######## design 1 ########
==> design_1/clk_routes.png <==
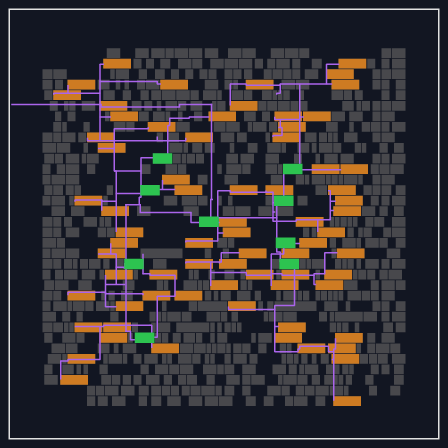

## src/rtl/exception_ctrl_if.sv

```systemverilog
// Exception controller bus: decoder/IRQ inputs, redirect/kill/ack/read-mux outputs.
// Latency: none (wires only).
// Backpressure: none; level IRQ is held by the source until ExtIAck pulses.
interface exception_ctrl_if #(
  parameter int N = 64
);
  logic [3:0]   EStatus;
  logic         ERet;
  logic         ExtIRQ;
  logic [N-1:0] PC;
  logic         SysSel;
  logic         Exc;
  logic [N-1:0] ExcPC;
  logic         Kill;
  logic         ExtIAck;
  logic [N-1:0] SysData;
  logic         Halt;

  // Core/decoder side: drives status and PC, consumes redirect controls.
  modport master (
    output EStatus, ERet, ExtIRQ, PC, SysSel,
    input  Exc, ExcPC, Kill, ExtIAck, SysData, Halt
  );

  // Controller side.
  modport slave (
    input  EStatus, ERet, ExtIRQ, PC, SysSel,
    output Exc, ExcPC, Kill, ExtIAck, SysData, Halt
  );
endinterface

```

## src/rtl/exception_ctrl.sv

```systemverilog
// Exception/interrupt sequencer: takes sync exceptions, illegal ERET and level IRQ, holds ELR/ESR.
// Latency: redirect/kill/ack combinational in the event cycle; ELR/ESR/state update next edge.
// Backpressure: IRQ is level; masked in HANDLER and for one instruction after ERET (holdoff).
module exception_ctrl #(
  parameter int           N      = 64,
  parameter logic [N-1:0] VECTOR = N'(64'hD8)
) (
  input  logic              clk,
  input  logic              reset,
  exception_ctrl_if.slave   bus
);

  typedef enum logic [1:0] {
    ST_RUN     = 2'd0,
    ST_HANDLER = 2'd1,
    ST_HALT    = 2'd2
  } state_t;

  localparam logic [3:0] ESR_IRQ       = 4'b0001;
  localparam logic [3:0] ESR_ILL_ERET  = 4'b0011;

  state_t       state_q, state_d;
  logic [N-1:0] elr_q, elr_d;
  logic [3:0]   esr_q, esr_d;
  logic         holdoff_q, holdoff_d;

  logic         exc, kill, ack, halt;
  logic [N-1:0] exc_pc;

  // State, ELR, ESR and holdoff registers; reset beats any event in the same cycle.
  always_ff @(posedge clk) begin
    if (reset) begin
      state_q   <= ST_RUN;
      elr_q     <= '0;
      esr_q     <= '0;
      holdoff_q <= 1'b0;
    end else begin
      state_q   <= state_d;
      elr_q     <= elr_d;
      esr_q     <= esr_d;
      holdoff_q <= holdoff_d;
    end
  end

  // Event priority, next-state and combinational redirect/kill/ack decisions.
  always_comb begin
    state_d   = state_q;
    elr_d     = elr_q;
    esr_d     = esr_q;
    holdoff_d = holdoff_q;
    exc       = 1'b0;
    kill      = 1'b0;
    ack       = 1'b0;
    halt      = 1'b0;
    exc_pc    = VECTOR;

    case (state_q)
      ST_RUN: begin
        // Any RUN cycle consumes the post-ERET holdoff.
        holdoff_d = 1'b0;
        if (bus.EStatus != 4'b0000) begin
          exc     = 1'b1;
          kill    = 1'b1;
          elr_d   = bus.PC;
          esr_d   = bus.EStatus;
          state_d = ST_HANDLER;
        end else if (bus.ERet) begin
          // ERET outside a handler is itself an exception.
          exc     = 1'b1;
          kill    = 1'b1;
          elr_d   = bus.PC;
          esr_d   = ESR_ILL_ERET;
          state_d = ST_HANDLER;
        end else if (bus.ExtIRQ && !holdoff_q) begin
          // Instruction at PC is squashed and re-executed on return.
          exc     = 1'b1;
          kill    = 1'b1;
          ack     = 1'b1;
          elr_d   = bus.PC;
          esr_d   = ESR_IRQ;
          state_d = ST_HANDLER;
        end
      end

      ST_HANDLER: begin
        if (bus.EStatus != 4'b0000) begin
          // Fault inside the handler: keep ELR of the original fault for post-mortem.
          kill    = 1'b1;
          esr_d   = bus.EStatus;
          state_d = ST_HALT;
        end else if (bus.ERet) begin
          exc       = 1'b1;
          exc_pc    = elr_q;
          holdoff_d = 1'b1;
          state_d   = ST_RUN;
        end
      end

      ST_HALT: begin
        kill = 1'b1;
        halt = 1'b1;
      end

      default: begin
        state_d = ST_RUN;
      end
    endcase

    // Outputs are quiet while reset is asserted, whatever the current state.
    if (reset) begin
      exc    = 1'b0;
      kill   = 1'b0;
      ack    = 1'b0;
      halt   = 1'b0;
      exc_pc = VECTOR;
    end
  end

  assign bus.Exc     = exc;
  assign bus.ExcPC   = exc_pc;
  assign bus.Kill    = kill;
  assign bus.ExtIAck = ack;
  assign bus.Halt    = halt;
  assign bus.SysData = bus.SysSel ? {{(N-4){1'b0}}, esr_q} : elr_q;

endmodule

```

## src/flat_wrapper.sv

```systemverilog
// flat-port wrapper written by rule: the top's interface ports become plain ports
module exception_ctrl_flat 
#(
  parameter int           N      = 64,
  parameter logic [N-1:0] VECTOR = N'(64'hD8)
)
  (clk, reset, bus_EStatus, bus_ERet, bus_ExtIRQ, bus_PC, bus_SysSel, bus_Exc, bus_ExcPC, bus_Kill, bus_ExtIAck, bus_SysData, bus_Halt);
  exception_ctrl_if #(.N(N)) bus_i ();
  input  logic clk;
  input  logic reset;
  input wire logic [$bits(bus_i.EStatus)-1:0] bus_EStatus;
  input wire logic [$bits(bus_i.ERet)-1:0] bus_ERet;
  input wire logic [$bits(bus_i.ExtIRQ)-1:0] bus_ExtIRQ;
  input wire logic [$bits(bus_i.PC)-1:0] bus_PC;
  input wire logic [$bits(bus_i.SysSel)-1:0] bus_SysSel;
  output wire logic [$bits(bus_i.Exc)-1:0] bus_Exc;
  output wire logic [$bits(bus_i.ExcPC)-1:0] bus_ExcPC;
  output wire logic [$bits(bus_i.Kill)-1:0] bus_Kill;
  output wire logic [$bits(bus_i.ExtIAck)-1:0] bus_ExtIAck;
  output wire logic [$bits(bus_i.SysData)-1:0] bus_SysData;
  output wire logic [$bits(bus_i.Halt)-1:0] bus_Halt;
  assign bus_i.EStatus = bus_EStatus;
  assign bus_i.ERet = bus_ERet;
  assign bus_i.ExtIRQ = bus_ExtIRQ;
  assign bus_i.PC = bus_PC;
  assign bus_i.SysSel = bus_SysSel;
  assign bus_Exc = bus_i.Exc;
  assign bus_ExcPC = bus_i.ExcPC;
  assign bus_Kill = bus_i.Kill;
  assign bus_ExtIAck = bus_i.ExtIAck;
  assign bus_SysData = bus_i.SysData;
  assign bus_Halt = bus_i.Halt;
  exception_ctrl #(.N(N), .VECTOR(VECTOR)) u_core (.clk(clk), .reset(reset), .bus(bus_i));
endmodule
```

## config.mk

```make
export PLATFORM = sky130hd
export DESIGN_NAME = exception_ctrl_flat
export DESIGN_NICKNAME = d
export VERILOG_FILES = /design/src/rtl/exception_ctrl_if.sv /design/src/rtl/exception_ctrl.sv /design/src/flat_wrapper.sv
export SDC_FILE = /design/constraint.sdc
export NUM_CORES = 1
export LEC_CHECK = 0
export CAP_MARGIN = 20
export CORE_MARGIN = 8
export CORE_UTILIZATION = 42
export DETAILED_ROUTE_END_ITERATION = 10
export PLACE_DENSITY = 0.86
export RECOVER_POWER = 25
export SYNTH_ARGS = -nofsm -noshare
export SYNTH_HDL_FRONTEND = slang
export SYNTH_SLANG_ARGS = --single-unit
```

## constraint.sdc

```tcl
create_clock -name clk -period 3.8 [get_ports clk]
set_clock_uncertainty 0.1 [all_clocks]
set_input_delay 0.57 -clock clk [delete_from_list [all_inputs] [get_ports clk]]
set_output_delay 0.57 -clock clk [all_outputs]
set_load 0.03 [all_outputs]
```

######## design 2 ########
### config.mk
export PLATFORM = sky130hd
export DESIGN_NAME = multicycle_control
export DESIGN_NICKNAME = d
export VERILOG_FILES = /design/src/rtl/multicycle_control.sv
export SDC_FILE = /design/constraint.sdc
export NUM_CORES = 1
export LEC_CHECK = 0
export CAP_MARGIN = 40
export CORE_MARGIN = 4
export CORE_UTILIZATION = 25
export CTS_CLUSTER_DIAMETER = 80
export DETAILED_ROUTE_END_ITERATION = 6
export GPL_ROUTABILITY_DRIVEN = 0
export PLACE_DENSITY_LB_ADDON = 0.3
export SKIP_LAST_GASP = 1
export SLEW_MARGIN = 20
export SYNTH_ARGS = -nofsm -noshare
export SYNTH_HDL_FRONTEND = slang
export SYNTH_SLANG_ARGS = --single-unit
### constraint.sdc
create_clock -name clk -period 2 [get_ports clk]
set_input_delay 0.4 -clock clk [delete_from_list [all_inputs] [get_ports clk]]
set_output_delay 0.4 -clock clk [all_outputs]
set_load 0.02 [all_outputs]
### src/rtl/multicycle_control.sv
// ---------------------------------------------------------------------------
// multicycle_control
//   Multi-cycle control FSM for the RV32 subset add, sub, addi, lw, sw, beq,
//   bne and jal. Sequences FETCH -> DECODE -> EXEC -> (MEM) -> (WB) over a
//   shared instruction/data memory port with a ready handshake, drives the
//   datapath selects, counts retired instructions and traps on illegal
//   encodings or a stalled memory.
//
// Ports
//   clk          rising-edge clock
//   rst_n        asynchronous active-low reset
//   instruction  memory read data, sampled into IR on FETCH completion
//   zero         ALU zero flag, consulted in EXEC for branches
//   mem_ready    memory completes the current request this cycle
//   mem_req      memory request
//   mem_sel      0 = PC address, 1 = ALU result address
//   memRW        0 = read, 1 = write
//   IRen         latch instruction into IR and current PC into oldPC
//   PCen         PC write enable
//   pc_src       0 = PC+4, 1 = ALU result
//   ALUsel       1 = add, 0 = sub
//   Asel         0 = rs1, 1 = oldPC
//   Bsel         0 = rs2, 1 = immediate
//   Immsel       00 = I, 01 = S, 10 = B, 11 = J
//   RWen         register file write strobe
//   WBsel        00 = memory, 01 = ALU, 10 = oldPC+4
//   retire       one-cycle pulse when an instruction completes
//   instr_count  retired-instruction count (wraps)
//   fault        sticky fault flag, cleared only by reset
//   illegal_op   sticky, set when the fault cause is an unsupported encoding
// ---------------------------------------------------------------------------
module multicycle_control #(
  parameter int unsigned TIMEOUT = 15,
  parameter int unsigned COUNT_W = 16,
  parameter int unsigned TO_W    = 8
) (
  input  logic               clk,
  input  logic               rst_n,
  input  logic [31:0]        instruction,
  input  logic               zero,
  input  logic               mem_ready,
  output logic               mem_req,
  output logic               mem_sel,
  output logic               memRW,
  output logic               IRen,
  output logic               PCen,
  output logic               pc_src,
  output logic               ALUsel,
  output logic               Asel,
  output logic               Bsel,
  output logic [1:0]         Immsel,
  output logic               RWen,
  output logic [1:0]         WBsel,
  output logic               retire,
  output logic [COUNT_W-1:0] instr_count,
  output logic               fault,
  output logic               illegal_op
);

  typedef enum logic [2:0] {
    S_FETCH  = 3'd0,
    S_DECODE = 3'd1,
    S_EXEC   = 3'd2,
    S_MEM    = 3'd3,
    S_WB     = 3'd4,
    S_FAULT  = 3'd5
  } state_t;

  state_t             state, state_nxt;
  logic [31:0]        ir;
  logic [TO_W-1:0]    to_cnt;
  logic [COUNT_W-1:0] count_q;
  logic               fault_q;
  logic               illegal_q;

  // ---------------------------------------------------------------------
  // Instruction classification from the registered IR
  // ---------------------------------------------------------------------
  logic [6:0] opcode;
  logic [2:0] funct3;
  logic [6:0] funct7;
  logic       is_add, is_sub, is_addi, is_lw, is_sw, is_beq, is_bne, is_jal;
  logic       is_legal;

  // Register fields are consumed by the datapath, not by this controller.
  logic       unused_ir_fields;

  assign opcode = ir[6:0];
  assign funct3 = ir[14:12];
  assign funct7 = ir[31:25];
  assign unused_ir_fields = ^{ir[24:15], ir[11:7]};

  assign is_add  = (opcode == 7'b0110011) && (funct3 == 3'b000) && (funct7 == 7'b0000000);
  assign is_sub  = (opcode == 7'b0110011) && (funct3 == 3'b000) && (funct7 == 7'b0100000);
  assign is_addi = (opcode == 7'b0010011) && (funct3 == 3'b000);
  assign is_lw   = (opcode == 7'b0000011) && (funct3 == 3'b010);
  assign is_sw   = (opcode == 7'b0100011) && (funct3 == 3'b010);
  assign is_beq  = (opcode == 7'b1100011) && (funct3 == 3'b000);
  assign is_bne  = (opcode == 7'b1100011) && (funct3 == 3'b001);
  assign is_jal  = (opcode == 7'b1101111);

  assign is_legal = is_add | is_sub | is_addi | is_lw | is_sw |
                    is_beq | is_bne | is_jal;

  // ---------------------------------------------------------------------
  // Memory wait tracking
  // ---------------------------------------------------------------------
  logic mem_phase;
  logic mem_wait;
  logic timed_out;

  assign mem_phase = (state == S_FETCH) || (state == S_MEM);
  assign mem_wait  = mem_phase && !mem_ready;
  // This is the TIMEOUT-th consecutive wait cycle; a ready on the same
  // cycle clears mem_wait and therefore wins.
  assign timed_out = mem_wait && (to_cnt == TO_W'(TIMEOUT - 1));

  // ---------------------------------------------------------------------
  // Next-state logic
  // ---------------------------------------------------------------------
  always_comb begin
    state_nxt = state;
    case (state)
      S_FETCH: begin
        if (mem_ready)      state_nxt = S_DECODE;
        else if (timed_out) state_nxt = S_FAULT;
      end
      S_DECODE: begin
        state_nxt = is_legal ? S_EXEC : S_FAULT;
      end
      S_EXEC: begin
        if (is_add || is_sub || is_addi || is_jal) state_nxt = S_WB;
        else if (is_lw || is_sw)                   state_nxt = S_MEM;
        else if (is_beq || is_bne)                 state_nxt = S_FETCH;
        else                                       state_nxt = S_FAULT;
      end
      S_MEM: begin
        if (mem_ready)      state_nxt = is_sw ? S_FETCH : S_WB;
        else if (timed_out) state_nxt = S_FAULT;
      end
      S_WB:    state_nxt = S_FETCH;
      S_FAULT: state_nxt = S_FAULT;
      default: state_nxt = S_FAULT;
    endcase
  end

  // ---------------------------------------------------------------------
  // Output decode
  // ---------------------------------------------------------------------
  always_comb begin
    mem_req = 1'b0;
    mem_sel = 1'b0;
    memRW   = 1'b0;
    IRen    = 1'b0;
    PCen    = 1'b0;
    pc_src  = 1'b0;
    ALUsel  = 1'b1;
    Asel    = 1'b0;
    Bsel    = 1'b0;
    Immsel  = 2'b00;
    RWen    = 1'b0;
    WBsel   = 2'b01;
    retire  = 1'b0;

    case (state)
      S_FETCH: begin
        mem_req = 1'b1;
        if (mem_ready) begin
          IRen = 1'b1;
          PCen = 1'b1;
        end
      end
      S_EXEC: begin
        if (is_add || is_sub) begin
          ALUsel = is_add;
        end else if (is_addi || is_lw) begin
          Bsel = 1'b1;
        end else if (is_sw) begin
          Bsel   = 1'b1;
          Immsel = 2'b01;
        end else if (is_beq || is_bne) begin
          Asel   = 1'b1;
          Bsel   = 1'b1;
          Immsel = 2'b10;
          pc_src = 1'b1;
          PCen   = (is_beq && zero) || (is_bne && !zero);
          retire = 1'b1;
        end else if (is_jal) begin
          Asel   = 1'b1;
          Bsel   = 1'b1;
          Immsel = 2'b11;
          pc_src = 1'b1;
          PCen   = 1'b1;
        end
      end
      S_MEM: begin
        mem_req = 1'b1;
        mem_sel = 1'b1;
        memRW   = is_sw;
        Bsel    = 1'b1;
        Immsel  = is_sw ? 2'b01 : 2'b00;
        retire  = is_sw && mem_ready;
      end
      S_WB: begin
        RWen   = 1'b1;
        retire = 1'b1;
        if (is_lw)       WBsel = 2'b00;
        else if (is_jal) WBsel = 2'b10;
        else             WBsel = 2'b01;
      end
      default: ;
    endcase

    // While reset is held the state register already reads FETCH; mask the
    // strobes so an in-flight request is dropped without waiting for a clock.
    if (!rst_n) begin
      mem_req = 1'b0;
      IRen    = 1'b0;
      PCen    = 1'b0;
      RWen    = 1'b0;
      retire  = 1'b0;
    end
  end

  // ---------------------------------------------------------------------
  // State, IR, counters and sticky flags
  // ---------------------------------------------------------------------
  always_ff @(posedge clk or negedge rst_n) begin
    if (!rst_n) begin
      state     <= S_FETCH;
      ir        <= '0;
      to_cnt    <= '0;
      count_q   <= '0;
      fault_q   <= 1'b0;
      illegal_q <= 1'b0;
    end else begin
      state <= state_nxt;

      if (IRen) ir <= instruction;

      if ((state_nxt != state) || mem_ready) to_cnt <= '0;
      else if (mem_wait)                     to_cnt <= to_cnt + TO_W'(1);

      if (retire) count_q <= count_q + COUNT_W'(1);

      if (state_nxt == S_FAULT) fault_q <= 1'b1;
      if ((state == S_DECODE) && !is_legal) illegal_q <= 1'b1;
    end
  end

  assign instr_count = count_q;
  assign fault       = fault_q;
  assign illegal_op  = illegal_q;

endmodule

######## design 3 ########
[config.mk]
export PLATFORM = sky130hd
export DESIGN_NAME = vb_mem_arbiter_flat
export DESIGN_NICKNAME = d
export VERILOG_FILES = /design/src/rtl/vb_mem_arbiter_if.sv /design/src/rtl/vb_mem_arbiter.sv /design/src/flat_wrapper.sv
export SDC_FILE = /design/constraint.sdc
export NUM_CORES = 1
export LEC_CHECK = 0
export ABC_AREA = 1
export CORE_AREA = 2 2 135 137
export CTS_CLUSTER_SIZE = 40
export DETAILED_ROUTE_END_ITERATION = 6
export DIE_AREA = 0 0 137 139
export GPL_TIMING_DRIVEN = 0
export SLEW_MARGIN = 10
export SYNTH_ARGS = -nofsm -noshare
export SYNTH_HDL_FRONTEND = slang
export SYNTH_SLANG_ARGS = --single-unit
[constraint.sdc]
create_clock -name wb_clk_i -period 3.8 [get_ports wb_clk_i]
set_input_delay 0.38 -clock wb_clk_i [delete_from_list [all_inputs] [get_ports wb_clk_i]]
set_output_delay 0.38 -clock wb_clk_i [all_outputs]
set_load 0.05 [all_outputs]
[src/rtl/vb_mem_arbiter_if.sv]
// Bus bundle for vb_mem_arbiter: Wishbone slave pins, core request port and the
// shared byte-wide memory port. The arbiter takes the slave view.
interface vb_mem_arbiter_if #(
    parameter int AW = 16
);
    logic          wbs_cyc_i;
    logic          wbs_stb_i;
    logic          wbs_we_i;
    logic [3:0]    wbs_sel_i;
    logic [31:0]   wbs_adr_i;
    logic [31:0]   wbs_dat_i;
    logic          wbs_ack_o;
    logic [31:0]   wbs_dat_o;

    logic          core_req;
    logic          core_we;
    logic [AW-1:0] core_addr;
    logic [7:0]    core_wdata;
    logic          core_ack;
    logic [7:0]    core_rdata;

    logic          mem_req;
    logic          mem_we;
    logic [AW-1:0] mem_addr;
    logic [7:0]    mem_wdata;
    logic          mem_ready;
    logic [7:0]    mem_rdata;

    modport slave (
        input  wbs_cyc_i, wbs_stb_i, wbs_we_i, wbs_sel_i, wbs_adr_i, wbs_dat_i,
        input  core_req, core_we, core_addr, core_wdata,
        input  mem_ready, mem_rdata,
        output wbs_ack_o, wbs_dat_o, core_ack, core_rdata,
        output mem_req, mem_we, mem_addr, mem_wdata
    );

    modport master (
        output wbs_cyc_i, wbs_stb_i, wbs_we_i, wbs_sel_i, wbs_adr_i, wbs_dat_i,
        output core_req, core_we, core_addr, core_wdata,
        output mem_ready, mem_rdata,
        input  wbs_ack_o, wbs_dat_o, core_ack, core_rdata,
        input  mem_req, mem_we, mem_addr, mem_wdata
    );
endinterface

[src/rtl/vb_mem_arbiter.sv]
// Round-robin arbiter sharing one byte-wide memory port between the Wishbone
// slave (32-bit accesses split into per-lane byte accesses) and the vb core.
module vb_mem_arbiter #(
    parameter int          AW        = 16,
    parameter logic [31:0] BASE_ADDR = 32'h3000_0000
) (
    input  logic wb_clk_i,
    input  logic wb_rst_i,
    vb_mem_arbiter_if.slave bus
);
    typedef enum logic [2:0] {
        IDLE,
        CORE_ACC,
        CORE_DONE,
        WB_ISSUE,
        WB_WAIT,
        WB_ACK
    } state_t;

    state_t        state;
    logic          last_wb;
    logic [3:0]    sel_rem;
    logic [AW-3:0] wb_word;
    logic [31:0]   wb_dat;
    logic          wb_we;
    logic [1:0]    cur_lane;
    logic          wb_abort;
    logic          wb_valid;
    logic [1:0]    lane;

    function automatic logic [1:0] low_lane(input logic [3:0] s);
        if (s[0])      return 2'd0;
        else if (s[1]) return 2'd1;
        else if (s[2]) return 2'd2;
        else           return 2'd3;
    endfunction

    assign wb_valid = bus.wbs_cyc_i & bus.wbs_stb_i &
                      (bus.wbs_adr_i[31:AW] == BASE_ADDR[31:AW]);
    assign lane     = low_lane(sel_rem);

    always_ff @(posedge wb_clk_i) begin
        if (wb_rst_i) begin
            state          <= IDLE;
            last_wb        <= 1'b1;
            wb_abort       <= 1'b0;
            bus.mem_req    <= 1'b0;
            bus.mem_we     <= 1'b0;
            bus.mem_addr   <= '0;
            bus.mem_wdata  <= '0;
            bus.core_ack   <= 1'b0;
            bus.core_rdata <= '0;
            bus.wbs_ack_o  <= 1'b0;
            bus.wbs_dat_o  <= '0;
        end else begin
            case (state)
                IDLE: begin
                    // Core wins when alone or when the WB side was served last.
                    if (bus.core_req && (!wb_valid || last_wb)) begin
                        bus.mem_addr  <= bus.core_addr;
                        bus.mem_we    <= bus.core_we;
                        bus.mem_wdata <= bus.core_wdata;
                        bus.mem_req   <= 1'b1;
                        last_wb       <= 1'b0;
                        state         <= CORE_ACC;
                    end else if (wb_valid) begin
                        sel_rem       <= bus.wbs_sel_i;
                        wb_word       <= bus.wbs_adr_i[AW-1:2];
                        wb_dat        <= bus.wbs_dat_i;
                        wb_we         <= bus.wbs_we_i;
                        wb_abort      <= 1'b0;
                        bus.wbs_dat_o <= '0;
                        last_wb       <= 1'b1;
                        state         <= WB_ISSUE;
                    end
                end
                CORE_ACC: begin
                    if (bus.mem_ready) begin
                        bus.mem_req  <= 1'b0;
                        if (!bus.mem_we) bus.core_rdata <= bus.mem_rdata;
                        bus.core_ack <= 1'b1;
                        state        <= CORE_DONE;
                    end
                end
                CORE_DONE: begin
                    bus.core_ack <= 1'b0;
                    state        <= IDLE;
                end
                WB_ISSUE: begin
                    if (!bus.wbs_cyc_i) begin
                        state <= IDLE;
                    end else if (sel_rem == 4'd0) begin
                        bus.wbs_ack_o <= 1'b1;
                        state         <= WB_ACK;
                    end else begin
                        bus.mem_addr  <= {wb_word, lane};
                        bus.mem_we    <= wb_we;
                        bus.mem_wdata <= wb_dat[{lane, 3'b000} +: 8];
                        bus.mem_req   <= 1'b1;
                        cur_lane      <= lane;
                        sel_rem[lane] <= 1'b0;
                        state         <= WB_WAIT;
                    end
                end
                WB_WAIT: begin
                    // A dropped cycle lets the outstanding byte finish, then abandons the rest.
                    if (!bus.wbs_cyc_i) wb_abort <= 1'b1;
                    if (bus.mem_ready) begin
                        bus.mem_req <= 1'b0;
                        if (!wb_we) bus.wbs_dat_o[{cur_lane, 3'b000} +: 8] <= bus.mem_rdata;
                        if (wb_abort || !bus.wbs_cyc_i) begin
                            state <= IDLE;
                        end else if (sel_rem != 4'd0) begin
                            state <= WB_ISSUE;
                        end else begin
                            bus.wbs_ack_o <= 1'b1;
                            state         <= WB_ACK;
                        end
                    end
                end
                WB_ACK: begin
                    bus.wbs_ack_o <= 1'b0;
                    state         <= IDLE;
                end
                default: state <= IDLE;
            endcase
        end
    end
endmodule

[src/flat_wrapper.sv]
// flat-port wrapper written by rule: the top's interface ports become plain ports
module vb_mem_arbiter_flat 
#(
    parameter int          AW        = 16,
    parameter logic [31:0] BASE_ADDR = 32'h3000_0000
)
  (wb_clk_i, wb_rst_i, bus_wbs_cyc_i, bus_wbs_stb_i, bus_wbs_we_i, bus_wbs_sel_i, bus_wbs_adr_i, bus_wbs_dat_i, bus_core_req, bus_core_we, bus_core_addr, bus_core_wdata, bus_mem_ready, bus_mem_rdata, bus_wbs_ack_o, bus_wbs_dat_o, bus_core_ack, bus_core_rdata, bus_mem_req, bus_mem_we, bus_mem_addr, bus_mem_wdata);
  vb_mem_arbiter_if #(.AW(AW)) bus_i ();
  input  logic wb_clk_i;
  input  logic wb_rst_i;
  input wire logic [$bits(bus_i.wbs_cyc_i)-1:0] bus_wbs_cyc_i;
  input wire logic [$bits(bus_i.wbs_stb_i)-1:0] bus_wbs_stb_i;
  input wire logic [$bits(bus_i.wbs_we_i)-1:0] bus_wbs_we_i;
  input wire logic [$bits(bus_i.wbs_sel_i)-1:0] bus_wbs_sel_i;
  input wire logic [$bits(bus_i.wbs_adr_i)-1:0] bus_wbs_adr_i;
  input wire logic [$bits(bus_i.wbs_dat_i)-1:0] bus_wbs_dat_i;
  input wire logic [$bits(bus_i.core_req)-1:0] bus_core_req;
  input wire logic [$bits(bus_i.core_we)-1:0] bus_core_we;
  input wire logic [$bits(bus_i.core_addr)-1:0] bus_core_addr;
  input wire logic [$bits(bus_i.core_wdata)-1:0] bus_core_wdata;
  input wire logic [$bits(bus_i.mem_ready)-1:0] bus_mem_ready;
  input wire logic [$bits(bus_i.mem_rdata)-1:0] bus_mem_rdata;
  output wire logic [$bits(bus_i.wbs_ack_o)-1:0] bus_wbs_ack_o;
  output wire logic [$bits(bus_i.wbs_dat_o)-1:0] bus_wbs_dat_o;
  output wire logic [$bits(bus_i.core_ack)-1:0] bus_core_ack;
  output wire logic [$bits(bus_i.core_rdata)-1:0] bus_core_rdata;
  output wire logic [$bits(bus_i.mem_req)-1:0] bus_mem_req;
  output wire logic [$bits(bus_i.mem_we)-1:0] bus_mem_we;
  output wire logic [$bits(bus_i.mem_addr)-1:0] bus_mem_addr;
  output wire logic [$bits(bus_i.mem_wdata)-1:0] bus_mem_wdata;
  assign bus_i.wbs_cyc_i = bus_wbs_cyc_i;
  assign bus_i.wbs_stb_i = bus_wbs_stb_i;
  assign bus_i.wbs_we_i = bus_wbs_we_i;
  assign bus_i.wbs_sel_i = bus_wbs_sel_i;
  assign bus_i.wbs_adr_i = bus_wbs_adr_i;
  assign bus_i.wbs_dat_i = bus_wbs_dat_i;
  assign bus_i.core_req = bus_core_req;
  assign bus_i.core_we = bus_core_we;
  assign bus_i.core_addr = bus_core_addr;
  assign bus_i.core_wdata = bus_core_wdata;
  assign bus_i.mem_ready = bus_mem_ready;
  assign bus_i.mem_rdata = bus_mem_rdata;
  assign bus_wbs_ack_o = bus_i.wbs_ack_o;
  assign bus_wbs_dat_o = bus_i.wbs_dat_o;
  assign bus_core_ack = bus_i.core_ack;
  assign bus_core_rdata = bus_i.core_rdata;
  assign bus_mem_req = bus_i.mem_req;
  assign bus_mem_we = bus_i.mem_we;
  assign bus_mem_addr = bus_i.mem_addr;
  assign bus_mem_wdata = bus_i.mem_wdata;
  vb_mem_arbiter #(.AW(AW), .BASE_ADDR(BASE_ADDR)) u_core (.wb_clk_i(wb_clk_i), .wb_rst_i(wb_rst_i), .bus(bus_i));
endmodule
######## design 4 ########
[src/rtl/fill_pkg.sv]
// Shared definitions for the pill/bottle counting datapath.
package fill_pkg;

    localparam int DIGIT_W             = 4;
    localparam int DEFAULT_STARVE_MS   = 5000;
    localparam int DEFAULT_DEBOUNCE_MS = 8;

    typedef enum logic [1:0] {
        IDLE    = 2'd0,
        FILLING = 2'd1,
        FULL    = 2'd2,
        DONE    = 2'd3
    } fill_state_t;

endpackage

[src/rtl/bcd_counter.sv]
// Saturating multi-digit BCD up-counter; count_inc is the value the next increment would give.
module bcd_counter
    import fill_pkg::*;
#(
    parameter int DIGITS = 3
) (
    input  logic                        clk_1khz,
    input  logic                        switch_clr,
    input  logic                        inc,
    input  logic                        clr,
    output logic [DIGITS*DIGIT_W-1:0]   count,
    output logic [DIGITS*DIGIT_W-1:0]   count_inc
);

    logic carry;
    logic at_max;

    // Ripple the +1 up through every digit that is already 9; all-nines holds.
    always_comb begin
        count_inc = count;
        carry     = 1'b1;
        at_max    = 1'b1;
        for (int i = 0; i < DIGITS; i++) begin
            if (count[i*DIGIT_W +: DIGIT_W] != DIGIT_W'(9)) begin
                at_max = 1'b0;
            end
            if (carry) begin
                if (count[i*DIGIT_W +: DIGIT_W] == DIGIT_W'(9)) begin
                    count_inc[i*DIGIT_W +: DIGIT_W] = '0;
                end else begin
                    count_inc[i*DIGIT_W +: DIGIT_W] = count[i*DIGIT_W +: DIGIT_W] + DIGIT_W'(1);
                    carry = 1'b0;
                end
            end
        end
        if (at_max) begin
            count_inc = count;
        end
    end

    always_ff @(posedge clk_1khz or negedge switch_clr) begin
        if (!switch_clr) begin
            count <= '0;
        end else if (clr) begin
            count <= '0;
        end else if (inc) begin
            count <= count_inc;
        end
    end

endmodule

[src/rtl/fill_counter.sv]
// Hopper sensor conditioning, pill/bottle BCD counts, fill FSM and starvation watchdog.
module fill_counter
    import fill_pkg::*;
#(
    parameter int DEBOUNCE_MS = DEFAULT_DEBOUNCE_MS,
    parameter int STARVE_MS   = DEFAULT_STARVE_MS,
    parameter int WD_W        = 13
) (
    input  logic         clk_1khz,
    input  logic         switch_clr,
    input  logic         hopper_level,
    input  logic         count_en,
    input  logic         bottle_ack,
    input  logic         batch_clr,
    input  logic [11:0]  target_pills,
    input  logic [7:0]   target_bottles,
    output logic [11:0]  now_pills,
    output logic [7:0]   now_bottles,
    output logic         bottle_full,
    output logic         batch_done,
    output logic         starve,
    output logic         pill_lost
);

    localparam int DB_W = $clog2(DEBOUNCE_MS) + 1;

    logic            sync_1, sync_2;
    logic            deb_level;
    logic [DB_W-1:0] deb_cnt;
    logic            pill;
    logic [WD_W-1:0] wd_cnt;

    fill_state_t state, state_nx;
    logic        pills_inc, pills_clr, bottles_inc, bottles_clr;
    logic        lost_nx, wd_run, wd_clr;
    logic [11:0] pills_next;
    logic [7:0]  bottles_next;

    // Accept a new level only after DEBOUNCE_MS consecutive differing samples.
    always_ff @(posedge clk_1khz or negedge switch_clr) begin
        if (!switch_clr) begin
            sync_1    <= 1'b0;
            sync_2    <= 1'b0;
            deb_level <= 1'b0;
            deb_cnt   <= '0;
            pill      <= 1'b0;
        end else begin
            sync_1 <= hopper_level;
            sync_2 <= sync_1;
            pill   <= 1'b0;
            if (sync_2 != deb_level) begin
                if (deb_cnt == DB_W'(DEBOUNCE_MS - 1)) begin
                    deb_level <= sync_2;
                    deb_cnt   <= '0;
                    pill      <= sync_2;
                end else begin
                    deb_cnt <= deb_cnt + DB_W'(1);
                end
            end else begin
                deb_cnt <= '0;
            end
        end
    end

    always_ff @(posedge clk_1khz or negedge switch_clr) begin
        if (!switch_clr) begin
            state     <= IDLE;
            pill_lost <= 1'b0;
        end else begin
            state     <= state_nx;
            pill_lost <= lost_nx;
        end
    end

    always_comb begin
        state_nx    = state;
        pills_inc   = 1'b0;
        pills_clr   = 1'b0;
        bottles_inc = 1'b0;
        bottles_clr = 1'b0;
        lost_nx     = 1'b0;
        wd_run      = 1'b0;
        wd_clr      = 1'b0;
        if (batch_clr) begin
            state_nx    = IDLE;
            pills_clr   = 1'b1;
            bottles_clr = 1'b1;
            wd_clr      = 1'b1;
        end else begin
            case (state)
                IDLE: begin
                    if (count_en && target_pills != 12'h000 && target_bottles != 8'h00) begin
                        state_nx = FILLING;
                    end
                end
                FILLING: begin
                    if (count_en) begin
                        wd_run = 1'b1;
                        if (pill) begin
                            pills_inc = 1'b1;
                            if (pills_next == target_pills) begin
                                state_nx = FULL;
                            end
                        end
                    end else if (pill) begin
                        lost_nx = 1'b1;
                    end
                end
                FULL: begin
                    lost_nx = pill;
                    if (bottle_ack) begin
                        pills_clr   = 1'b1;
                        bottles_inc = 1'b1;
                        state_nx    = (bottles_next == target_bottles) ? DONE : FILLING;
                    end
                end
                DONE: begin
                    state_nx = DONE;
                end
                default: begin
                    state_nx = IDLE;
                end
            endcase
        end
    end

    // Watchdog holds at STARVE_MS-1 once starve is raised; frozen outside FILLING+count_en.
    always_ff @(posedge clk_1khz or negedge switch_clr) begin
        if (!switch_clr) begin
            wd_cnt <= '0;
            starve <= 1'b0;
        end else if (wd_clr) begin
            wd_cnt <= '0;
            starve <= 1'b0;
        end else if (wd_run) begin
            if (pill) begin
                wd_cnt <= '0;
                starve <= 1'b0;
            end else if (wd_cnt != WD_W'(STARVE_MS - 1)) begin
                wd_cnt <= wd_cnt + WD_W'(1);
                if (wd_cnt == WD_W'(STARVE_MS - 2)) begin
                    starve <= 1'b1;
                end
            end
        end
    end

    bcd_counter #(.DIGITS(3)) u_pills (
        .clk_1khz  (clk_1khz),
        .switch_clr(switch_clr),
        .inc       (pills_inc),
        .clr       (pills_clr),
        .count     (now_pills),
        .count_inc (pills_next)
    );

    bcd_counter #(.DIGITS(2)) u_bottles (
        .clk_1khz  (clk_1khz),
        .switch_clr(switch_clr),
        .inc       (bottles_inc),
        .clr       (bottles_clr),
        .count     (now_bottles),
        .count_inc (bottles_next)
    );

    assign bottle_full = (state == FULL);
    assign batch_done  = (state == DONE);

endmodule
[config.mk]
export PLATFORM = sky130hd
export DESIGN_NAME = fill_counter
export DESIGN_NICKNAME = d
export VERILOG_FILES = /design/src/rtl/fill_pkg.sv /design/src/rtl/bcd_counter.sv /design/src/rtl/fill_counter.sv
export SDC_FILE = /design/constraint.sdc
export NUM_CORES = 1
export LEC_CHECK = 0
export CORE_ASPECT_RATIO = 1.75
export CORE_UTILIZATION = 30
export CTS_BUF_LIST = sky130_fd_sc_hd__clkbuf_2 sky130_fd_sc_hd__clkbuf_4 sky130_fd_sc_hd__clkbuf_8
export DETAILED_ROUTE_END_ITERATION = 10
export GPL_TIMING_DRIVEN = 0
export PLACE_DENSITY = 0.47
export SETUP_SLACK_MARGIN = 0.2
export SYNTH_ARGS = -nofsm -noshare
export SYNTH_HDL_FRONTEND = slang
export SYNTH_SLANG_ARGS = --single-unit
export TNS_END_PERCENT = 1
[constraint.sdc]
create_clock -name clk_1khz -period 5.8 [get_ports clk_1khz]
set_input_delay 0.58 -clock clk_1khz [delete_from_list [all_inputs] [get_ports clk_1khz]]
set_output_delay 0.58 -clock clk_1khz [all_outputs]
set_load 0.05 [all_outputs]
==> design_2/wires.png <==
Bar = 20 um. Only two layers are drawn.
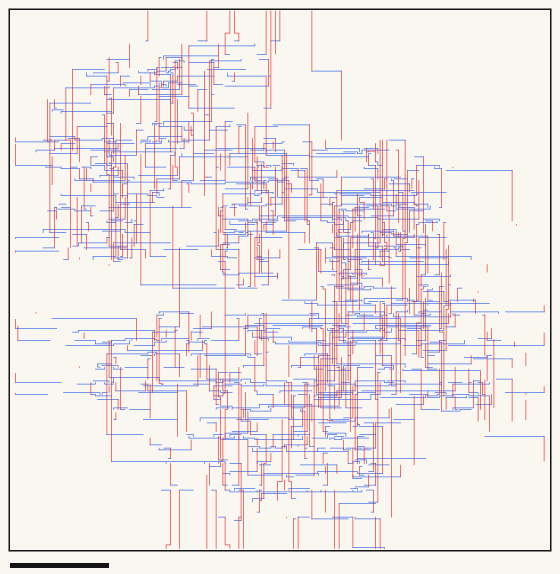
metal 2 -> red  # wire length 3430 um
metal 1 -> blue  # wire length 3460 um
Post-Route WL: 7233 um
gr usage total: 0.1230
detailed-route via count: 2470
Avg WL per Cell: 13.52 um

==> design_2/power_grid.png <==
Bar = 20 um. Pins as bars on the die edge. Tap cells in grey.
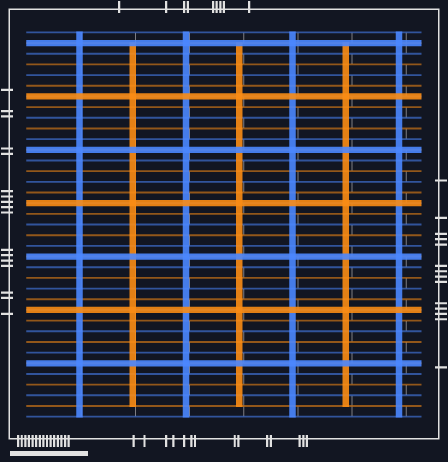
VDD -> orange
VSS -> blue
tap cells = 133
met5 straps = 7
signal pins = 69
met4 straps = 7

==> results.txt, design 2 <==
fresh numbers from the pnr run: Top-area cell share=0.4508, status=finished, violations left, num rows=36, Num CTS Buffers=5, worst-path fanout max=3, Setup violations, final=36, RSZ-0062 raised after global routing=true, violated checks=setup timing, P_clk=619 uW, DR DRC count=0, FF+latch area=0.001154 sq mm, Worst Hold Slack=0.04871 ns, clk sink count=46, synthesized cell area=0.002554 sq mm, final worst setup slack=-0.4377 ns, Synth flops=46, Pwr top=combinational cells, flop count=46, Final #Nets=440, clock root cell=clkbuf_8, # fillers=965, Largest cell class=combinational gates, crit path cell chain=or3_4 -> or3_4 -> o21ai_2 -> nand2_2 -> o31ai_4 -> buf_6, routed length on met1=3461 um, critical path arrival=2.04 ns, Most common reg cell=dfrtp_1, Buf/Inv on CP=1, Initial Utilization=0.2589
design 2: synth_stat cells, types with 3 or more instances:
| cell | count |
|---|---|
| ha_1 | 3 |
| a21o_1 | 3 |
| a211oi_1 | 5 |
| and2_1 | 5 |
| o21ai_0 | 6 |
| nand4_1 | 14 |
| nor2_1 | 15 |
| clkbuf_1 | 11 |
| nand3b_1 | 4 |
| nor2b_1 | 3 |
| nor3_1 | 13 |
| inv_1 | 5 |
| dfrtp_1 | 46 |
| o211ai_1 | 3 |
| and3_1 | 6 |
| or3_1 | 3 |
| a21oi_1 | 6 |
| xor2_1 | 7 |
| nand3_2 | 3 |
| nand2_1 | 72 |
| xnor2_1 | 17 |
design 2: cell families after synthesis:
group,synth area share
buffers and inverters,0.03430
adder cells (fa/ha/maj),0.01470
flip-flops,0.4508
XOR/XNOR,0.08231
multiplexers,0.004409
AND-OR/OR-AND,0.1107
AND/OR/NAND/NOR,0.3028
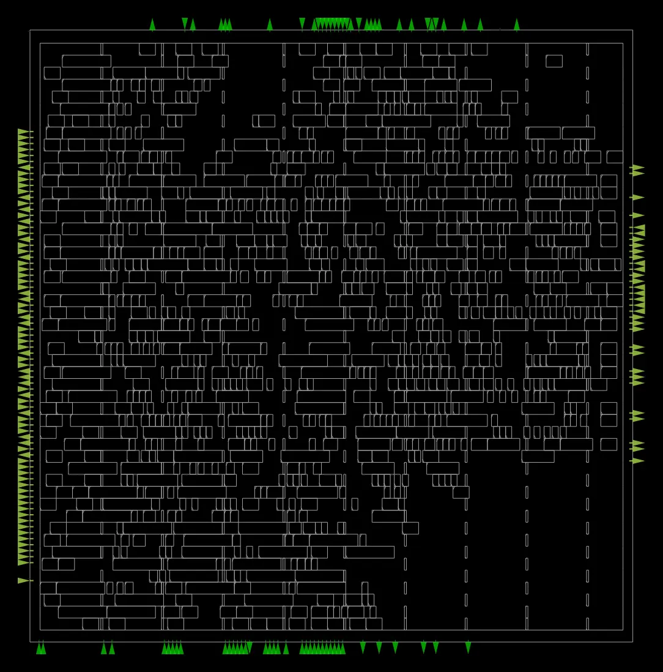
(design_3/placement.png)
core area: 0.01766 sq mm
post-layout util: 0.4909
Tapcells: 229
# fillers: 1786

==> results.txt, design 3 <==
fresh numbers from the pnr run: status=complete, no violations, Logic inverters=127, vias in the first global route=5359, CP Launch Type=register, headroom to the max-slew limit=0.4546, CP Capture Point=u_core.bus.wbs_dat_o[18], met2 wire length=7833 um, crit end category=register, Synth Warn #=0, Num CTS Buffers=17, Synth flops=126, max_cap viols=0, flop count=126, Clock buf/inv share=0.06900, R2R Setup Slk=1.37 ns, Pwr Density=665.5 mW/mm^2, peak supply drop=0.3657 mV, Yosys chip area=0.006031 sq mm, Period minus WS final=2.426 ns, Worst Hold Slack=0.4555 ns, Seq group=1750 uW, kind of critical path=register to register, largest net degree at the start of global routing=32, Clock transition at path regs=0.06 ns, CP Launch Point=u_core.cur_lane[0], clock share of power=0.289, critical path arrival=2.78 ns, M3 GR Usage=0.08004, clock buffer depth=2, net switching power=2304 uW, Horiz. Die Dim=137 um, synthesized cell area=0.006031 sq mm, mux cell area share after synthesis=0.001660, critical path depth=8, P_leak=0.003601 uW, R2R Path Start=u_core.cur_lane[0], Top non-seq family=simple AND/OR/NAND/NOR gates, GPL Wtd Cong=0.8447, 1st-pass router iterations=5, num rows=49, placed cell area=0.008070 sq mm, FF-to-FF End=u_core.bus.wbs_dat_o[18], detailed-route via count=5442
==> design 3: cell usage after synthesis <==
library cell	instances	area, sq um
o31ai_1	3	22.52
buf_4	10	75.07
inv_1	120	450.4
a211oi_1	1	7.510
nand2_1	220	825.8
nor2_2	2	12.51
dfxtp_1	73	1461
mux2i_1	1	10.01
nand3b_1	2	15.01
nand2_2	1	6.260
nand2_4	1	11.26
and3_1	1	6.260
clkbuf_1	17	63.81
a21oi_1	20	100.1
inv_2	4	15.01
buf_1	1	3.750
buf_6	2	22.52
o21ai_0	33	165.2
nand3_2	3	30.03
ha_1	4	50.05
clkinv_1	3	11.26
a21oi_2	3	26.28
nor2_4	1	11.26
nor3_1	4	20.02
nand3_4	3	52.55
nand3_1	51	255.2
nor2_1	86	322.8
nor3b_1	1	7.510
buf_2	7	35.03
nand4_1	42	262.8
o211ai_1	9	67.56
edfxtp_1	53	1592
or2_2	2	12.51
==> design 3: through the flow <==
step | std cells | util
finish | 1219 | 0.4909
floorplan | 784 | -
global route | 1219 | 0.4909
CTS | 1219 | 0.4909
detailed placement | 1187 | 0.4571
global placement | 1186 | 0.4559
==> design_1/power_grid.png <==
Bar = 20 um. Pins as bars on the die edge. Tap cells in grey.
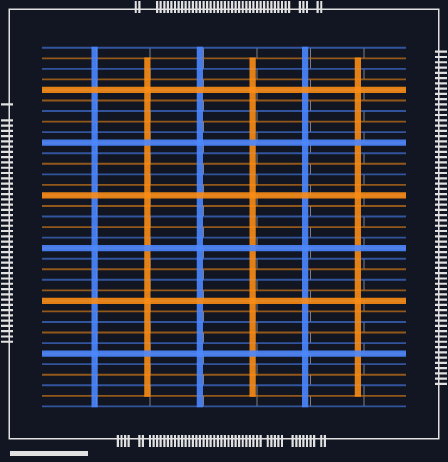
VDD -> orange
VSS -> blue
signal pins = 205
met1 rails = 35
core area: 0.008678 sq mm
Horiz. Die Dim: 110.4 um
die height: 110.4 um

==> design_1/placement.png <==
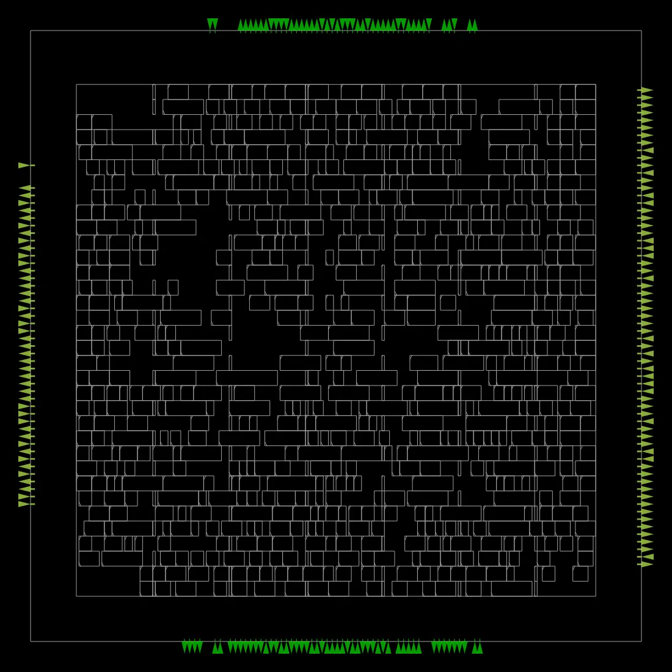
Tapcells: 108
Seq area share: 0.2449
post-layout util: 0.6688

About design_1/clk_routes.png:
clock wires -> purple  # length 870 um
flip-flops -> orange  # count 71
clock drivers -> green  # count 9
routed clock nets = 10
Late-Pin Clk Latency: 0.32 ns
P_clk: 665 uW

==> results.txt, design 1 <==
fresh numbers from the pnr run: Synth flops=71, CTS tree=built, most numerous logic cell after layout=clkdlybuf4s50_1, hold depth=2, mux cell area share after synthesis=0.01472, Clock transition at path regs=0.07 ns, layout cells sized above 1=0.2232, GRT overflow=0, antenna cells=0, Initial Utilization=0.4311, R2R cell count=5, worst-margin pin slew=1.155 ns, status=complete, no violations, CP dominant cell by count=clkdlybuf4s50_1, grt met1 use=0.1978, RSZ-0062 raised after global routing=false, Num CTS Buffers=9, R2R Path Start=u_core.state_q[1], num rows=34, H-tree depth=3, top post-synthesis cells by area=dfxtp_1 (38%), nor2b_1 (10%), and2_1 (10%), Detailed Place HPWL=9352 um, Comb pwr share=0.277, syn nets=542, delay-heaviest family, CP=buffers and inverters, critical path depth=7
design 1: power by group through the flow:
| stage | Clock, uW | Combinational, uW | Sequential, uW |
|---|---|---|---|
| after CTS | 681 | 626 | 894 |
| after global routing | 724 | 650 | 904 |
| after global placement | 0 | 610 | 905 |
| after detailed placement | 0 | 624 | 910 |
| final | 665 | 597 | 892 |
| after floorplan | 0 | 422 | 880 |
design 1: sequential cells by signal, indices dropped and copies added (netlist names):
signal            cells
u_core.elr_q         64
u_core.esr_q          4
u_core.holdoff_q      1
u_core.state_q        2
design 1: cell type report:
| type | count | area [sq um] |
|---|---|---|
| repair buffers | 213 | 1953 |
| fillers | 762 | 2874 |
| clock buffers | 11 | 141.4 |
| well taps | 108 | 135.1 |
| inverters | 1 | 3.754 |
| clock inverters | 5 | 81.33 |
| multi-input cells | 362 | 2068 |
| flip-flops and latches | 71 | 1421 |
==> design_4/placement.png <==
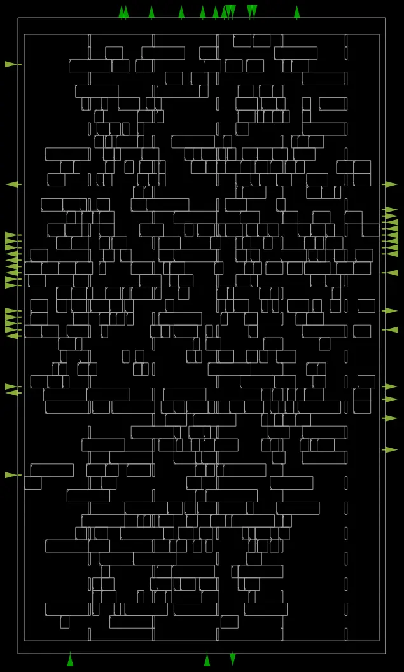
fin cells: 528
core area: 0.009970 sq mm
post-layout util: 0.3908
flop count: 45
Seq area share: 0.2890

==> results.txt, design 4 <==
fresh numbers from the pnr run: Biggest register=wd_cnt, routed length on met1=3493 um, OpenROAD warnings=35, CTS tree=built, status=complete, no violations, first-pass GRT wire length=14480 um, skew final=0.01032 ns, clock share of power=0.347, IO Port Bufs=49, die height=136.8 um, met2 wire length=4578 um, Logic cell area=0.001864 sq mm, GPL Wtd Cong=0.8248, detailed-route via count=2807, most used routing layer=met2, synthesized cell area=0.003117 sq mm, maximum clock frequency=0.3680 GHz, Setup Fix Bufs, Post-CTS=0
design 4: Yosys cell counts, types with 3 or more instances:
library cell	n	area (sq um)
a21oi_1	27	135.1
and3_1	4	25.02
and3b_1	3	26.28
clkbuf_1	3	11.26
dfrtp_1	45	1126
ha_1	17	212.7
inv_1	14	52.55
mux2i_1	5	50.05
nand2_1	23	86.33
nand3_1	15	75.07
nand3b_1	3	22.52
nand4_1	6	37.54
nor2_1	30	112.6
nor2b_1	8	50.05
nor3_1	13	65.06
nor3b_1	3	22.52
nor4_1	11	68.82
o21ai_0	15	75.07
o22ai_1	3	18.77
or3_1	4	25.02
xnor2_1	23	201.4
xor2_1	12	105.1
design 4: cell type report:
type | count | share of cell area
buffer | 11 | 0.01895
timing repair buffer | 50 | 0.1297
clock buffer | 5 | 0.01766
clock inverter | 3 | 0.01252
sequential | 45 | 0.2890
multi-input combinational | 275 | 0.4785
tap | 125 | 0.04014
inverter | 14 | 0.01349
design 4: stage by stage:
step	util	power, uW	worst slack (ns)
after floorplan	-	438.7	3.206
after global routing	0.3908	796.5	2.904
after detailed placement	0.3790	499.9	3.020
after CTS	0.3908	765.2	3.155
after global placement	0.3775	496.2	2.792
final	0.3908	752.2	3.083

==> screenshots <==
Placed cells, one colour a class.
panel A
Bar = 20 um.
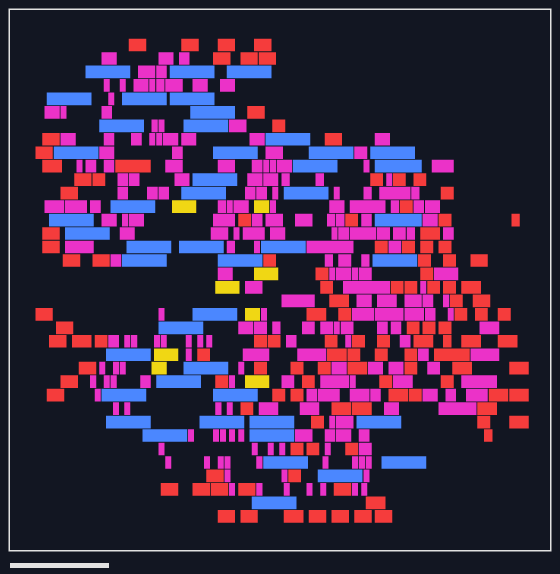
panel B
Bar = 20 um.
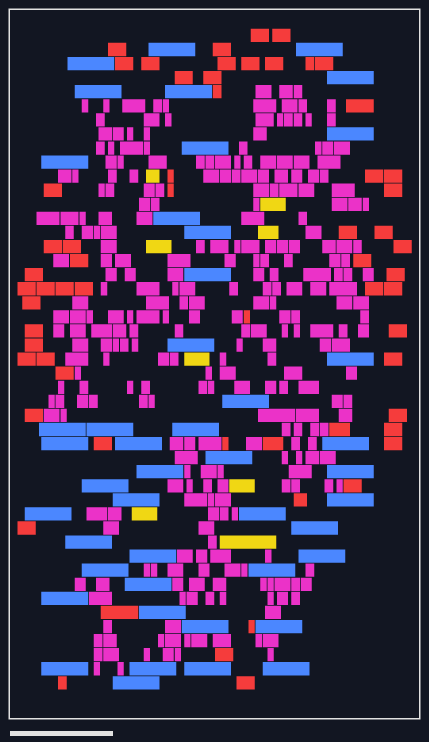
panel C
Bar = 20 um.
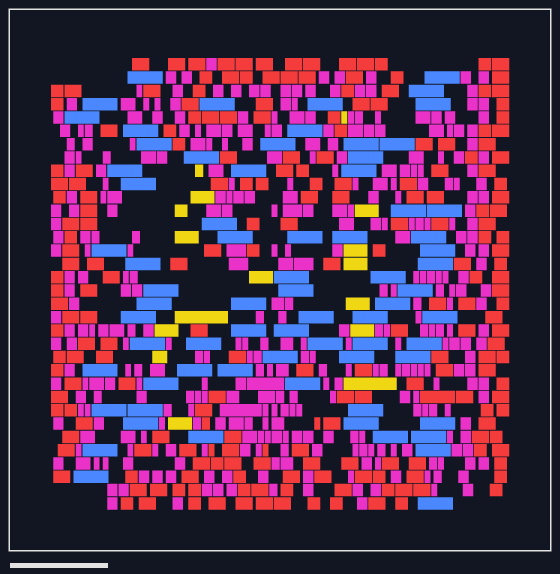
panel D
Bar = 50 um.
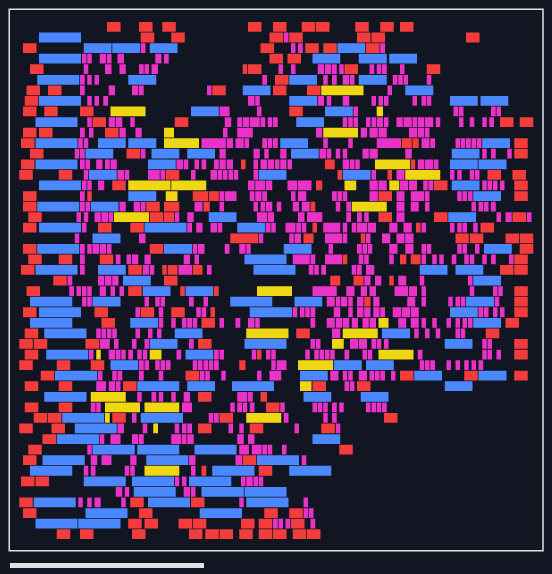
panel B -> design 4
panel A -> design 2
panel C -> design 1
panel D -> design 3


######## design 5 ########
==> design_5/placement.png <==
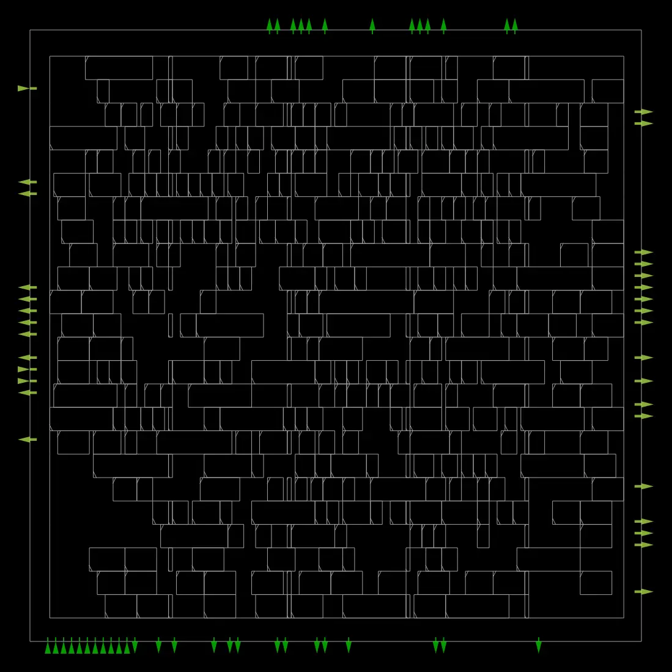

==> src/rtl/jtkunio_vtiming_pkg.sv <==
// Shared constants for the kunio video timing generator: default raster
// geometry and the range helper used by the elaboration-time checks.
package jtkunio_vtiming_pkg;

   localparam int DEF_HW       = 9;
   localparam int DEF_VW       = 9;
   localparam int DEF_HCNT_END = 383;
   localparam int DEF_HB_START = 260;
   localparam int DEF_HB_END   = 16;
   localparam int DEF_HS_START = 300;
   localparam int DEF_HS_END   = 331;
   localparam int DEF_VCNT_END = 271;
   localparam int DEF_VB_START = 240;
   localparam int DEF_VB_END   = 8;
   localparam int DEF_VS_START = 258;
   localparam int DEF_VS_END   = 261;
   localparam int DEF_IRQ_H    = 0;

   // True when value can be held in an unsigned counter of the given width.
   function automatic bit fits_width(input int unsigned value, input int unsigned width);
      return (64'(value) >> width) == 64'd0;
   endfunction

endpackage

==> src/rtl/jtkunio_vtiming_win.sv <==
// Start/end window flag. The flag sets on the enabled edge where pos equals
// START and clears where pos equals END. Being event driven, it handles
// windows that wrap around the counter end (START > END) without extra logic.
module jtkunio_vtiming_win
   import jtkunio_vtiming_pkg::*;
#(
   parameter int W     = 9,
   parameter int START = 0,
   parameter int END   = 1
) (
   input  logic         clk,
   input  logic         rst_n,
   input  logic         en,
   input  logic [W-1:0] pos,
   output logic         flag
);

   // Window flag register, updated only on enabled edges.
   // NOTE: sequential state uses non-blocking assignments so every register
   // samples the pre-edge values, independent of block ordering.
   always_ff @(posedge clk) begin
      if (!rst_n) begin
         flag <= 1'b0;
      end else if (en) begin
         if (pos == W'(START))    flag <= 1'b1;
         else if (pos == W'(END)) flag <= 1'b0;
      end
   end

endmodule

==> src/rtl/jtkunio_vtiming.sv <==
// Video timing generator for the kunio-family video top: counters, blanking,
// sync, render-ahead line, flip-mapped coordinates and a vblank CPU interrupt.
// Optional macro JTKUNIO_VTIMING_RASTER_EN adds a raster-compare interrupt
// source on irq_line; without it irq_line is ignored.
module jtkunio_vtiming
   import jtkunio_vtiming_pkg::*;
#(
   parameter int HW       = DEF_HW,
   parameter int VW       = DEF_VW,
   parameter int HCNT_END = DEF_HCNT_END,
   parameter int HB_START = DEF_HB_START,
   parameter int HB_END   = DEF_HB_END,
   parameter int HS_START = DEF_HS_START,
   parameter int HS_END   = DEF_HS_END,
   parameter int VCNT_END = DEF_VCNT_END,
   parameter int VB_START = DEF_VB_START,
   parameter int VB_END   = DEF_VB_END,
   parameter int VS_START = DEF_VS_START,
   parameter int VS_END   = DEF_VS_END,
   parameter int IRQ_H    = DEF_IRQ_H
) (
   input  logic          clk,
   input  logic          rst_n,
   input  logic          pxl_cen,
   input  logic          flip,
   input  logic          irq_ack,
   input  logic [VW-1:0] irq_line,
   output logic [HW-1:0] hdump,
   output logic [VW-1:0] vdump,
   output logic [VW-1:0] vrender,
   output logic [HW-1:0] hf,
   output logic [VW-1:0] vf,
   output logic          flip_l,
   output logic          Hinit,
   output logic          Vinit,
   output logic          LHBL,
   output logic          LVBL,
   output logic          HS,
   output logic          VS,
   output logic          h8,
   output logic          v8,
   output logic          irq
);

   if (!fits_width(HCNT_END, HW)) begin : g_bad_hcnt
      $error("jtkunio_vtiming: HCNT_END does not fit in HW bits");
   end
   if (!fits_width(VCNT_END, VW)) begin : g_bad_vcnt
      $error("jtkunio_vtiming: VCNT_END does not fit in VW bits");
   end
   if (HB_END >= HB_START) begin : g_bad_hblank
      $error("jtkunio_vtiming: HB_END must be below HB_START");
   end

   logic [HW-1:0] hnext;
   logic [VW-1:0] vnext;
   logic          hwrap, vwrap, irq_set;

   // Next counter values; the window flags look at these so they change on
   // the same edge as the counter value that causes them.
   // NOTE: every always_comb output gets a default first, so no path can
   // leave it unassigned and infer a latch.
   always_comb begin
      hwrap   = hdump == HW'(HCNT_END);
      vwrap   = vdump == VW'(VCNT_END);
      hnext   = hwrap ? '0 : hdump + 1'b1;
      vnext   = vdump;
      vrender = vwrap ? '0 : vdump + 1'b1;
      if (hwrap) vnext = vwrap ? '0 : vdump + 1'b1;
   end

   // Counters, line/frame strobes and the frame-latched flip.
   always_ff @(posedge clk) begin
      if (!rst_n) begin
         hdump  <= '0;
         vdump  <= '0;
         Hinit  <= 1'b0;
         Vinit  <= 1'b0;
         flip_l <= 1'b0;
      end else if (pxl_cen) begin
         hdump <= hnext;
         vdump <= vnext;
         Hinit <= hnext == '0;
         Vinit <= hnext == '0 && vnext == '0;
         if (hnext == '0 && vnext == '0) flip_l <= flip;
      end
   end

   // Horizontal windows follow the pixel counter directly.
   jtkunio_vtiming_win #(.W(HW), .START(HB_END), .END(HB_START)) u_lhbl (
      .clk(clk), .rst_n(rst_n), .en(pxl_cen), .pos(hnext), .flag(LHBL));

   jtkunio_vtiming_win #(.W(HW), .START(HS_START), .END(HS_END)) u_hs (
      .clk(clk), .rst_n(rst_n), .en(pxl_cen), .pos(hnext), .flag(HS));

   // LVBL is updated at the start of horizontal blank using the upcoming line,
   // so a line is either fully visible or fully blanked.
   jtkunio_vtiming_win #(.W(VW), .START(VB_END), .END(VB_START)) u_lvbl (
      .clk(clk), .rst_n(rst_n), .en(pxl_cen && hnext == HW'(HB_START)),
      .pos(vrender), .flag(LVBL));

   // VS toggles at the horizontal sync position of its start/end lines.
   jtkunio_vtiming_win #(.W(VW), .START(VS_START), .END(VS_END)) u_vs (
      .clk(clk), .rst_n(rst_n), .en(pxl_cen && hnext == HW'(HS_START)),
      .pos(vdump), .flag(VS));

`ifdef JTKUNIO_VTIMING_RASTER_EN
   logic [VW-1:0] line_l;

   // Raster compare line is captured at each line start; a change therefore
   // applies from the following line on.
   always_ff @(posedge clk) begin
      if (!rst_n)                          line_l <= '0;
      else if (pxl_cen && hnext == '0)     line_l <= irq_line;
   end

   assign irq_set = pxl_cen && hnext == HW'(IRQ_H) &&
                    (vnext == VW'(VB_START) || vnext == line_l);
`else
   logic unused_irq_line;
   assign unused_irq_line = ^irq_line;
   assign irq_set = pxl_cen && hnext == HW'(IRQ_H) && vnext == VW'(VB_START);
`endif

   // Level interrupt: a new event wins over a coincident acknowledge.
   always_ff @(posedge clk) begin
      if (!rst_n)       irq <= 1'b0;
      else if (irq_set) irq <= 1'b1;
      else if (irq_ack) irq <= 1'b0;
   end

   assign hf = hdump ^ {HW{flip_l}};
   assign vf = vdump ^ {VW{flip_l}};
   assign h8 = hdump[3];
   assign v8 = vdump[3] && (LVBL || vdump[2]);

endmodule

==> config.mk <==
export PLATFORM = sky130hd
export DESIGN_NAME = jtkunio_vtiming
export DESIGN_NICKNAME = d
export VERILOG_FILES = /design/src/rtl/jtkunio_vtiming_pkg.sv /design/src/rtl/jtkunio_vtiming_win.sv /design/src/rtl/jtkunio_vtiming.sv
export SDC_FILE = /design/constraint.sdc
export NUM_CORES = 1
export LEC_CHECK = 0
export ABC_AREA = 1
export CORE_MARGIN = 2
export CORE_UTILIZATION = 45
export DETAILED_ROUTE_END_ITERATION = 10
export GPL_TIMING_DRIVEN = 0
export PLACE_DENSITY_LB_ADDON = 0.08
export REMOVE_ABC_BUFFERS = 1
export SETUP_SLACK_MARGIN = 0.02
export SLEW_MARGIN = 20
export SYNTH_ARGS = -nofsm -noshare
export SYNTH_HDL_FRONTEND = slang
export SYNTH_SLANG_ARGS = --single-unit
==> constraint.sdc <==
create_clock -name clk -period 2.5 [get_ports clk]
set_clock_uncertainty 0.2 [all_clocks]
set_input_delay 0.5 -clock clk [delete_from_list [all_inputs] [get_ports clk]]
set_output_delay 0.5 -clock clk [all_outputs]
set_load 0.01 [all_outputs]
######## design 6 ########
<file path="src/rtl/matrix_elementwise_engine.sv">
// Element-wise matrix engine: add / sub / scale / max, LANES elements per cycle.
// Define MATRIX_SATURATE_EN to clamp out-of-range results instead of wrapping.
module matrix_elementwise_engine #(
   parameter int MATRIX_ROWS = 4,
   parameter int MATRIX_COLS = 4,
   parameter int DATA_WIDTH  = 8,
   parameter int LANES       = 2
) (
   input  logic                  clock_signal,
   input  logic                  reset_signal,
   input  logic                  start_operation,
   input  logic [1:0]            operation_mode,
   input  logic [DATA_WIDTH-1:0] scalar_factor,
   input  logic [MATRIX_ROWS-1:0][MATRIX_COLS-1:0][DATA_WIDTH-1:0] matrix_a_input,
   input  logic [MATRIX_ROWS-1:0][MATRIX_COLS-1:0][DATA_WIDTH-1:0] matrix_b_input,
   output logic [MATRIX_ROWS-1:0][MATRIX_COLS-1:0][DATA_WIDTH-1:0] matrix_result_output,
   output logic                  operation_busy,
   output logic                  operation_complete,
   output logic                  result_valid,
   output logic                  overflow_flag
);

   localparam int ROW_W = (MATRIX_ROWS > 1) ? $clog2(MATRIX_ROWS) : 1;
   localparam int COL_W = (MATRIX_COLS > 1) ? $clog2(MATRIX_COLS) : 1;
   localparam int WIDE  = 2 * DATA_WIDTH;

   if ((MATRIX_COLS % LANES) != 0) begin : g_bad_lanes
      $error("MATRIX_COLS must be a multiple of LANES");
   end

   typedef enum logic [1:0] {IDLE, LOAD, COMPUTE, DONE} state_t;

   state_t state_q, state_d;

   logic [MATRIX_ROWS-1:0][MATRIX_COLS-1:0][DATA_WIDTH-1:0] a_q, b_q;
   logic [1:0]            mode_q;
   logic [DATA_WIDTH-1:0] scalar_q;
   logic [ROW_W-1:0]      row_q;
   logic [COL_W-1:0]      col_q;
   logic                  last_chunk;

   logic [LANES-1:0][WIDE-1:0]       ea, eb, wide;
   logic [LANES-1:0][DATA_WIDTH-1:0] lane_res;
   logic [LANES-1:0]                 lane_ovf;

   assign last_chunk = (row_q == ROW_W'(MATRIX_ROWS - 1)) &&
                       (col_q == COL_W'(MATRIX_COLS - LANES));

   always_ff @(posedge clock_signal or posedge reset_signal) begin
      if (reset_signal) state_q <= IDLE;
      else              state_q <= state_d;
   end

   always_comb begin
      state_d            = state_q;
      operation_busy     = 1'b0;
      operation_complete = 1'b0;
      unique case (state_q)
         IDLE: begin
            if (start_operation) state_d = LOAD;
         end
         LOAD: begin
            operation_busy = 1'b1;
            state_d        = COMPUTE;
         end
         COMPUTE: begin
            operation_busy = 1'b1;
            if (last_chunk) state_d = DONE;
         end
         DONE: begin
            operation_complete = 1'b1;
            state_d            = IDLE;
         end
         default: state_d = IDLE;
      endcase
   end

   // Double-width arithmetic exposes carry/borrow for range detection
   always_comb begin
      ea       = '0;
      eb       = '0;
      wide     = '0;
      lane_res = '0;
      lane_ovf = '0;
      for (int l = 0; l < LANES; l++) begin
         ea[l] = WIDE'(a_q[row_q][col_q + COL_W'(l)]);
         eb[l] = WIDE'(b_q[row_q][col_q + COL_W'(l)]);
         unique case (mode_q)
            2'b00: begin
               wide[l]     = ea[l] + eb[l];
               lane_ovf[l] = |wide[l][WIDE-1:DATA_WIDTH];
            end
            2'b01: begin
               wide[l]     = ea[l] - eb[l];
               lane_ovf[l] = ea[l] < eb[l];
            end
            2'b10: begin
               wide[l]     = ea[l] * WIDE'(scalar_q);
               lane_ovf[l] = |wide[l][WIDE-1:DATA_WIDTH];
            end
            default: begin
               wide[l] = (ea[l] > eb[l]) ? ea[l] : eb[l];
            end
         endcase
`ifdef MATRIX_SATURATE_EN
         if (lane_ovf[l])
            lane_res[l] = (mode_q == 2'b01) ? '0 : '1;
         else
            lane_res[l] = wide[l][DATA_WIDTH-1:0];
`else
         lane_res[l] = wide[l][DATA_WIDTH-1:0];
`endif
      end
   end

   always_ff @(posedge clock_signal or posedge reset_signal) begin
      if (reset_signal) begin
         a_q                  <= '0;
         b_q                  <= '0;
         mode_q               <= '0;
         scalar_q             <= '0;
         row_q                <= '0;
         col_q                <= '0;
         matrix_result_output <= '0;
         result_valid         <= 1'b0;
         overflow_flag        <= 1'b0;
      end else begin
         case (state_q)
            IDLE: begin
               if (start_operation) begin
                  a_q           <= matrix_a_input;
                  b_q           <= matrix_b_input;
                  mode_q        <= operation_mode;
                  scalar_q      <= scalar_factor;
                  result_valid  <= 1'b0;
                  overflow_flag <= 1'b0;
               end
            end
            LOAD: begin
               row_q <= '0;
               col_q <= '0;
            end
            COMPUTE: begin
               for (int l = 0; l < LANES; l++)
                  matrix_result_output[row_q][col_q + COL_W'(l)] <= lane_res[l];
               if (|lane_ovf) overflow_flag <= 1'b1;
               if (col_q == COL_W'(MATRIX_COLS - LANES)) begin
                  col_q <= '0;
                  row_q <= row_q + 1'b1;
               end else begin
                  col_q <= col_q + COL_W'(LANES);
               end
               if (last_chunk) result_valid <= 1'b1;
            end
            default: ;
         endcase
      end
   end

endmodule
</file>
<file path="config.mk">
export PLATFORM = sky130hd
export DESIGN_NAME = matrix_elementwise_engine
export DESIGN_NICKNAME = d
export VERILOG_FILES = /design/src/rtl/matrix_elementwise_engine.sv
export SDC_FILE = /design/constraint.sdc
export NUM_CORES = 1
export LEC_CHECK = 0
export CAP_MARGIN = 20
export CORE_ASPECT_RATIO = 0.8
export CORE_MARGIN = 8
export CORE_UTILIZATION = 54
export DETAILED_ROUTE_END_ITERATION = 8
export GPL_TIMING_DRIVEN = 0
export PLACE_DENSITY = 0.81
export SLEW_MARGIN = 20
export SYNTH_ARGS = -nofsm -noshare
export SYNTH_HDL_FRONTEND = slang
export SYNTH_SLANG_ARGS = --single-unit
</file>
<file path="constraint.sdc">
create_clock -name clock_signal -period 20.7 [get_ports clock_signal]
set_clock_uncertainty 0.2 [all_clocks]
set_input_delay 5.175 -clock clock_signal [delete_from_list [all_inputs] [get_ports clock_signal]]
set_output_delay 5.175 -clock clock_signal [all_outputs]
set_load 0.01 [all_outputs]
</file>
######## design 7 ########
===== src/rtl/rps_pkg.sv =====
// Shared encodings, FSM state type and defaults for the rock-paper-scissors round sequencer.
// The judge and the predictor's reward logic both import this package.
package rps_pkg;

    localparam logic [1:0] ROCK    = 2'b00;
    localparam logic [1:0] SCISSOR = 2'b01;
    localparam logic [1:0] PAPER   = 2'b10;
    localparam logic [1:0] ILLEGAL = 2'b11;

    localparam logic [1:0] TIE      = 2'b00;
    localparam logic [1:0] USER_WIN = 2'b01;
    localparam logic [1:0] COMP_WIN = 2'b10;

    localparam int MAX_GAMES_DEF = 60;
    localparam int CNT_W         = 6;
    localparam int WAIT_W        = 8;

    typedef enum logic [2:0] {
        IDLE,
        WAIT_PRED,
        COMMIT,
        SCORE,
        DONE
    } state_t;

    // True when throw a defeats throw b (legal throws only).
    function automatic logic beats(input logic [1:0] a, input logic [1:0] b);
        return ((a == ROCK)    && (b == SCISSOR)) ||
               ((a == SCISSOR) && (b == PAPER))   ||
               ((a == PAPER)   && (b == ROCK));
    endfunction

endpackage


===== src/rtl/rps_judge.sv =====
// Combinational win/lose judgement for one round; an illegal computer throw forfeits to the user.
module rps_judge
    import rps_pkg::*;
(
    input  logic [1:0] user,
    input  logic [1:0] comp,
    output logic [1:0] outcome
);

    always_comb begin
        outcome = COMP_WIN;
        if (comp == ILLEGAL) begin
            outcome = USER_WIN;
        end else if (user == comp) begin
            outcome = TIE;
        end else if (beats(user, comp)) begin
            outcome = USER_WIN;
        end
    end

endmodule


===== src/rtl/rps_round_sequencer.sv =====
// Round sequencer: latches the user's throw, waits for the predictor, pulses start low once,
// scores the round and keeps the match tallies until MAX_GAMES rounds are played.
module rps_round_sequencer
    import rps_pkg::*;
#(
    parameter int MAX_GAMES = MAX_GAMES_DEF,
    parameter int TIMEOUT   = 255
) (
    input  logic             clock,
    input  logic             reset,
    input  logic             key_valid,
    input  logic [1:0]       key_choice,
    input  logic [1:0]       pred_choice,
    input  logic             pred_ready,
    output logic [1:0]       user_choice,
    output logic             start,
    output logic [1:0]       comp_choice,
    output logic [1:0]       outcome,
    output logic             outcome_valid,
    output logic [CNT_W-1:0] wins,
    output logic [CNT_W-1:0] losses,
    output logic [CNT_W-1:0] ties,
    output logic [CNT_W-1:0] game_count,
    output logic             busy,
    output logic             game_over,
    output logic             timeout_err
);

    localparam logic [CNT_W-1:0]  MAX_GAMES_C = CNT_W'(MAX_GAMES);
    localparam logic [WAIT_W-1:0] TIMEOUT_C   = WAIT_W'(TIMEOUT);

    state_t             state_q;
    logic [WAIT_W-1:0]  wait_q;
    logic [1:0]         user_q;
    logic [1:0]         comp_q;
    logic [1:0]         outcome_q;
    logic               outcome_valid_q;
    logic               start_q;
    logic [CNT_W-1:0]   wins_q;
    logic [CNT_W-1:0]   losses_q;
    logic [CNT_W-1:0]   ties_q;
    logic [CNT_W-1:0]   game_count_q;
    logic               busy_q;
    logic               game_over_q;
    logic               timeout_q;

    logic [1:0]         outcome_d;
    logic [CNT_W-1:0]   game_count_d;

    rps_judge u_judge (
        .user    (user_q),
        .comp    (comp_q),
        .outcome (outcome_d)
    );

    assign game_count_d = game_count_q + 1'b1;

    always_ff @(posedge clock or posedge reset) begin
        if (reset) begin
            state_q         <= IDLE;
            wait_q          <= '0;
            user_q          <= ROCK;
            comp_q          <= ROCK;
            outcome_q       <= TIE;
            outcome_valid_q <= 1'b0;
            start_q         <= 1'b1;
            wins_q          <= '0;
            losses_q        <= '0;
            ties_q          <= '0;
            game_count_q    <= '0;
            busy_q          <= 1'b0;
            game_over_q     <= 1'b0;
            timeout_q       <= 1'b0;
        end else begin
            outcome_valid_q <= 1'b0;
            start_q         <= 1'b1;
            case (state_q)
                IDLE: begin
                    if (key_valid && (key_choice != ILLEGAL)) begin
                        user_q  <= key_choice;
                        wait_q  <= '0;
                        busy_q  <= 1'b1;
                        state_q <= WAIT_PRED;
                    end
                end
                WAIT_PRED: begin
                    // start is registered, so it drops on the same edge that enters COMMIT.
                    if (pred_ready) begin
                        comp_q  <= pred_choice;
                        start_q <= 1'b0;
                        state_q <= COMMIT;
                    end else if (wait_q == TIMEOUT_C) begin
                        timeout_q <= 1'b1;
                        comp_q    <= pred_choice;
                        start_q   <= 1'b0;
                        state_q   <= COMMIT;
                    end else begin
                        wait_q <= wait_q + 1'b1;
                    end
                end
                COMMIT: begin
                    outcome_q       <= outcome_d;
                    outcome_valid_q <= 1'b1;
                    game_count_q    <= game_count_d;
                    case (outcome_d)
                        TIE:      ties_q   <= ties_q + 1'b1;
                        USER_WIN: wins_q   <= wins_q + 1'b1;
                        default:  losses_q <= losses_q + 1'b1;
                    endcase
                    if (game_count_d == MAX_GAMES_C) begin
                        game_over_q <= 1'b1;
                    end
                    state_q <= SCORE;
                end
                SCORE: begin
                    if (game_over_q) begin
                        state_q <= DONE;
                    end else begin
                        busy_q  <= 1'b0;
                        state_q <= IDLE;
                    end
                end
                DONE: begin
                    state_q <= DONE;
                end
                default: begin
                    busy_q  <= 1'b0;
                    state_q <= IDLE;
                end
            endcase
        end
    end

    assign user_choice   = user_q;
    assign start         = start_q;
    assign comp_choice   = comp_q;
    assign outcome       = outcome_q;
    assign outcome_valid = outcome_valid_q;
    assign wins          = wins_q;
    assign losses        = losses_q;
    assign ties          = ties_q;
    assign game_count    = game_count_q;
    assign busy          = busy_q;
    assign game_over     = game_over_q;
    assign timeout_err   = timeout_q;

endmodule


===== config.mk =====
export PLATFORM = sky130hd
export DESIGN_NAME = rps_round_sequencer
export DESIGN_NICKNAME = d
export VERILOG_FILES = /design/src/rtl/rps_pkg.sv /design/src/rtl/rps_judge.sv /design/src/rtl/rps_round_sequencer.sv
export SDC_FILE = /design/constraint.sdc
export NUM_CORES = 1
export LEC_CHECK = 0
export CAP_MARGIN = 5
export CORE_MARGIN = 5
export CORE_UTILIZATION = 35
export CTS_CLUSTER_SIZE = 28
export DETAILED_ROUTE_END_ITERATION = 12
export DONT_BUFFER_PORTS = 1
export HOLD_SLACK_MARGIN = 0.06
export PLACE_DENSITY = 0.53
export SLEW_MARGIN = 20
export SYNTH_ARGS = -nofsm -noshare
export SYNTH_HDL_FRONTEND = slang
export SYNTH_SLANG_ARGS = --single-unit

===== constraint.sdc =====
create_clock -name clock -period 4.2 [get_ports clock]
set_input_delay 0.84 -clock clock [delete_from_list [all_inputs] [get_ports clock]]
set_output_delay 0.84 -clock clock [all_outputs]
set_load 0.1 [all_outputs]

######## design 8 ########
--- src/rtl/rom_arbiter.sv ---
// rom_arbiter: round-robin sharing of the single genrom read port between
// instruction fetch (port 0) and data load (port 1), with per-port bounds windows.
module rom_arbiter #(
    parameter  int MEM_ADDR  = 5,
    parameter  int MEM_EXTRA = 4,
    localparam int AW        = MEM_ADDR + 1,
    localparam int DW        = (2 ** MEM_EXTRA) * 8
) (
    input  logic                 clk,
    input  logic                 reset,
    input  logic                 req0,
    input  logic                 req1,
    input  logic [AW-1:0]        addr0,
    input  logic [AW-1:0]        addr1,
    input  logic [MEM_EXTRA-1:0] extra0,
    input  logic [MEM_EXTRA-1:0] extra1,
    output logic                 valid0,
    output logic                 valid1,
    output logic [DW-1:0]        data0,
    output logic [DW-1:0]        data1,
    output logic                 err0,
    output logic                 err1,
    output logic                 busy,
    input  logic                 cfg_we,
    input  logic                 cfg_sel,
    input  logic [AW-1:0]        cfg_lower,
    input  logic [AW-1:0]        cfg_upper,
    output logic [AW-1:0]        mem_addr,
    output logic [MEM_EXTRA-1:0] mem_extra,
    output logic [AW-1:0]        mem_lower_bound,
    output logic [AW-1:0]        mem_upper_bound,
    input  logic [DW-1:0]        mem_data,
    input  logic                 mem_error
);
    typedef enum logic [1:0] {IDLE, ISSUE, DONE} state_t;

    state_t        state, state_next;
    logic          owner, last;
    logic          grant, win;
    logic [AW-1:0] lo0, up0, lo1, up1;

    always_ff @(posedge clk) begin
        if (reset) state <= IDLE;
        else       state <= state_next;
    end

    // Ties go to the port that was not served last.
    always_comb begin
        state_next = state;
        grant      = 1'b0;
        win        = 1'b0;
        case (state)
            IDLE: begin
                if (req0 || req1) begin
                    grant      = 1'b1;
                    win        = (req0 && req1) ? ~last : req1;
                    state_next = ISSUE;
                end
            end
            ISSUE:   state_next = DONE;
            DONE:    state_next = IDLE;
            default: state_next = IDLE;
        endcase
    end

    assign busy = (state != IDLE);

    always_ff @(posedge clk) begin
        if (reset) begin
            owner           <= 1'b0;
            last            <= 1'b1;
            valid0          <= 1'b0;
            valid1          <= 1'b0;
            data0           <= '0;
            data1           <= '0;
            err0            <= 1'b0;
            err1            <= 1'b0;
            mem_addr        <= '0;
            mem_extra       <= '0;
            mem_lower_bound <= '0;
            mem_upper_bound <= '1;
            lo0             <= '0;
            up0             <= '1;
            lo1             <= '0;
            up1             <= '1;
        end else begin
            valid0 <= 1'b0;
            valid1 <= 1'b0;
            if (cfg_we) begin
                if (cfg_sel) begin
                    lo1 <= cfg_lower;
                    up1 <= cfg_upper;
                end else begin
                    lo0 <= cfg_lower;
                    up0 <= cfg_upper;
                end
            end
            // Bounds are sampled before any same-edge config write lands.
            if (grant) begin
                owner           <= win;
                mem_addr        <= win ? addr1  : addr0;
                mem_extra       <= win ? extra1 : extra0;
                mem_lower_bound <= win ? lo1    : lo0;
                mem_upper_bound <= win ? up1    : up0;
            end
            if (state == DONE) begin
                last <= owner;
                if (owner) begin
                    data1  <= mem_data;
                    err1   <= mem_error;
                    valid1 <= 1'b1;
                end else begin
                    data0  <= mem_data;
                    err0   <= mem_error;
                    valid0 <= 1'b1;
                end
            end
        end
    end
endmodule

--- config.mk ---
export PLATFORM = sky130hd
export DESIGN_NAME = rom_arbiter
export DESIGN_NICKNAME = d
export VERILOG_FILES = /design/src/rtl/rom_arbiter.sv
export SDC_FILE = /design/constraint.sdc
export NUM_CORES = 1
export LEC_CHECK = 0
export CORE_AREA = 2 2 176 178
export DETAILED_ROUTE_END_ITERATION = 16
export DIE_AREA = 0 0 178 180
export HOLD_SLACK_MARGIN = 0.02
export PLACE_DENSITY = 0.75
export SYNTH_ARGS = -nofsm -noshare
export SYNTH_HDL_FRONTEND = slang
export SYNTH_SLANG_ARGS = --single-unit
--- constraint.sdc ---
create_clock -name clk -period 2 [get_ports clk]
set_input_delay 0.4 -clock clk [delete_from_list [all_inputs] [get_ports clk]]
set_output_delay 0.4 -clock clk [all_outputs]
set_load 0.05 [all_outputs]

## Gallery

Routed clock nets over the placement.
image #1
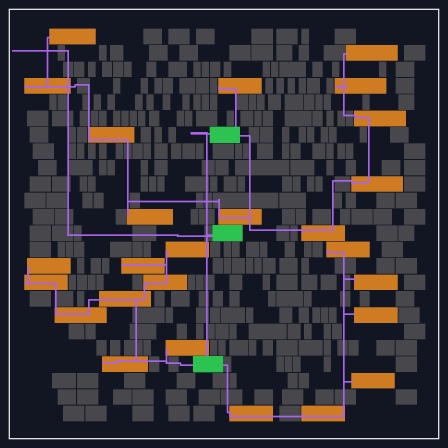
image #2
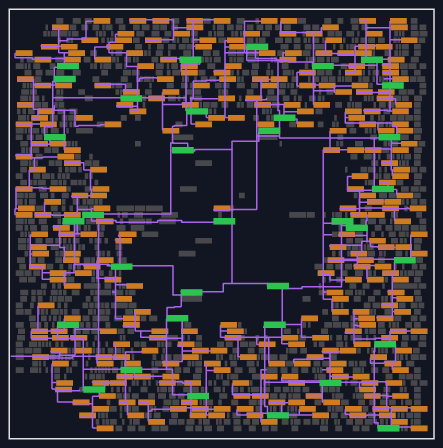
image #3
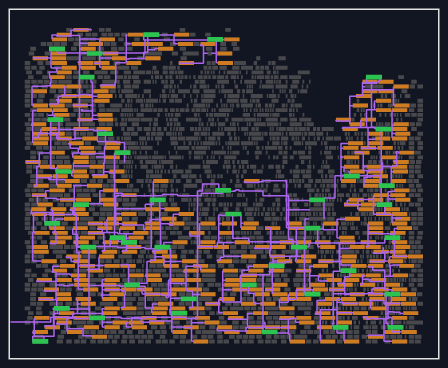
image #4
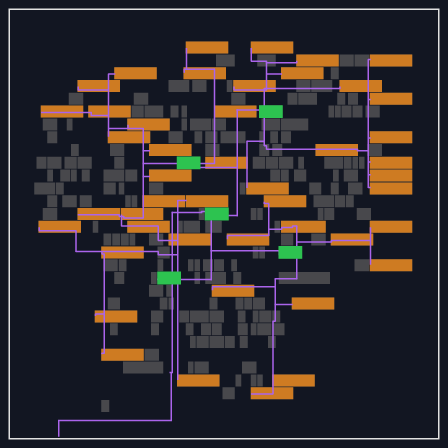
Of these, fewest sequential cells: image #1
Image #2 comes from design 8.
Image #1 comes from design 5.
Image #4 comes from design 7.
Image #3 comes from design 6.

Key to image #3:
clock drivers -> green  # count 41
flip-flops -> orange  # count 401
clock wires -> purple  # length 4810 um
flops lie = spread over the die

==> design_8/placement_by_type.png <==
Bar = 50 um.
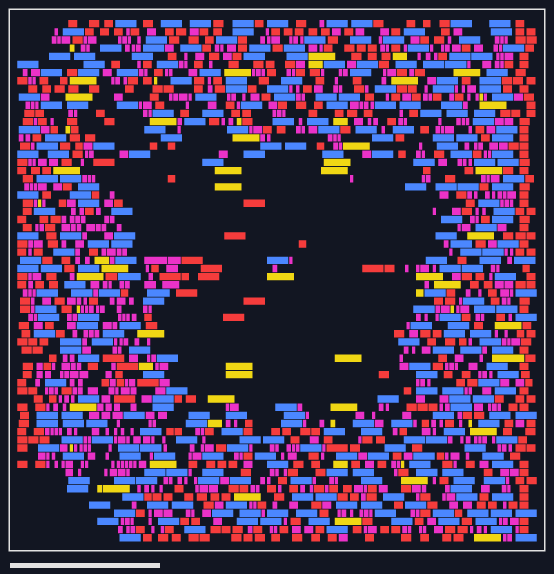
clock drivers and dummy loads -> yellow  # cells 59, share of their area 7.1%
remaining buffers and delay cells -> red  # cells 477, share of their area 29%
sequential cells -> blue  # cells 310, share of their area 40%
combinational and other logic -> magenta  # cells 708, share of their area 24%

==> results.txt, design 8 <==
fresh numbers from the pnr run: min-delay worst type=input port to register, Area growth, synth to finish=54.91%, Synth flops=310, count leader, synth=dfxtp_1, Detail Route Antenna Nets=0, clk sink count=310, Post-CTS Hold Buffers=0, Final #Nets=1698, CTS resizes=259, gr usage total=0.2164, CP Launch Type=register, list of most frequent post-synthesis cells=dfxtp_1 (310), nand2_1 (308), a21oi_1 (158), headroom to the max-slew limit=0.6248, placed cell area=0.01536 sq mm, Detailed Place HPWL=24700 um, largest net degree at the start of global routing=111, R2R Setup Slk=0.42 ns, status=complete, no violations, Worst Hold Slack=0.1239 ns, fin cells=1952, synthesized cell area=0.01044 sq mm, Seq area share=0.3838, GRT overflow=0, mux cell area share after synthesis=0
design 8: layout by cell type, fill, tap and decap left out, types with 2 or more instances in the layout:
master,synthesis,routed
clkbuf_16,0,37
a2111oi_0,16,16
o311a_1,6,6
o21ai_0,2,2
buf_12,0,16
nor3_1,34,34
buf_6,1,2
dfxtp_1,310,308
clkbuf_1,43,8
dfxtp_2,0,2
nand4_1,6,6
nand3b_1,12,12
dlygate4sd2_1,0,256
a22o_1,129,129
a21oi_1,158,158
o2111ai_1,6,6
buf_4,4,38
clkdlybuf4s50_1,0,165
nor2_1,15,14
inv_1,4,4
clkinv_2,0,5
clkbuf_8,0,7
nand2_1,308,308
diode_2,0,2
design 8: metal layers:
layer | track usage | part of all wire | up-vias
li1 | - | - | 4715
met1 | 0.2594 | 0.40 | 4643
met2 | 0.3670 | 0.48 | 412
met3 | 0.05647 | 0.081 | 88
met4 | 0.08590 | 0.034 | 2
met5 | 0 | 0.00036 | -
design 8: final timing paths:
check | startpoint | depth (start not counted) | to
hold / removal | reset | 2 | data0[29]
hold reg to reg | data0[120] | 2 | data0[120]
setup reg to reg | state[1] | 4 | data0[60]
setup / recovery | state[1] | 4 | busy
==> design_5/power_grid.png <==
Bar = 20 um. Pins as bars on the die edge. Tap cells in grey.
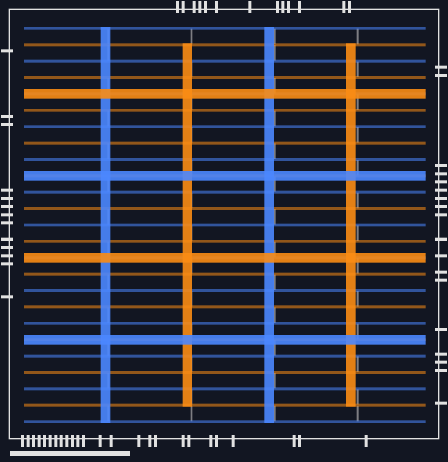
VSS -> blue
VDD -> orange
rows = 24
met4 straps = 4
met1 rails = 25
tap cells = 52
Horiz. Die Dim: 71.05 um

==> design_5/placement_by_type.png <==
Bar = 20 um.
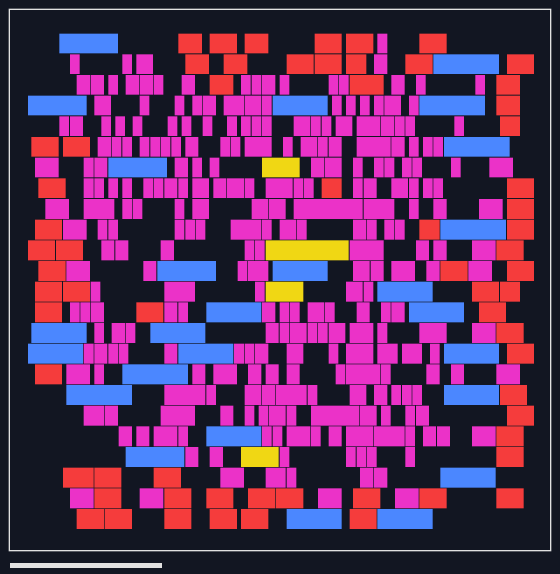
combinational and other logic -> magenta  # cells 270, share of their area 54%
sequential cells -> blue  # cells 26, share of their area 20%
remaining buffers and delay cells -> red  # cells 64, share of their area 23%
clock drivers and dummy loads -> yellow  # cells 4, share of their area 2.6%

## Picture notes: design_5/placement.png
flop count: 26
fin cells: 416
num rows: 24
core area: 0.004354 sq mm

==> results.txt, design 5 <==
fresh numbers from the pnr run: clock root cell=clkbuf_8, maximum clock frequency=0.4203 GHz, CTS tree=built, number of enable flip-flop cells=0, DR DRC count=0, CP Launch Point=vdump[0], Post-Route WL=5404 um, Mapped Cells=312, crit end category=output port, first-pass GRT wire length=9114 um, largest net degree at the start of global routing=28, IO Port Bufs=59, Setup Fix Bufs, Post-CTS=5, Post-synth seq share=0.2573, worst-margin pin slew=0.5420 ns, GPL Wtd Cong=0.8606, worst-path fanout max=6, R2R Setup Slk=0.21 ns, Final Hold Violating Endpoints=0, Avg WL per Cell=12.99 um, CTS resizes=29, headroom to the max-slew limit=0.6383, top post-synthesis cells by area=dfxtp_1 (26%), nand2_1 (14%), xor2_1 (7.8%), status=complete, no violations, HP Start=Hinit, max_cap viols=0, clock buffer depth=2, detailed-route via count=2122, R2R cell count=12, GRT overflow=0
## design 5: per-stage QoR
| stage | cells | util | cell area [sq um] | setup TNS, ns | worst slack [ns] |
|---|---|---|---|---|---|
| 2_1_floorplan | 296 | - | 1919 | 0 | 0.3584 |
| 3_3_place_gp | 407 | 0.5914 | 2575 | -3.128 | -0.6705 |
| 3_5_place_dp | 407 | 0.5914 | 2575 | -3.834 | -0.7390 |
| 4_1_cts | 416 | 0.6236 | 2715 | 0 | 0.02466 |
| 5_1_grt | 416 | 0.6330 | 2756 | 0 | 0.02348 |
| 6_report | 416 | 0.6330 | 2756 | 0 | 0.1210 |
## design 5: per-layer routing
layer	GRT usage	wire length, um	part of all wire
met1	0.3143	2643	0.49
met2	0.3489	2473	0.46
met3	0.02849	207	0.038
met4	0.07547	80	0.015
met5	0	0	0
## design 5: final cells by class
type | instances | area (sq um)
Tap cell | 52 | 65.06
Fill cell | 403 | 1598
Clock buffer | 3 | 41.29
Inverter | 42 | 162.7
Multi-Input combinational cell | 228 | 1285
Sequential cell | 26 | 549.3
Clock inverter | 1 | 30.03
Timing Repair Buffer | 64 | 623.1
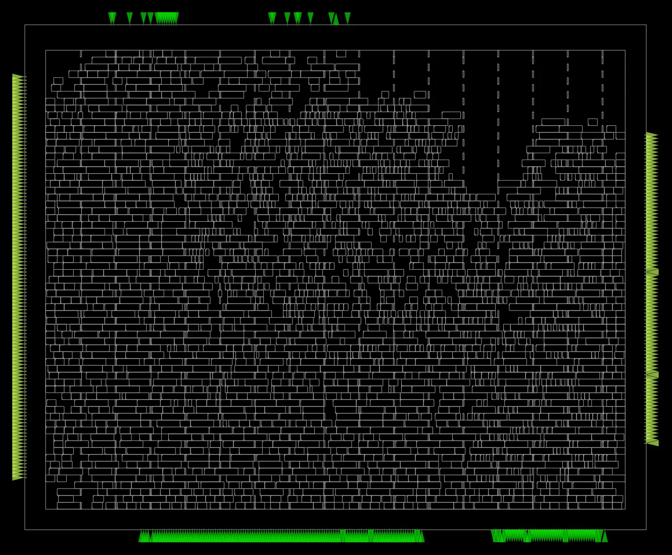
(design_6/placement.png)
num rows: 67
fin cells: 3004

==> results.txt, design 6 <==
fresh numbers from the pnr run: status=complete, no violations, initial antenna violation count=17, gr usage total=0.2962, Initial Utilization=0.5482, RSZ-0062 raised after global routing=false, Synth Warn #=0, H-tree depth=2, IO Port Bufs=400, R2R Path Start=row_q[1], min-delay worst type=register to register, layout cells sized above 1=0.1951, Critical Path RT=20.92 ns, M3 GR Usage=0.07367, Detailed Place HPWL=56850 um, grt met1 use=0.3773, top post-synthesis cells by area=dfrtp_1 (44%), mux2_2 (15%), fa_1 (6.6%), first-pass GRT wire length=113000 um, Max Used Layer=met5
==> design 6: registers in the layout (all words and copies together), names as in the netlist <==
| signal | count |
|---|---|
| col_q | 1 |
| overflow_flag | 1 |
| row_q | 2 |
| result_valid | 1 |
| b_q | 128 |
| scalar_q | 8 |
| a_q | 128 |
| mode_q | 2 |
| matrix_result_output | 128 |
| state_q | 2 |
==> design 6: layout make-up <==
type | count | area, sq um | share of cell area
Multi-Input combinational cell | 1305 | 11950 | 0.4071
Timing Repair Buffer | 406 | 4129 | 0.1407
Tap cell | 552 | 690.7 | 0.02353
Clock inverter | 17 | 330.3 | 0.01126
Antenna cell | 12 | 30.03 | 0.001023
Sequential cell | 401 | 10030 | 0.3419
Inverter | 154 | 585.6 | 0.01995
Buffer | 100 | 425.4 | 0.01450
Clock buffer | 57 | 1176 | 0.04008
==> design_7/power_grid.png <==
Bar = 20 um. Pins as bars on the die edge. Tap cells in grey.
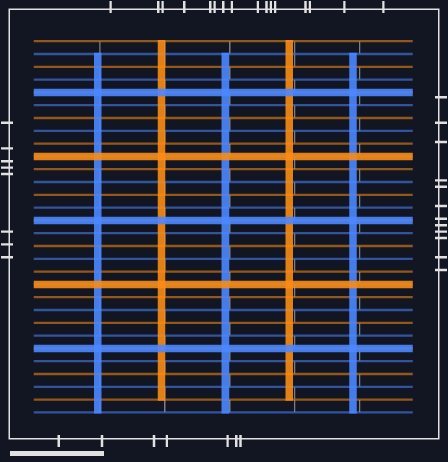
VSS -> blue
VDD -> orange
tap cells = 77
signal pins = 43
met1 rails = 30
rows = 29
met5 straps = 5

==> design_7/placement_by_type.png <==
Bar = 20 um.
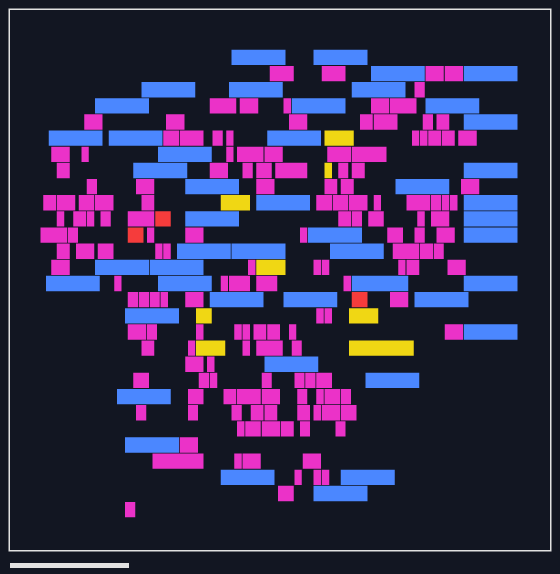
combinational and other logic -> magenta  # cells 161, share of their area 46%
sequential cells -> blue  # cells 46, share of their area 48%
remaining buffers and delay cells -> red  # cells 3, share of their area 0.95%
clock drivers and dummy loads -> yellow  # cells 8, share of their area 4.6%

==> results.txt, design 7 <==
fresh numbers from the pnr run: critical path arrival=2.55 ns, GPL Wtd Cong=0.7551, GRT overflow=0, Clock transition at path regs=0.09 ns, CTS tree=built, die area=0.008272 sq mm, crit path cell chain=nor2b_1 -> o41ai_2 -> and2_1 -> mux2_1, DR iter-0 viols=41, OpenROAD warnings=27, Mapped Cells=214, CP Launch Type=register, antenna cells=0, core area=0.006350 sq mm, R2R Path Start=user_choice[0], max reg flops=8, status=complete, no violations, R2R cell count=4, layout cells sized above 1=0.1055, synthesized cell area=0.002293 sq mm, Top non-seq family=simple AND/OR/NAND/NOR gates, Max Used Layer=met4, first-pass GRT wire length=8010 um, Crit-path slowest cell=dfrtp_1, Netlist cell types=51, fin cells=295, clock root cell=clkbuf_8, number of cells in Yosys stat=214, worst-path fanout max=8, clock buffer depth=2, maximum clock frequency=0.4233 GHz, Period minus WS final=2.362 ns, Yosys chip area=0.002293 sq mm, post-layout util=0.3900, worst-margin pin slew=1.099 ns, via/cell ratio=5.295, most used routing layer=met2, gr usage total=0.1187, simple share=0.2019, critical path depth=4, CP Capture Point=ties[1]
## design 7: cells in the mapped netlist, drive strengths merged, types with 3 or more instances
cell type   n  area share
o21ai       6       0.015
mux2        5       0.025
xnor2      16       0.061
inv         5      0.0082
nor2b       4       0.011
ha          6       0.033
a211oi      4       0.015
xor2       10       0.038
nand4      10       0.027
dfrtp      45        0.49
buf         5       0.017
nor2        9       0.015
a21oi       8       0.019
and3        4       0.011
nand2      28       0.046
nand3      14       0.031
and2        3      0.0082
## design 7: area by class of cell
type / count / area [sq um]
fillers: 618 / 3874
flip-flops and latches: 46 / 1152
multi-input cells: 156 / 1075
well taps: 77 / 96.34
clock buffers: 6 / 72.57
clock inverters: 2 / 37.54
repair buffers: 3 / 22.52
inverters: 5 / 20.02

######## design 9 ########
==> design_9/power_grid.png <==
Bar = 10 um. Pins as bars on the die edge. Tap cells in grey.
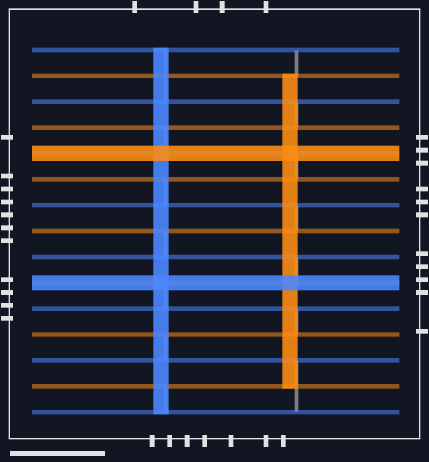

**src/rtl/mux2to1_stream.sv**
```systemverilog
// mux2to1_stream: merges two valid/ready channels into one registered output
// stream. Each output word carries its source channel in out_sel.
// A one-entry output register (EMPTY/FULL) gives single-cycle latency and
// full throughput when out_ready is held high.
// Build option: define MUX2TO1_RR_EN for round-robin conflict resolution.
// Without it, in0 has fixed priority over in1.
module mux2to1_stream #(
   parameter int WIDTH = 8
) (
   input  logic             clk,
   input  logic             rst_n,
   input  logic             in0_valid,
   input  logic [WIDTH-1:0] in0_data,
   output logic             in0_ready,
   input  logic             in1_valid,
   input  logic [WIDTH-1:0] in1_data,
   output logic             in1_ready,
   output logic             out_valid,
   output logic [WIDTH-1:0] out_data,
   output logic             out_sel,
   input  logic             out_ready
);

`ifdef MUX2TO1_RR_EN
   localparam bit RR_EN = 1'b1;
`else
   localparam bit RR_EN = 1'b0;
`endif

   typedef enum logic {
      ST_EMPTY = 1'b0,
      ST_FULL  = 1'b1
   } state_t;

   state_t           r_state;
   logic [WIDTH-1:0] r_data;
   logic             r_sel;
   logic             r_last_grant;

   logic             w_slot_free;
   logic             w_en;
   logic             w_pick1;
   logic             w_gnt0;
   logic             w_gnt1;
   logic             w_accept;
   logic [WIDTH-1:0] w_acc_data;

   // Pick a channel: a lone requester always wins; on conflict round-robin
   // hands the grant to the channel that did not win last time, while the
   // fixed-priority build always favours in0. Readies are held low during
   // reset and whenever the output slot cannot take a new word.
   always_comb begin
      w_slot_free = (r_state == ST_EMPTY) || out_ready;
      w_en        = rst_n && w_slot_free;
      if (in0_valid && in1_valid)
         w_pick1 = RR_EN ? !r_last_grant : 1'b0;
      else
         w_pick1 = in1_valid;
      w_gnt0     = w_en && in0_valid && !w_pick1;
      w_gnt1     = w_en && in1_valid &&  w_pick1;
      w_accept   = w_gnt0 || w_gnt1;
      w_acc_data = w_gnt1 ? in1_data : in0_data;
   end

   assign in0_ready = w_gnt0;
   assign in1_ready = w_gnt1;

   // Output slot state machine: load on any accept, drain on an output
   // transfer with no refill; data/sel only change when a word is accepted.
   always_ff @(posedge clk) begin
      if (!rst_n) begin
         r_state      <= ST_EMPTY;
         r_data       <= '0;
         r_sel        <= 1'b0;
         r_last_grant <= 1'b1;
      end else begin
         case (r_state)
            ST_EMPTY: begin
               if (w_accept) r_state <= ST_FULL;
            end
            ST_FULL: begin
               if (out_ready && !w_accept) r_state <= ST_EMPTY;
            end
            default: r_state <= ST_EMPTY;
         endcase
         if (w_accept) begin
            r_data       <= w_acc_data;
            r_sel        <= w_gnt1;
            r_last_grant <= w_gnt1;
         end
      end
   end

   assign out_valid = (r_state == ST_FULL);
   assign out_data  = r_data;
   assign out_sel   = r_sel;

endmodule
```
**config.mk**
```make
export PLATFORM = sky130hd
export DESIGN_NAME = mux2to1_stream
export DESIGN_NICKNAME = d
export VERILOG_FILES = /design/src/rtl/mux2to1_stream.sv
export SDC_FILE = /design/constraint.sdc
export NUM_CORES = 1
export LEC_CHECK = 0
export CORE_AREA = 2 2 41 43
export DETAILED_ROUTE_END_ITERATION = 8
export DIE_AREA = 0 0 43 45
export PLACE_DENSITY_LB_ADDON = 0.3
export SYNTH_ARGS = -nofsm -noshare
export SYNTH_HDL_FRONTEND = slang
export SYNTH_SLANG_ARGS = --single-unit
```
**constraint.sdc**
```tcl
create_clock -name clk -period 1.56 [get_ports clk]
set_clock_uncertainty 0.1 [all_clocks]
set_input_delay 0.468 -clock clk [delete_from_list [all_inputs] [get_ports clk]]
set_output_delay 0.468 -clock clk [all_outputs]
set_load 0.01 [all_outputs]
```
######## design 10 ########
--- src/rtl/btn_pkg.sv ---
// btn_pkg: shared state encoding, default timing and width helper
// for the button conditioner slice.
package btn_pkg;

  typedef enum logic [1:0] {
    IDLE         = 2'd0,
    PRESS_WAIT   = 2'd1,
    HELD         = 2'd2,
    RELEASE_WAIT = 2'd3
  } btn_state_e;

  localparam int unsigned DEF_N_BTN      = 6;
  localparam int unsigned DEF_TICK_DIV   = 12000;
  localparam int unsigned DEF_DB_TICKS   = 20;
  localparam int unsigned DEF_RPT_DELAY  = 500;
  localparam int unsigned DEF_RPT_PERIOD = 100;

  // bits needed to hold 0..maxv
  function automatic int unsigned cw(input int unsigned maxv);
    return (maxv < 2) ? 1 : $clog2(maxv + 1);
  endfunction

endpackage

--- src/rtl/btn_channel.sv ---
// btn_channel: one button's debounce FSM and auto-repeat timer.
// Ports: clk, rst (async low), s (pressed-high), tick -> level/press/rel/rpt.
module btn_channel
  import btn_pkg::*;
#(
  parameter int unsigned DB_TICKS   = DEF_DB_TICKS,
  parameter int unsigned RPT_DELAY  = DEF_RPT_DELAY,
  parameter int unsigned RPT_PERIOD = DEF_RPT_PERIOD,
  parameter bit          RPT_EN     = 1'b0
) (
  input  logic clk,
  input  logic rst,
  input  logic s,
  input  logic tick,
  output logic level,
  output logic press,
  output logic rel,
  output logic rpt
);

  localparam int unsigned DW = cw(DB_TICKS);
  localparam int unsigned RW = cw(RPT_DELAY);
  localparam logic [DW-1:0] DB_LAST = DW'(DB_TICKS - 1);
  localparam logic [RW-1:0] RPT_LAST = RW'(RPT_DELAY - 1);
  localparam logic [RW-1:0] RPT_RELOAD =
    (RPT_PERIOD >= RPT_DELAY) ? '0 : RW'(RPT_DELAY - RPT_PERIOD);

  btn_state_e state, state_d;
  logic [DW-1:0] db_cnt, db_cnt_d;
  logic [RW-1:0] rpt_cnt, rpt_cnt_d;
  logic level_d, press_d, rel_d, rpt_d;
  logic db_done, rpt_step, rpt_hit;

  assign db_done = tick && (db_cnt == DB_LAST);

  // repeat timer runs only while accepted-pressed and s is high;
  // a glitch into RELEASE_WAIT freezes it
  assign rpt_step = RPT_EN && tick && s &&
                    (state == HELD || state == RELEASE_WAIT);
  assign rpt_hit  = rpt_step && (rpt_cnt == RPT_LAST);

  always_ff @(posedge clk or negedge rst) begin
    if (!rst) begin
      state   <= IDLE;
      db_cnt  <= '0;
      rpt_cnt <= '0;
      level   <= 1'b0;
      press   <= 1'b0;
      rel     <= 1'b0;
      rpt     <= 1'b0;
    end else begin
      state   <= state_d;
      db_cnt  <= db_cnt_d;
      rpt_cnt <= rpt_cnt_d;
      level   <= level_d;
      press   <= press_d;
      rel     <= rel_d;
      rpt     <= rpt_d;
    end
  end

  always_comb begin
    state_d   = state;
    db_cnt_d  = db_cnt;
    rpt_cnt_d = rpt_cnt;
    unique case (state)
      IDLE: begin
        if (s) begin
          state_d  = PRESS_WAIT;
          db_cnt_d = '0;
        end
      end
      PRESS_WAIT: begin
        if (!s) begin
          state_d = IDLE;
        end else if (db_done) begin
          state_d   = HELD;
          rpt_cnt_d = '0;
        end else if (tick) begin
          db_cnt_d = db_cnt + 1'b1;
        end
      end
      HELD: begin
        if (!s) begin
          state_d  = RELEASE_WAIT;
          db_cnt_d = '0;
        end
      end
      RELEASE_WAIT: begin
        if (s) begin
          state_d = HELD;
        end else if (db_done) begin
          state_d = IDLE;
        end else if (tick) begin
          db_cnt_d = db_cnt + 1'b1;
        end
      end
      default: state_d = IDLE;
    endcase
    if (rpt_step) begin
      rpt_cnt_d = rpt_hit ? RPT_RELOAD : rpt_cnt + 1'b1;
    end
  end

  always_comb begin
    press_d = (state == PRESS_WAIT) && s && db_done;
    rel_d   = (state == RELEASE_WAIT) && !s && db_done;
    rpt_d   = rpt_hit;
    level_d = level;
    if (press_d) level_d = 1'b1;
    if (rel_d)   level_d = 1'b0;
  end

endmodule

--- src/rtl/btn_conditioner.sv ---
// btn_conditioner: synchronizers, shared 1 ms prescaler, N_BTN channels.
// Ports: clk, rst (async low), btn_raw -> btn_level/press/release/repeat.
module btn_conditioner
  import btn_pkg::*;
#(
  parameter int unsigned          N_BTN      = DEF_N_BTN,
  parameter int unsigned          TICK_DIV   = DEF_TICK_DIV,
  parameter int unsigned          DB_TICKS   = DEF_DB_TICKS,
  parameter int unsigned          RPT_DELAY  = DEF_RPT_DELAY,
  parameter int unsigned          RPT_PERIOD = DEF_RPT_PERIOD,
  parameter bit                   ACTIVE_LOW = 1'b1,
  parameter logic [N_BTN-1:0]     RPT_MASK   = N_BTN'(6'b000011)
) (
  input  logic             clk,
  input  logic             rst,
  input  logic [N_BTN-1:0] btn_raw,
  output logic [N_BTN-1:0] btn_level,
  output logic [N_BTN-1:0] btn_press,
  output logic [N_BTN-1:0] btn_release,
  output logic [N_BTN-1:0] btn_repeat
);

  localparam int unsigned PW = cw(TICK_DIV - 1);
  localparam logic [PW-1:0] PRE_LAST = PW'(TICK_DIV - 1);
  // raw level of a released button
  localparam logic [N_BTN-1:0] IDLE_LVL = {N_BTN{ACTIVE_LOW}};

  logic [N_BTN-1:0] sync1, sync2, s;
  logic [PW-1:0] pre_cnt;
  logic tick;

  assign tick = (pre_cnt == PRE_LAST);
  assign s    = sync2 ^ IDLE_LVL;

  always_ff @(posedge clk or negedge rst) begin
    if (!rst) begin
      sync1   <= IDLE_LVL;
      sync2   <= IDLE_LVL;
      pre_cnt <= '0;
    end else begin
      sync1   <= btn_raw;
      sync2   <= sync1;
      pre_cnt <= tick ? '0 : pre_cnt + 1'b1;
    end
  end

  for (genvar i = 0; i < int'(N_BTN); i++) begin : g_ch
    btn_channel #(
      .DB_TICKS  (DB_TICKS),
      .RPT_DELAY (RPT_DELAY),
      .RPT_PERIOD(RPT_PERIOD),
      .RPT_EN    (RPT_MASK[i])
    ) u_ch (
      .clk  (clk),
      .rst  (rst),
      .s    (s[i]),
      .tick (tick),
      .level(btn_level[i]),
      .press(btn_press[i]),
      .rel  (btn_release[i]),
      .rpt  (btn_repeat[i])
    );
  end

endmodule

--- config.mk ---
export PLATFORM = sky130hd
export DESIGN_NAME = btn_conditioner
export DESIGN_NICKNAME = d
export VERILOG_FILES = /design/src/rtl/btn_pkg.sv /design/src/rtl/btn_channel.sv /design/src/rtl/btn_conditioner.sv
export SDC_FILE = /design/constraint.sdc
export NUM_CORES = 1
export LEC_CHECK = 0
export CORE_UTILIZATION = 53
export DETAILED_ROUTE_END_ITERATION = 16
export PLACE_DENSITY_LB_ADDON = 0.05
export SKIP_LAST_GASP = 1
export SLEW_MARGIN = 15
export SYNTH_ARGS = -nofsm -noshare
export SYNTH_HDL_FRONTEND = slang
export SYNTH_SLANG_ARGS = --single-unit
--- constraint.sdc ---
create_clock -name clk -period 1.8 [get_ports clk]
set_clock_uncertainty 0.05 [all_clocks]
set_input_delay 0.36 -clock clk [delete_from_list [all_inputs] [get_ports clk]]
set_output_delay 0.36 -clock clk [all_outputs]
set_load 0.01 [all_outputs]

==> screenshots <==
Metal layers overlaid.
(a)
Bar = 10 um. Only two layers are drawn.
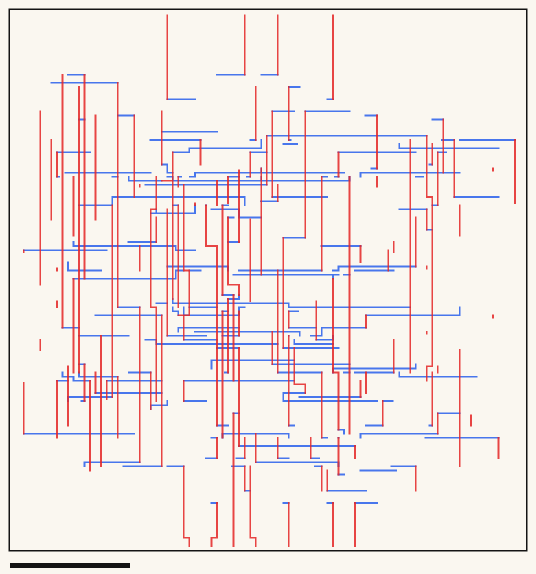
(b)
Bar = 20 um. Only two layers are drawn.
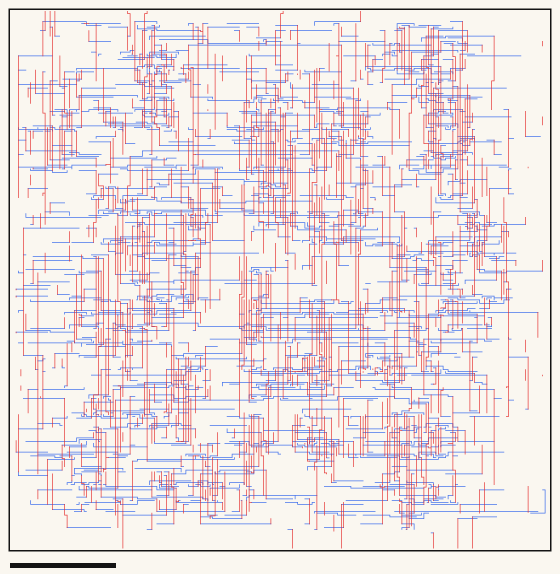
The one with the largest die is (b).
The one with the most wire is (b).
(b) -> design 10
(a) -> design 9

==> design_9/placement.png <==
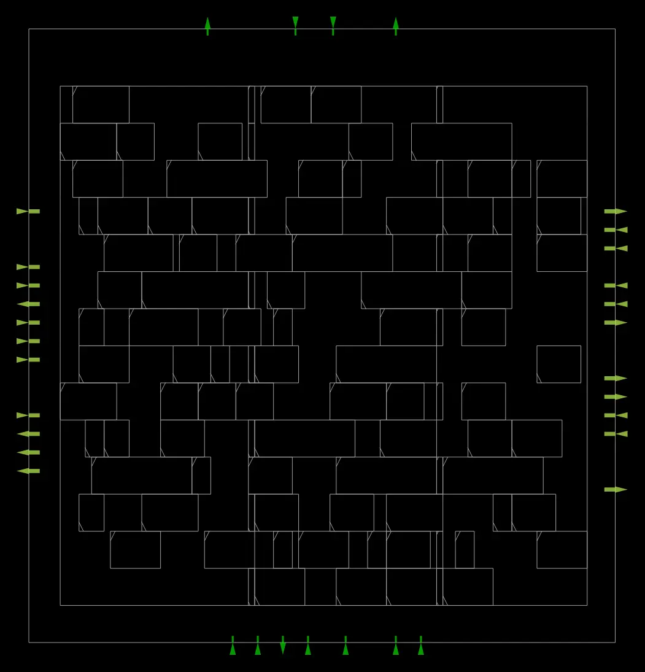
fin cells: 101
# fillers: 153
Seq area share: 0.2347

About design_9/power_grid.png:
VSS -> blue
VDD -> orange
met1 rails = 15
tap cells = 16
met4 straps = 2
signal pins = 33
die height: 45 um
peak supply drop: 0.5913 mV

==> results.txt, design 9 <==
fresh numbers from the pnr run: status=complete, no violations, synthesized area per cell=9.775 sq um, Logic cell area=239.0 sq um, dpl ws=-0.8187 ns, mux cell area share after synthesis=0, routed length on met1=533 um, headroom to the max-slew limit=0.8136, Num CTS Buffers=3, delay-heaviest family, CP=simple AND/OR/NAND/NOR gates, 1st-pass router iterations=4, crit path cell chain=buf_2 -> nand2b_4 -> and3_4 -> buf_6, num rows=14, Setup Fix Bufs, Post-CTS=0, post-layout util=0.5833, Post-synth seq share=0.4267, Final #Nets=107, kind of critical path=input port to output port, CTS resizes=35, Yosys chip area=469.2 sq um, layout cells sized above 1=0.2941, R2R Path Start=out_valid, grt met1 use=0.1744, largest area contributor in the netlist=dfxtp_1, max_cap viols=0, crit end category=output port, clock root cell=clkbuf_4, Post-CTS Hold Buffers=0, detailed-route via count=523, maximum clock frequency=0.6448 GHz, aoi share=0.3840, Adder Share, Synth=0, CP Launch Type=input port, Signal buf overhead=0.3863, clk sink count=10, Detail Route Antenna Nets=0, hold depth=2, CTS tree=built, CP Launch Point=out_ready, Critical Path Max Stage Delay=0.16 ns, GPL Wtd Cong=0.6380, Buf/Inv on CP=2, Synth flops=10, syn nets=69, fin. max-slew vios=0, max reg flops=8
## design 9: cells in the final DEF (no fill, tap or decap)
master           netlist  final
dfxtp_2                0      1
clkdlybuf4s15_1        0      1
nor2_1                 2      2
buf_2                  1      2
clkbuf_8               0      1
nand2b_2               0      1
buf_6                  1      1
o21a_1                 1      1
dlygate4sd2_1          0     10
a21oi_1                1      1
nand3_2                0      1
a2bb2oi_1              8      8
and3_4                 0      1
nand2b_4               0      1
clkdlybuf4s50_1        0     16
dfxtp_1               10      9
a21boi_0               1      1
clkdlybuf4s15_2        0      2
inv_1                  8      8
o221a_2                7      7
clkbuf_4               0      3
o221a_1                1      1
nand2_1                2      2
buf_4                  0      4
## design 9: per-stage QoR
step	power, uW	TNS, ns	hold slack [ns]
2_1_floorplan	377.2	0	0.3805
3_3_place_gp	492.9	-5.464	0.3509
3_5_place_dp	496.7	-5.957	0.3539
4_1_cts	729.5	-0.004305	0.3603
5_1_grt	758.1	-0.08899	0.4001
6_report	716.5	0	0.3617
## design 9: power breakdown
part           switching, uW  total [uW]  internal, uW
clock network           98.0         240           142
registers               12.0         292           280
logic                   70.4         185           114
total                    181         717           536
==> design_10/placement.png <==
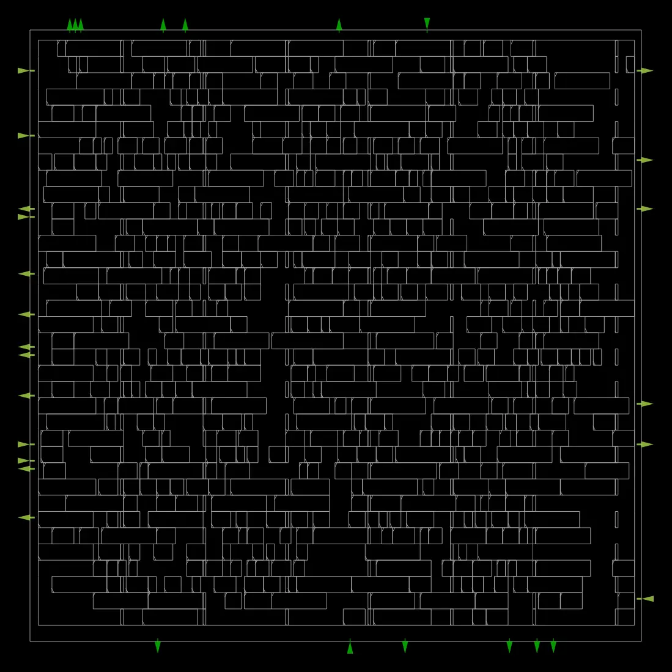
fin cells: 731
Tapcells: 133
flop count: 106

==> results.txt, design 10 <==
fresh numbers from the pnr run: aoi share=0.1571, IO Port Bufs=27, Initial Utilization=0.5461, number of enable flip-flop cells=0, crit end category=register, maximum clock frequency=0.5378 GHz, die area=0.01048 sq mm, max_cap viols=0, synthesized area per cell=10.15 sq um, violated checks=setup timing, Clock transition at path regs=0.11 ns, final worst setup slack=-0.05927 ns, status=finished, violations left, vias in the first global route=3854, number of cells in Yosys stat=526, mux cell area share after synthesis=0.002110, Setup violations, final=21, CP Launch Type=register, placed cell area=0.006051 sq mm, Comb pwr share=0.037, Setup Total Neg Slack=-0.5294 ns, Signal buf overhead=0.1429, Net Sw Frac=0.2356, logic share of the area=0.3842, hold depth=0, initial antenna violation count=0, comb pwr=153 uW, Late-Pin Clk Latency=0.39 ns, R2R cell count=6, met2 wire length=5231 um, Area growth, synth to finish=22.39%, post-layout util=0.6683
design 10: flip-flops by register name, indices dropped and copies added, names as in the netlist, named ones only:
| name | count |
|---|---|
| g_ch.u_ch.rpt_cnt | 18 |
| g_ch.u_ch.press | 6 |
| g_ch.u_ch.level | 6 |
| g_ch.u_ch.rpt | 2 |
| pre_cnt | 14 |
| g_ch.u_ch.db_cnt | 30 |
| sync2 | 6 |
| sync1 | 6 |
| g_ch.u_ch.rel | 6 |
| g_ch.u_ch.state | 6 |
design 10: routing by layer:
layer | GRT usage | up-vias
met5 | 0 | -
met4 | 0.08571 | 0
met3 | 0.05267 | 11
met2 | 0.3573 | 69
met1 | 0.3043 | 2054
li1 | - | 2059
design 10: repair_timing:
action / 4_1_cts / 5_1_grt
gates cloned: 1 / 1
setup buffers: 4 / 3
hold buffers: 1 / 0
gates resized: 19 / 32
endpoints found under the hold margin: 28 / 0
pin swaps: 2 / 11
setup endpoints to repair: 54 / 58

######## design 11 ########
## src/rtl/Purple_Jade_pkg.sv

```systemverilog
// Shared widths and arbiter state encoding for the data-memory port.
package Purple_Jade_pkg;

   localparam int WORD_SIZE_P = 32;
   localparam int SB_ENTRY    = 8;

   typedef enum logic {
      LOAD_PRI = 1'b0,
      DRAIN    = 1'b1
   } arb_state_e;

endpackage : Purple_Jade_pkg

```

## src/rtl/dmem_port_arbiter.sv

```systemverilog
// Arbitrates one single-port synchronous data memory between execute loads
// and store-buffer drains.
//
// Handshake: a requester transfers in a cycle only when its valid and its
// ready are both high in that cycle. A ready never depends on its own
// requester's valid, only on the other valid, the arbiter state, the
// starvation counter, the flush and reset.
//
// LOAD_PRI lets loads win conflicts until a store has been denied
// STARVE_LIMIT_P cycles in a row. DRAIN lets stores win every conflict.
// A sole valid requester is always served. Load data returns one cycle after
// the grant straight from the memory, and a flush in that cycle drops it.
module dmem_port_arbiter #(
   parameter int WORD_SIZE_P    = Purple_Jade_pkg::WORD_SIZE_P,
   parameter int HI_WATER_P     = Purple_Jade_pkg::SB_ENTRY - 2,
   parameter int LO_WATER_P     = 2,
   parameter int STARVE_LIMIT_P = 4
) (
   input  logic                                     clk_i,
   input  logic                                     reset_i,
   input  logic                                     ld_v_i,
   input  logic [WORD_SIZE_P-1:0]                   ld_addr_i,
   output logic                                     ld_ready_o,
   output logic                                     ld_resp_v_o,
   output logic [WORD_SIZE_P-1:0]                   ld_resp_data_o,
   input  logic                                     st_v_i,
   input  logic [WORD_SIZE_P-1:0]                   st_addr_i,
   input  logic [WORD_SIZE_P-1:0]                   st_data_i,
   output logic                                     st_ready_o,
   input  logic [$clog2(Purple_Jade_pkg::SB_ENTRY):0] sb_count_i,
   input  logic                                     rob_mispredict_i,
   output logic                                     mem_v_o,
   output logic                                     mem_w_o,
   output logic [WORD_SIZE_P-1:0]                   mem_addr_o,
   output logic [WORD_SIZE_P-1:0]                   mem_data_o,
   input  logic [WORD_SIZE_P-1:0]                   mem_data_i,
   output logic                                     drain_mode_o
);

   import Purple_Jade_pkg::*;

   localparam int SB_CNT_W = $clog2(SB_ENTRY) + 1;
   localparam int STARVE_W = $clog2(STARVE_LIMIT_P + 1);

   localparam logic [SB_CNT_W-1:0] HI_WATER    = SB_CNT_W'(HI_WATER_P);
   localparam logic [SB_CNT_W-1:0] LO_WATER    = SB_CNT_W'(LO_WATER_P);
   localparam logic [STARVE_W-1:0] STARVE_MAX  = STARVE_W'(STARVE_LIMIT_P);

   arb_state_e          state_q, state_d;
   logic [STARVE_W-1:0] starve_q, starve_d;
   logic                ld_resp_v_q, ld_resp_v_d;

   logic                store_wins;
   logic                ld_req;
   logic                ld_grant;
   logic                st_grant;

   // Next state: hysteresis between the high and low water marks.
   always_comb begin
      state_d = state_q;
      unique case (state_q)
         LOAD_PRI: if (sb_count_i >= HI_WATER) state_d = DRAIN;
         DRAIN:    if (sb_count_i <= LO_WATER) state_d = LOAD_PRI;
         default:  state_d = LOAD_PRI;
      endcase
   end

   // Readies, grants and memory command; a flushed load cannot transfer,
   // so it never blocks a store. Reset holds both readies low.
   always_comb begin
      store_wins = (state_q == DRAIN) || (starve_q == STARVE_MAX);
      ld_req     = ld_v_i && !rob_mispredict_i;

      ld_ready_o = !reset_i && !rob_mispredict_i && (!st_v_i || !store_wins);
      st_ready_o = !reset_i && (!ld_req || store_wins);

      ld_grant   = ld_v_i && ld_ready_o;
      st_grant   = st_v_i && st_ready_o;

      mem_v_o    = 1'b0;
      mem_w_o    = 1'b0;
      mem_addr_o = '0;
      mem_data_o = '0;
      if (st_grant) begin
         mem_v_o    = 1'b1;
         mem_w_o    = 1'b1;
         mem_addr_o = st_addr_i;
         mem_data_o = st_data_i;
      end else if (ld_grant) begin
         mem_v_o    = 1'b1;
         mem_addr_o = ld_addr_i;
      end
   end

   // Starvation counter: counts consecutive denied store cycles, saturating.
   always_comb begin
      starve_d = '0;
      if (st_v_i && !st_grant) begin
         starve_d = (starve_q == STARVE_MAX) ? starve_q : starve_q + 1'b1;
      end
      ld_resp_v_d = ld_grant;
   end

   // State, starvation counter and response-pending flag.
   always_ff @(posedge clk_i or posedge reset_i) begin
      if (reset_i) begin
         state_q     <= LOAD_PRI;
         starve_q    <= '0;
         ld_resp_v_q <= 1'b0;
      end else begin
         state_q     <= state_d;
         starve_q    <= starve_d;
         ld_resp_v_q <= ld_resp_v_d;
      end
   end

   // Response: memory data arrives one cycle after the grant.
   always_comb begin
      ld_resp_v_o    = ld_resp_v_q && !rob_mispredict_i;
      ld_resp_data_o = mem_data_i;
      drain_mode_o   = (state_q == DRAIN);
   end

endmodule : dmem_port_arbiter

```

## config.mk

```make
export PLATFORM = sky130hd
export DESIGN_NAME = dmem_port_arbiter
export DESIGN_NICKNAME = d
export VERILOG_FILES = /design/src/rtl/Purple_Jade_pkg.sv /design/src/rtl/dmem_port_arbiter.sv
export SDC_FILE = /design/constraint.sdc
export NUM_CORES = 1
export LEC_CHECK = 0
export ABC_AREA = 1
export CAP_MARGIN = 5
export CORE_AREA = 2 2 92 94
export CTS_CLUSTER_SIZE = 25
export DETAILED_ROUTE_END_ITERATION = 16
export DIE_AREA = 0 0 94 96
export GPL_ROUTABILITY_DRIVEN = 0
export PLACE_DENSITY = 0.68
export SETUP_SLACK_MARGIN = 0.02
export SLEW_MARGIN = 0
export SYNTH_ARGS = -nofsm -noshare
export SYNTH_HDL_FRONTEND = slang
export SYNTH_SLANG_ARGS = --single-unit
```

## constraint.sdc

```tcl
create_clock -name clk_i -period 1.5 [get_ports clk_i]
set_input_delay 0.15 -clock clk_i [delete_from_list [all_inputs] [get_ports clk_i]]
set_output_delay 0.15 -clock clk_i [all_outputs]
set_load 0.05 [all_outputs]
```

==> design_11/power_grid.png <==
Bar = 20 um. Pins as bars on the die edge. Tap cells in grey.
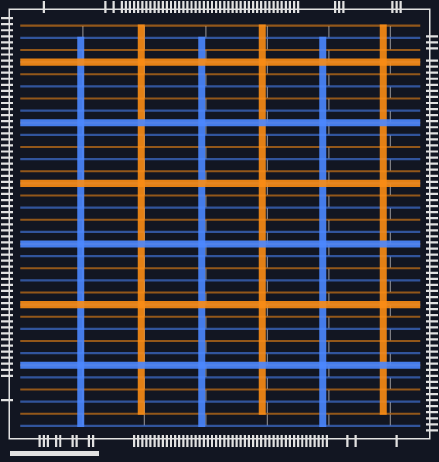
VDD -> orange
VSS -> blue
signal pins = 239
met1 rails = 34
tap cells = 105
met4 straps = 6
Horiz. Die Dim: 94 um
core area: 0.008051 sq mm
die height: 96 um
peak supply drop: 0.3538 mV

==> design_11/placement_by_type.png <==
Bar = 20 um.
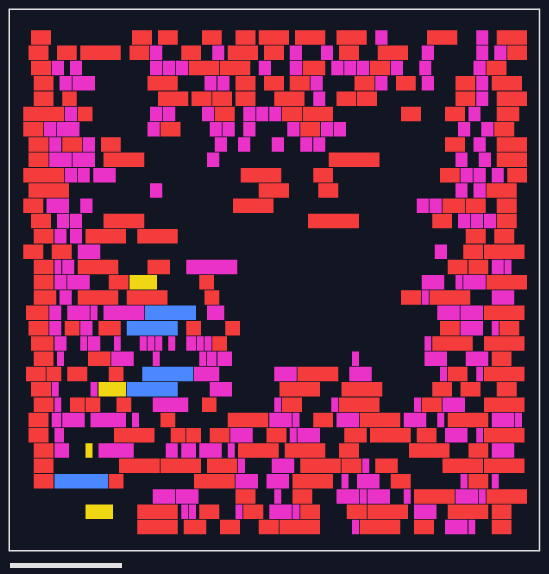
combinational and other logic -> magenta  # cells 196, share of their area 33%
clock drivers and dummy loads -> yellow  # cells 4, share of their area 1.1%
remaining buffers and delay cells -> red  # cells 205, share of their area 63%
sequential cells -> blue  # cells 5, share of their area 3.0%
Seq area share: 0.02910
num rows: 33
post-layout util: 0.5394
design area: 0.004343 sq mm

==> results.txt <==
fresh numbers from the pnr run: status=finished, violations left, violated checks=setup timing, Top non-seq family=simple AND/OR/NAND/NOR gates, kind of critical path=register to output port, FF-to-FF End=ld_resp_v_q, met2 wire length=4003 um, Post-CTS Hold Buffers=0, RSZ-0062 raised after global routing=true, Late-Pin Clk Latency=0.23 ns, detailed-route via count=2335, max reg flops=3, Detail Route Antenna Nets=0, most used routing layer=met2, maximum clock frequency=0.5527 GHz, met2 Resource Use GR=0.2839, headroom to the max-slew limit=0.8167, XOR-XNOR Cells, Area Fraction=0.006076, critical path arrival=1.66 ns, Most common reg cell=dfrtp_1, Area growth, synth to finish=201.3%, Setup violations, final=68, antenna cells=0, asr flop ratio synth=1.000, OpenROAD warnings=30, initial antenna violation count=0, worst-margin pin slew=0.2741 ns, number of cells in Yosys stat=256, IO Port Bufs=174, crit end category=output port, final worst setup slack=-0.3092 ns, Post-synth seq share=0.08681, R2R cell count=10, Overall Power=1864 uW, simple share=0.5191, fin cells=515, top post-synthesis cells by area=nand4_1 (28%), buf_4 (20%), inv_1 (11%), fin. max-slew vios=0, most numerous logic cell after layout=clkdlybuf4s50_1, number of enable flip-flop cells=0, delay-heaviest family, CP=simple AND/OR/NAND/NOR gates, I/O pin count=239, DR iter-0 viols=50
worst min-delay path by stage:
| stage | start | end | cells after the start | slack, ns |
|---|---|---|---|---|
| 2_1_floorplan | reset_i | ld_resp_v_q | 2 | 0.21 |
| 3_3_place_gp | mem_data_i[12] | ld_resp_data_o[12] | 0 | 0.30 |
| 3_5_place_dp | mem_data_i[12] | ld_resp_data_o[12] | 0 | 0.30 |
| 5_1_grt | mem_data_i[18] | ld_resp_data_o[18] | 0 | 0.30 |
| 6_report | mem_data_i[14] | ld_resp_data_o[14] | 0 | 0.30 |
| 4_1_cts | mem_data_i[12] | ld_resp_data_o[12] | 0 | 0.30 |
cell type report:
class	count	area (sq um)
multi-input cells	154	1236
fillers	722	3709
flip-flops and latches	5	126.4
clock buffers	4	45.04
inverters	42	161.4
well taps	105	131.4
repair buffers	205	2643
power by group:
part	internal [uW]	total, uW	leakage [uW]	switching (uW)
sequential	142	147	0.0000639	4.97
clock	184	264	0.0000228	80.4
combinational	721	1450	0.00178	732
what timing repair did:
action,CTS,global route
pin swaps,8,9
gates resized,53,18
cloned,2,2
buffers inserted,7,5
endpoints found under the setup margin,68,68


==> gallery <==
Metal layers overlaid.
picture 1
Bar = 50 um. Only two layers are drawn.
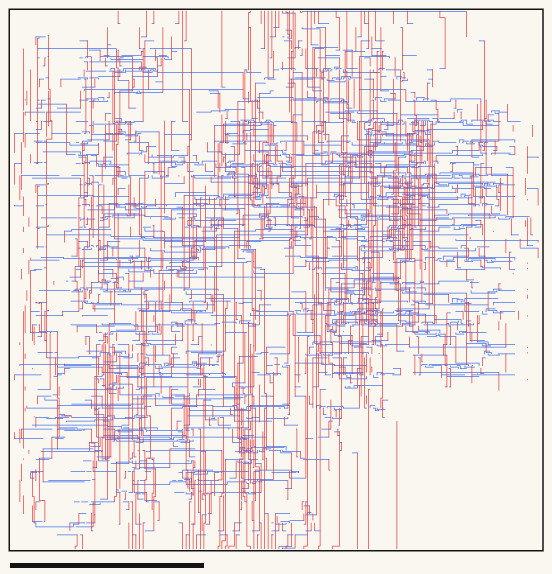
picture 2
Bar = 20 um. Only two layers are drawn.
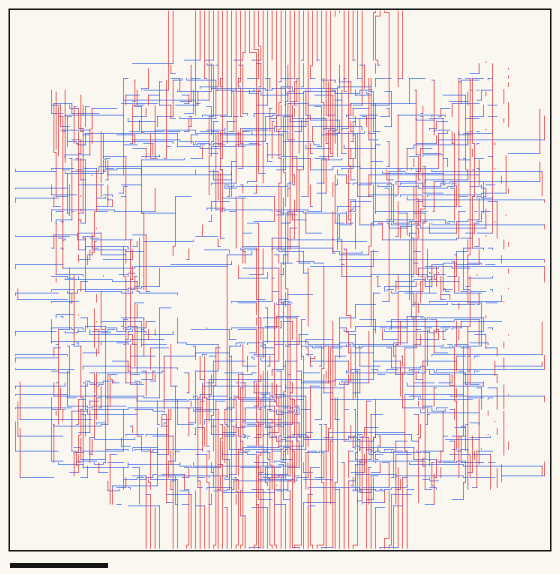
picture 3
Bar = 20 um. Only two layers are drawn.
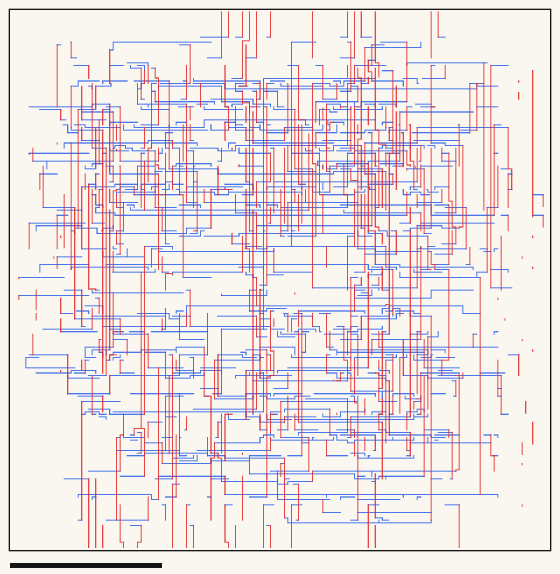
picture 4
Bar = 20 um. Only two layers are drawn.
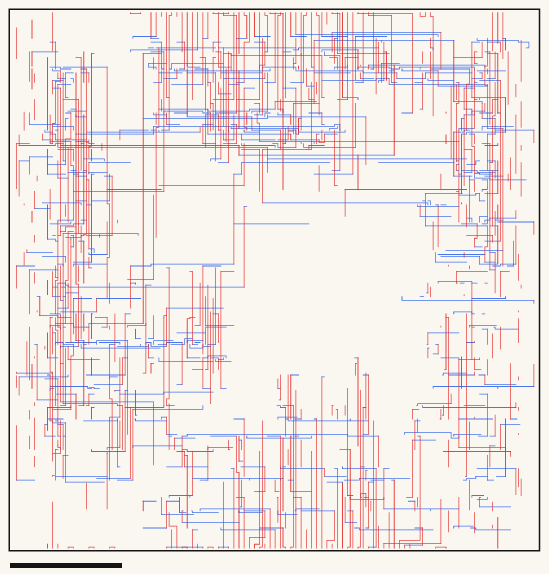
picture 5
Bar = 50 um. Only two layers are drawn.
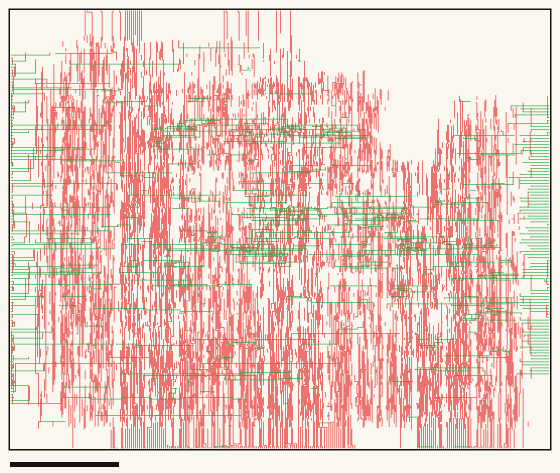
picture 6
Bar = 20 um. Only two layers are drawn.
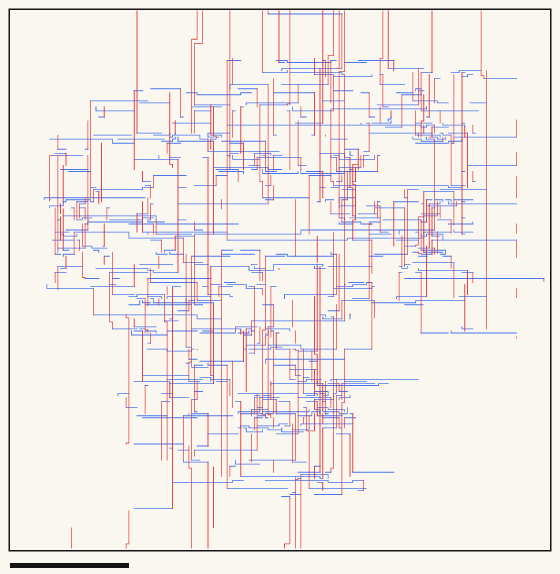
Picture 1 is design 3.
Picture 5 is design 6.
Picture 6 is design 7.
Picture 2 is design 1.
Picture 4 is design 11.
Picture 3 is design 5.


==> screenshots <==
Floorplan with the power grid.
shot_01.png
Bar = 20 um. Pins as bars on the die edge. Tap cells in grey.
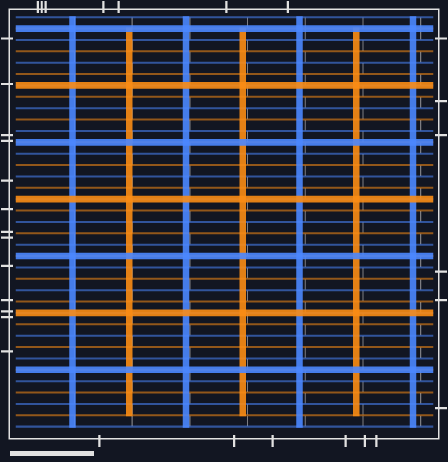
shot_02.png
Bar = 20 um. Pins as bars on the die edge. Tap cells in grey.
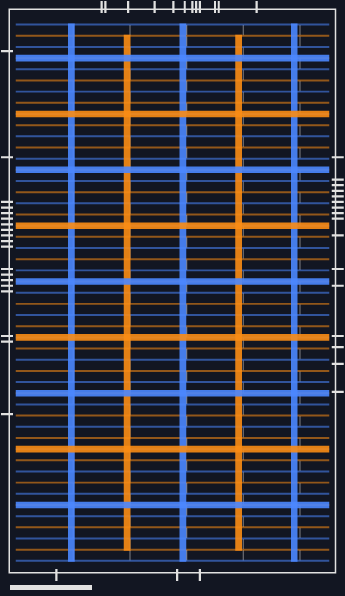
| picture | from |
|---|---|
| shot_02.png | design 4 |
| shot_01.png | design 10 |
- most pins: shot_02.png

Power figures rest on the tool's default switching activity, not on a simulated workload.
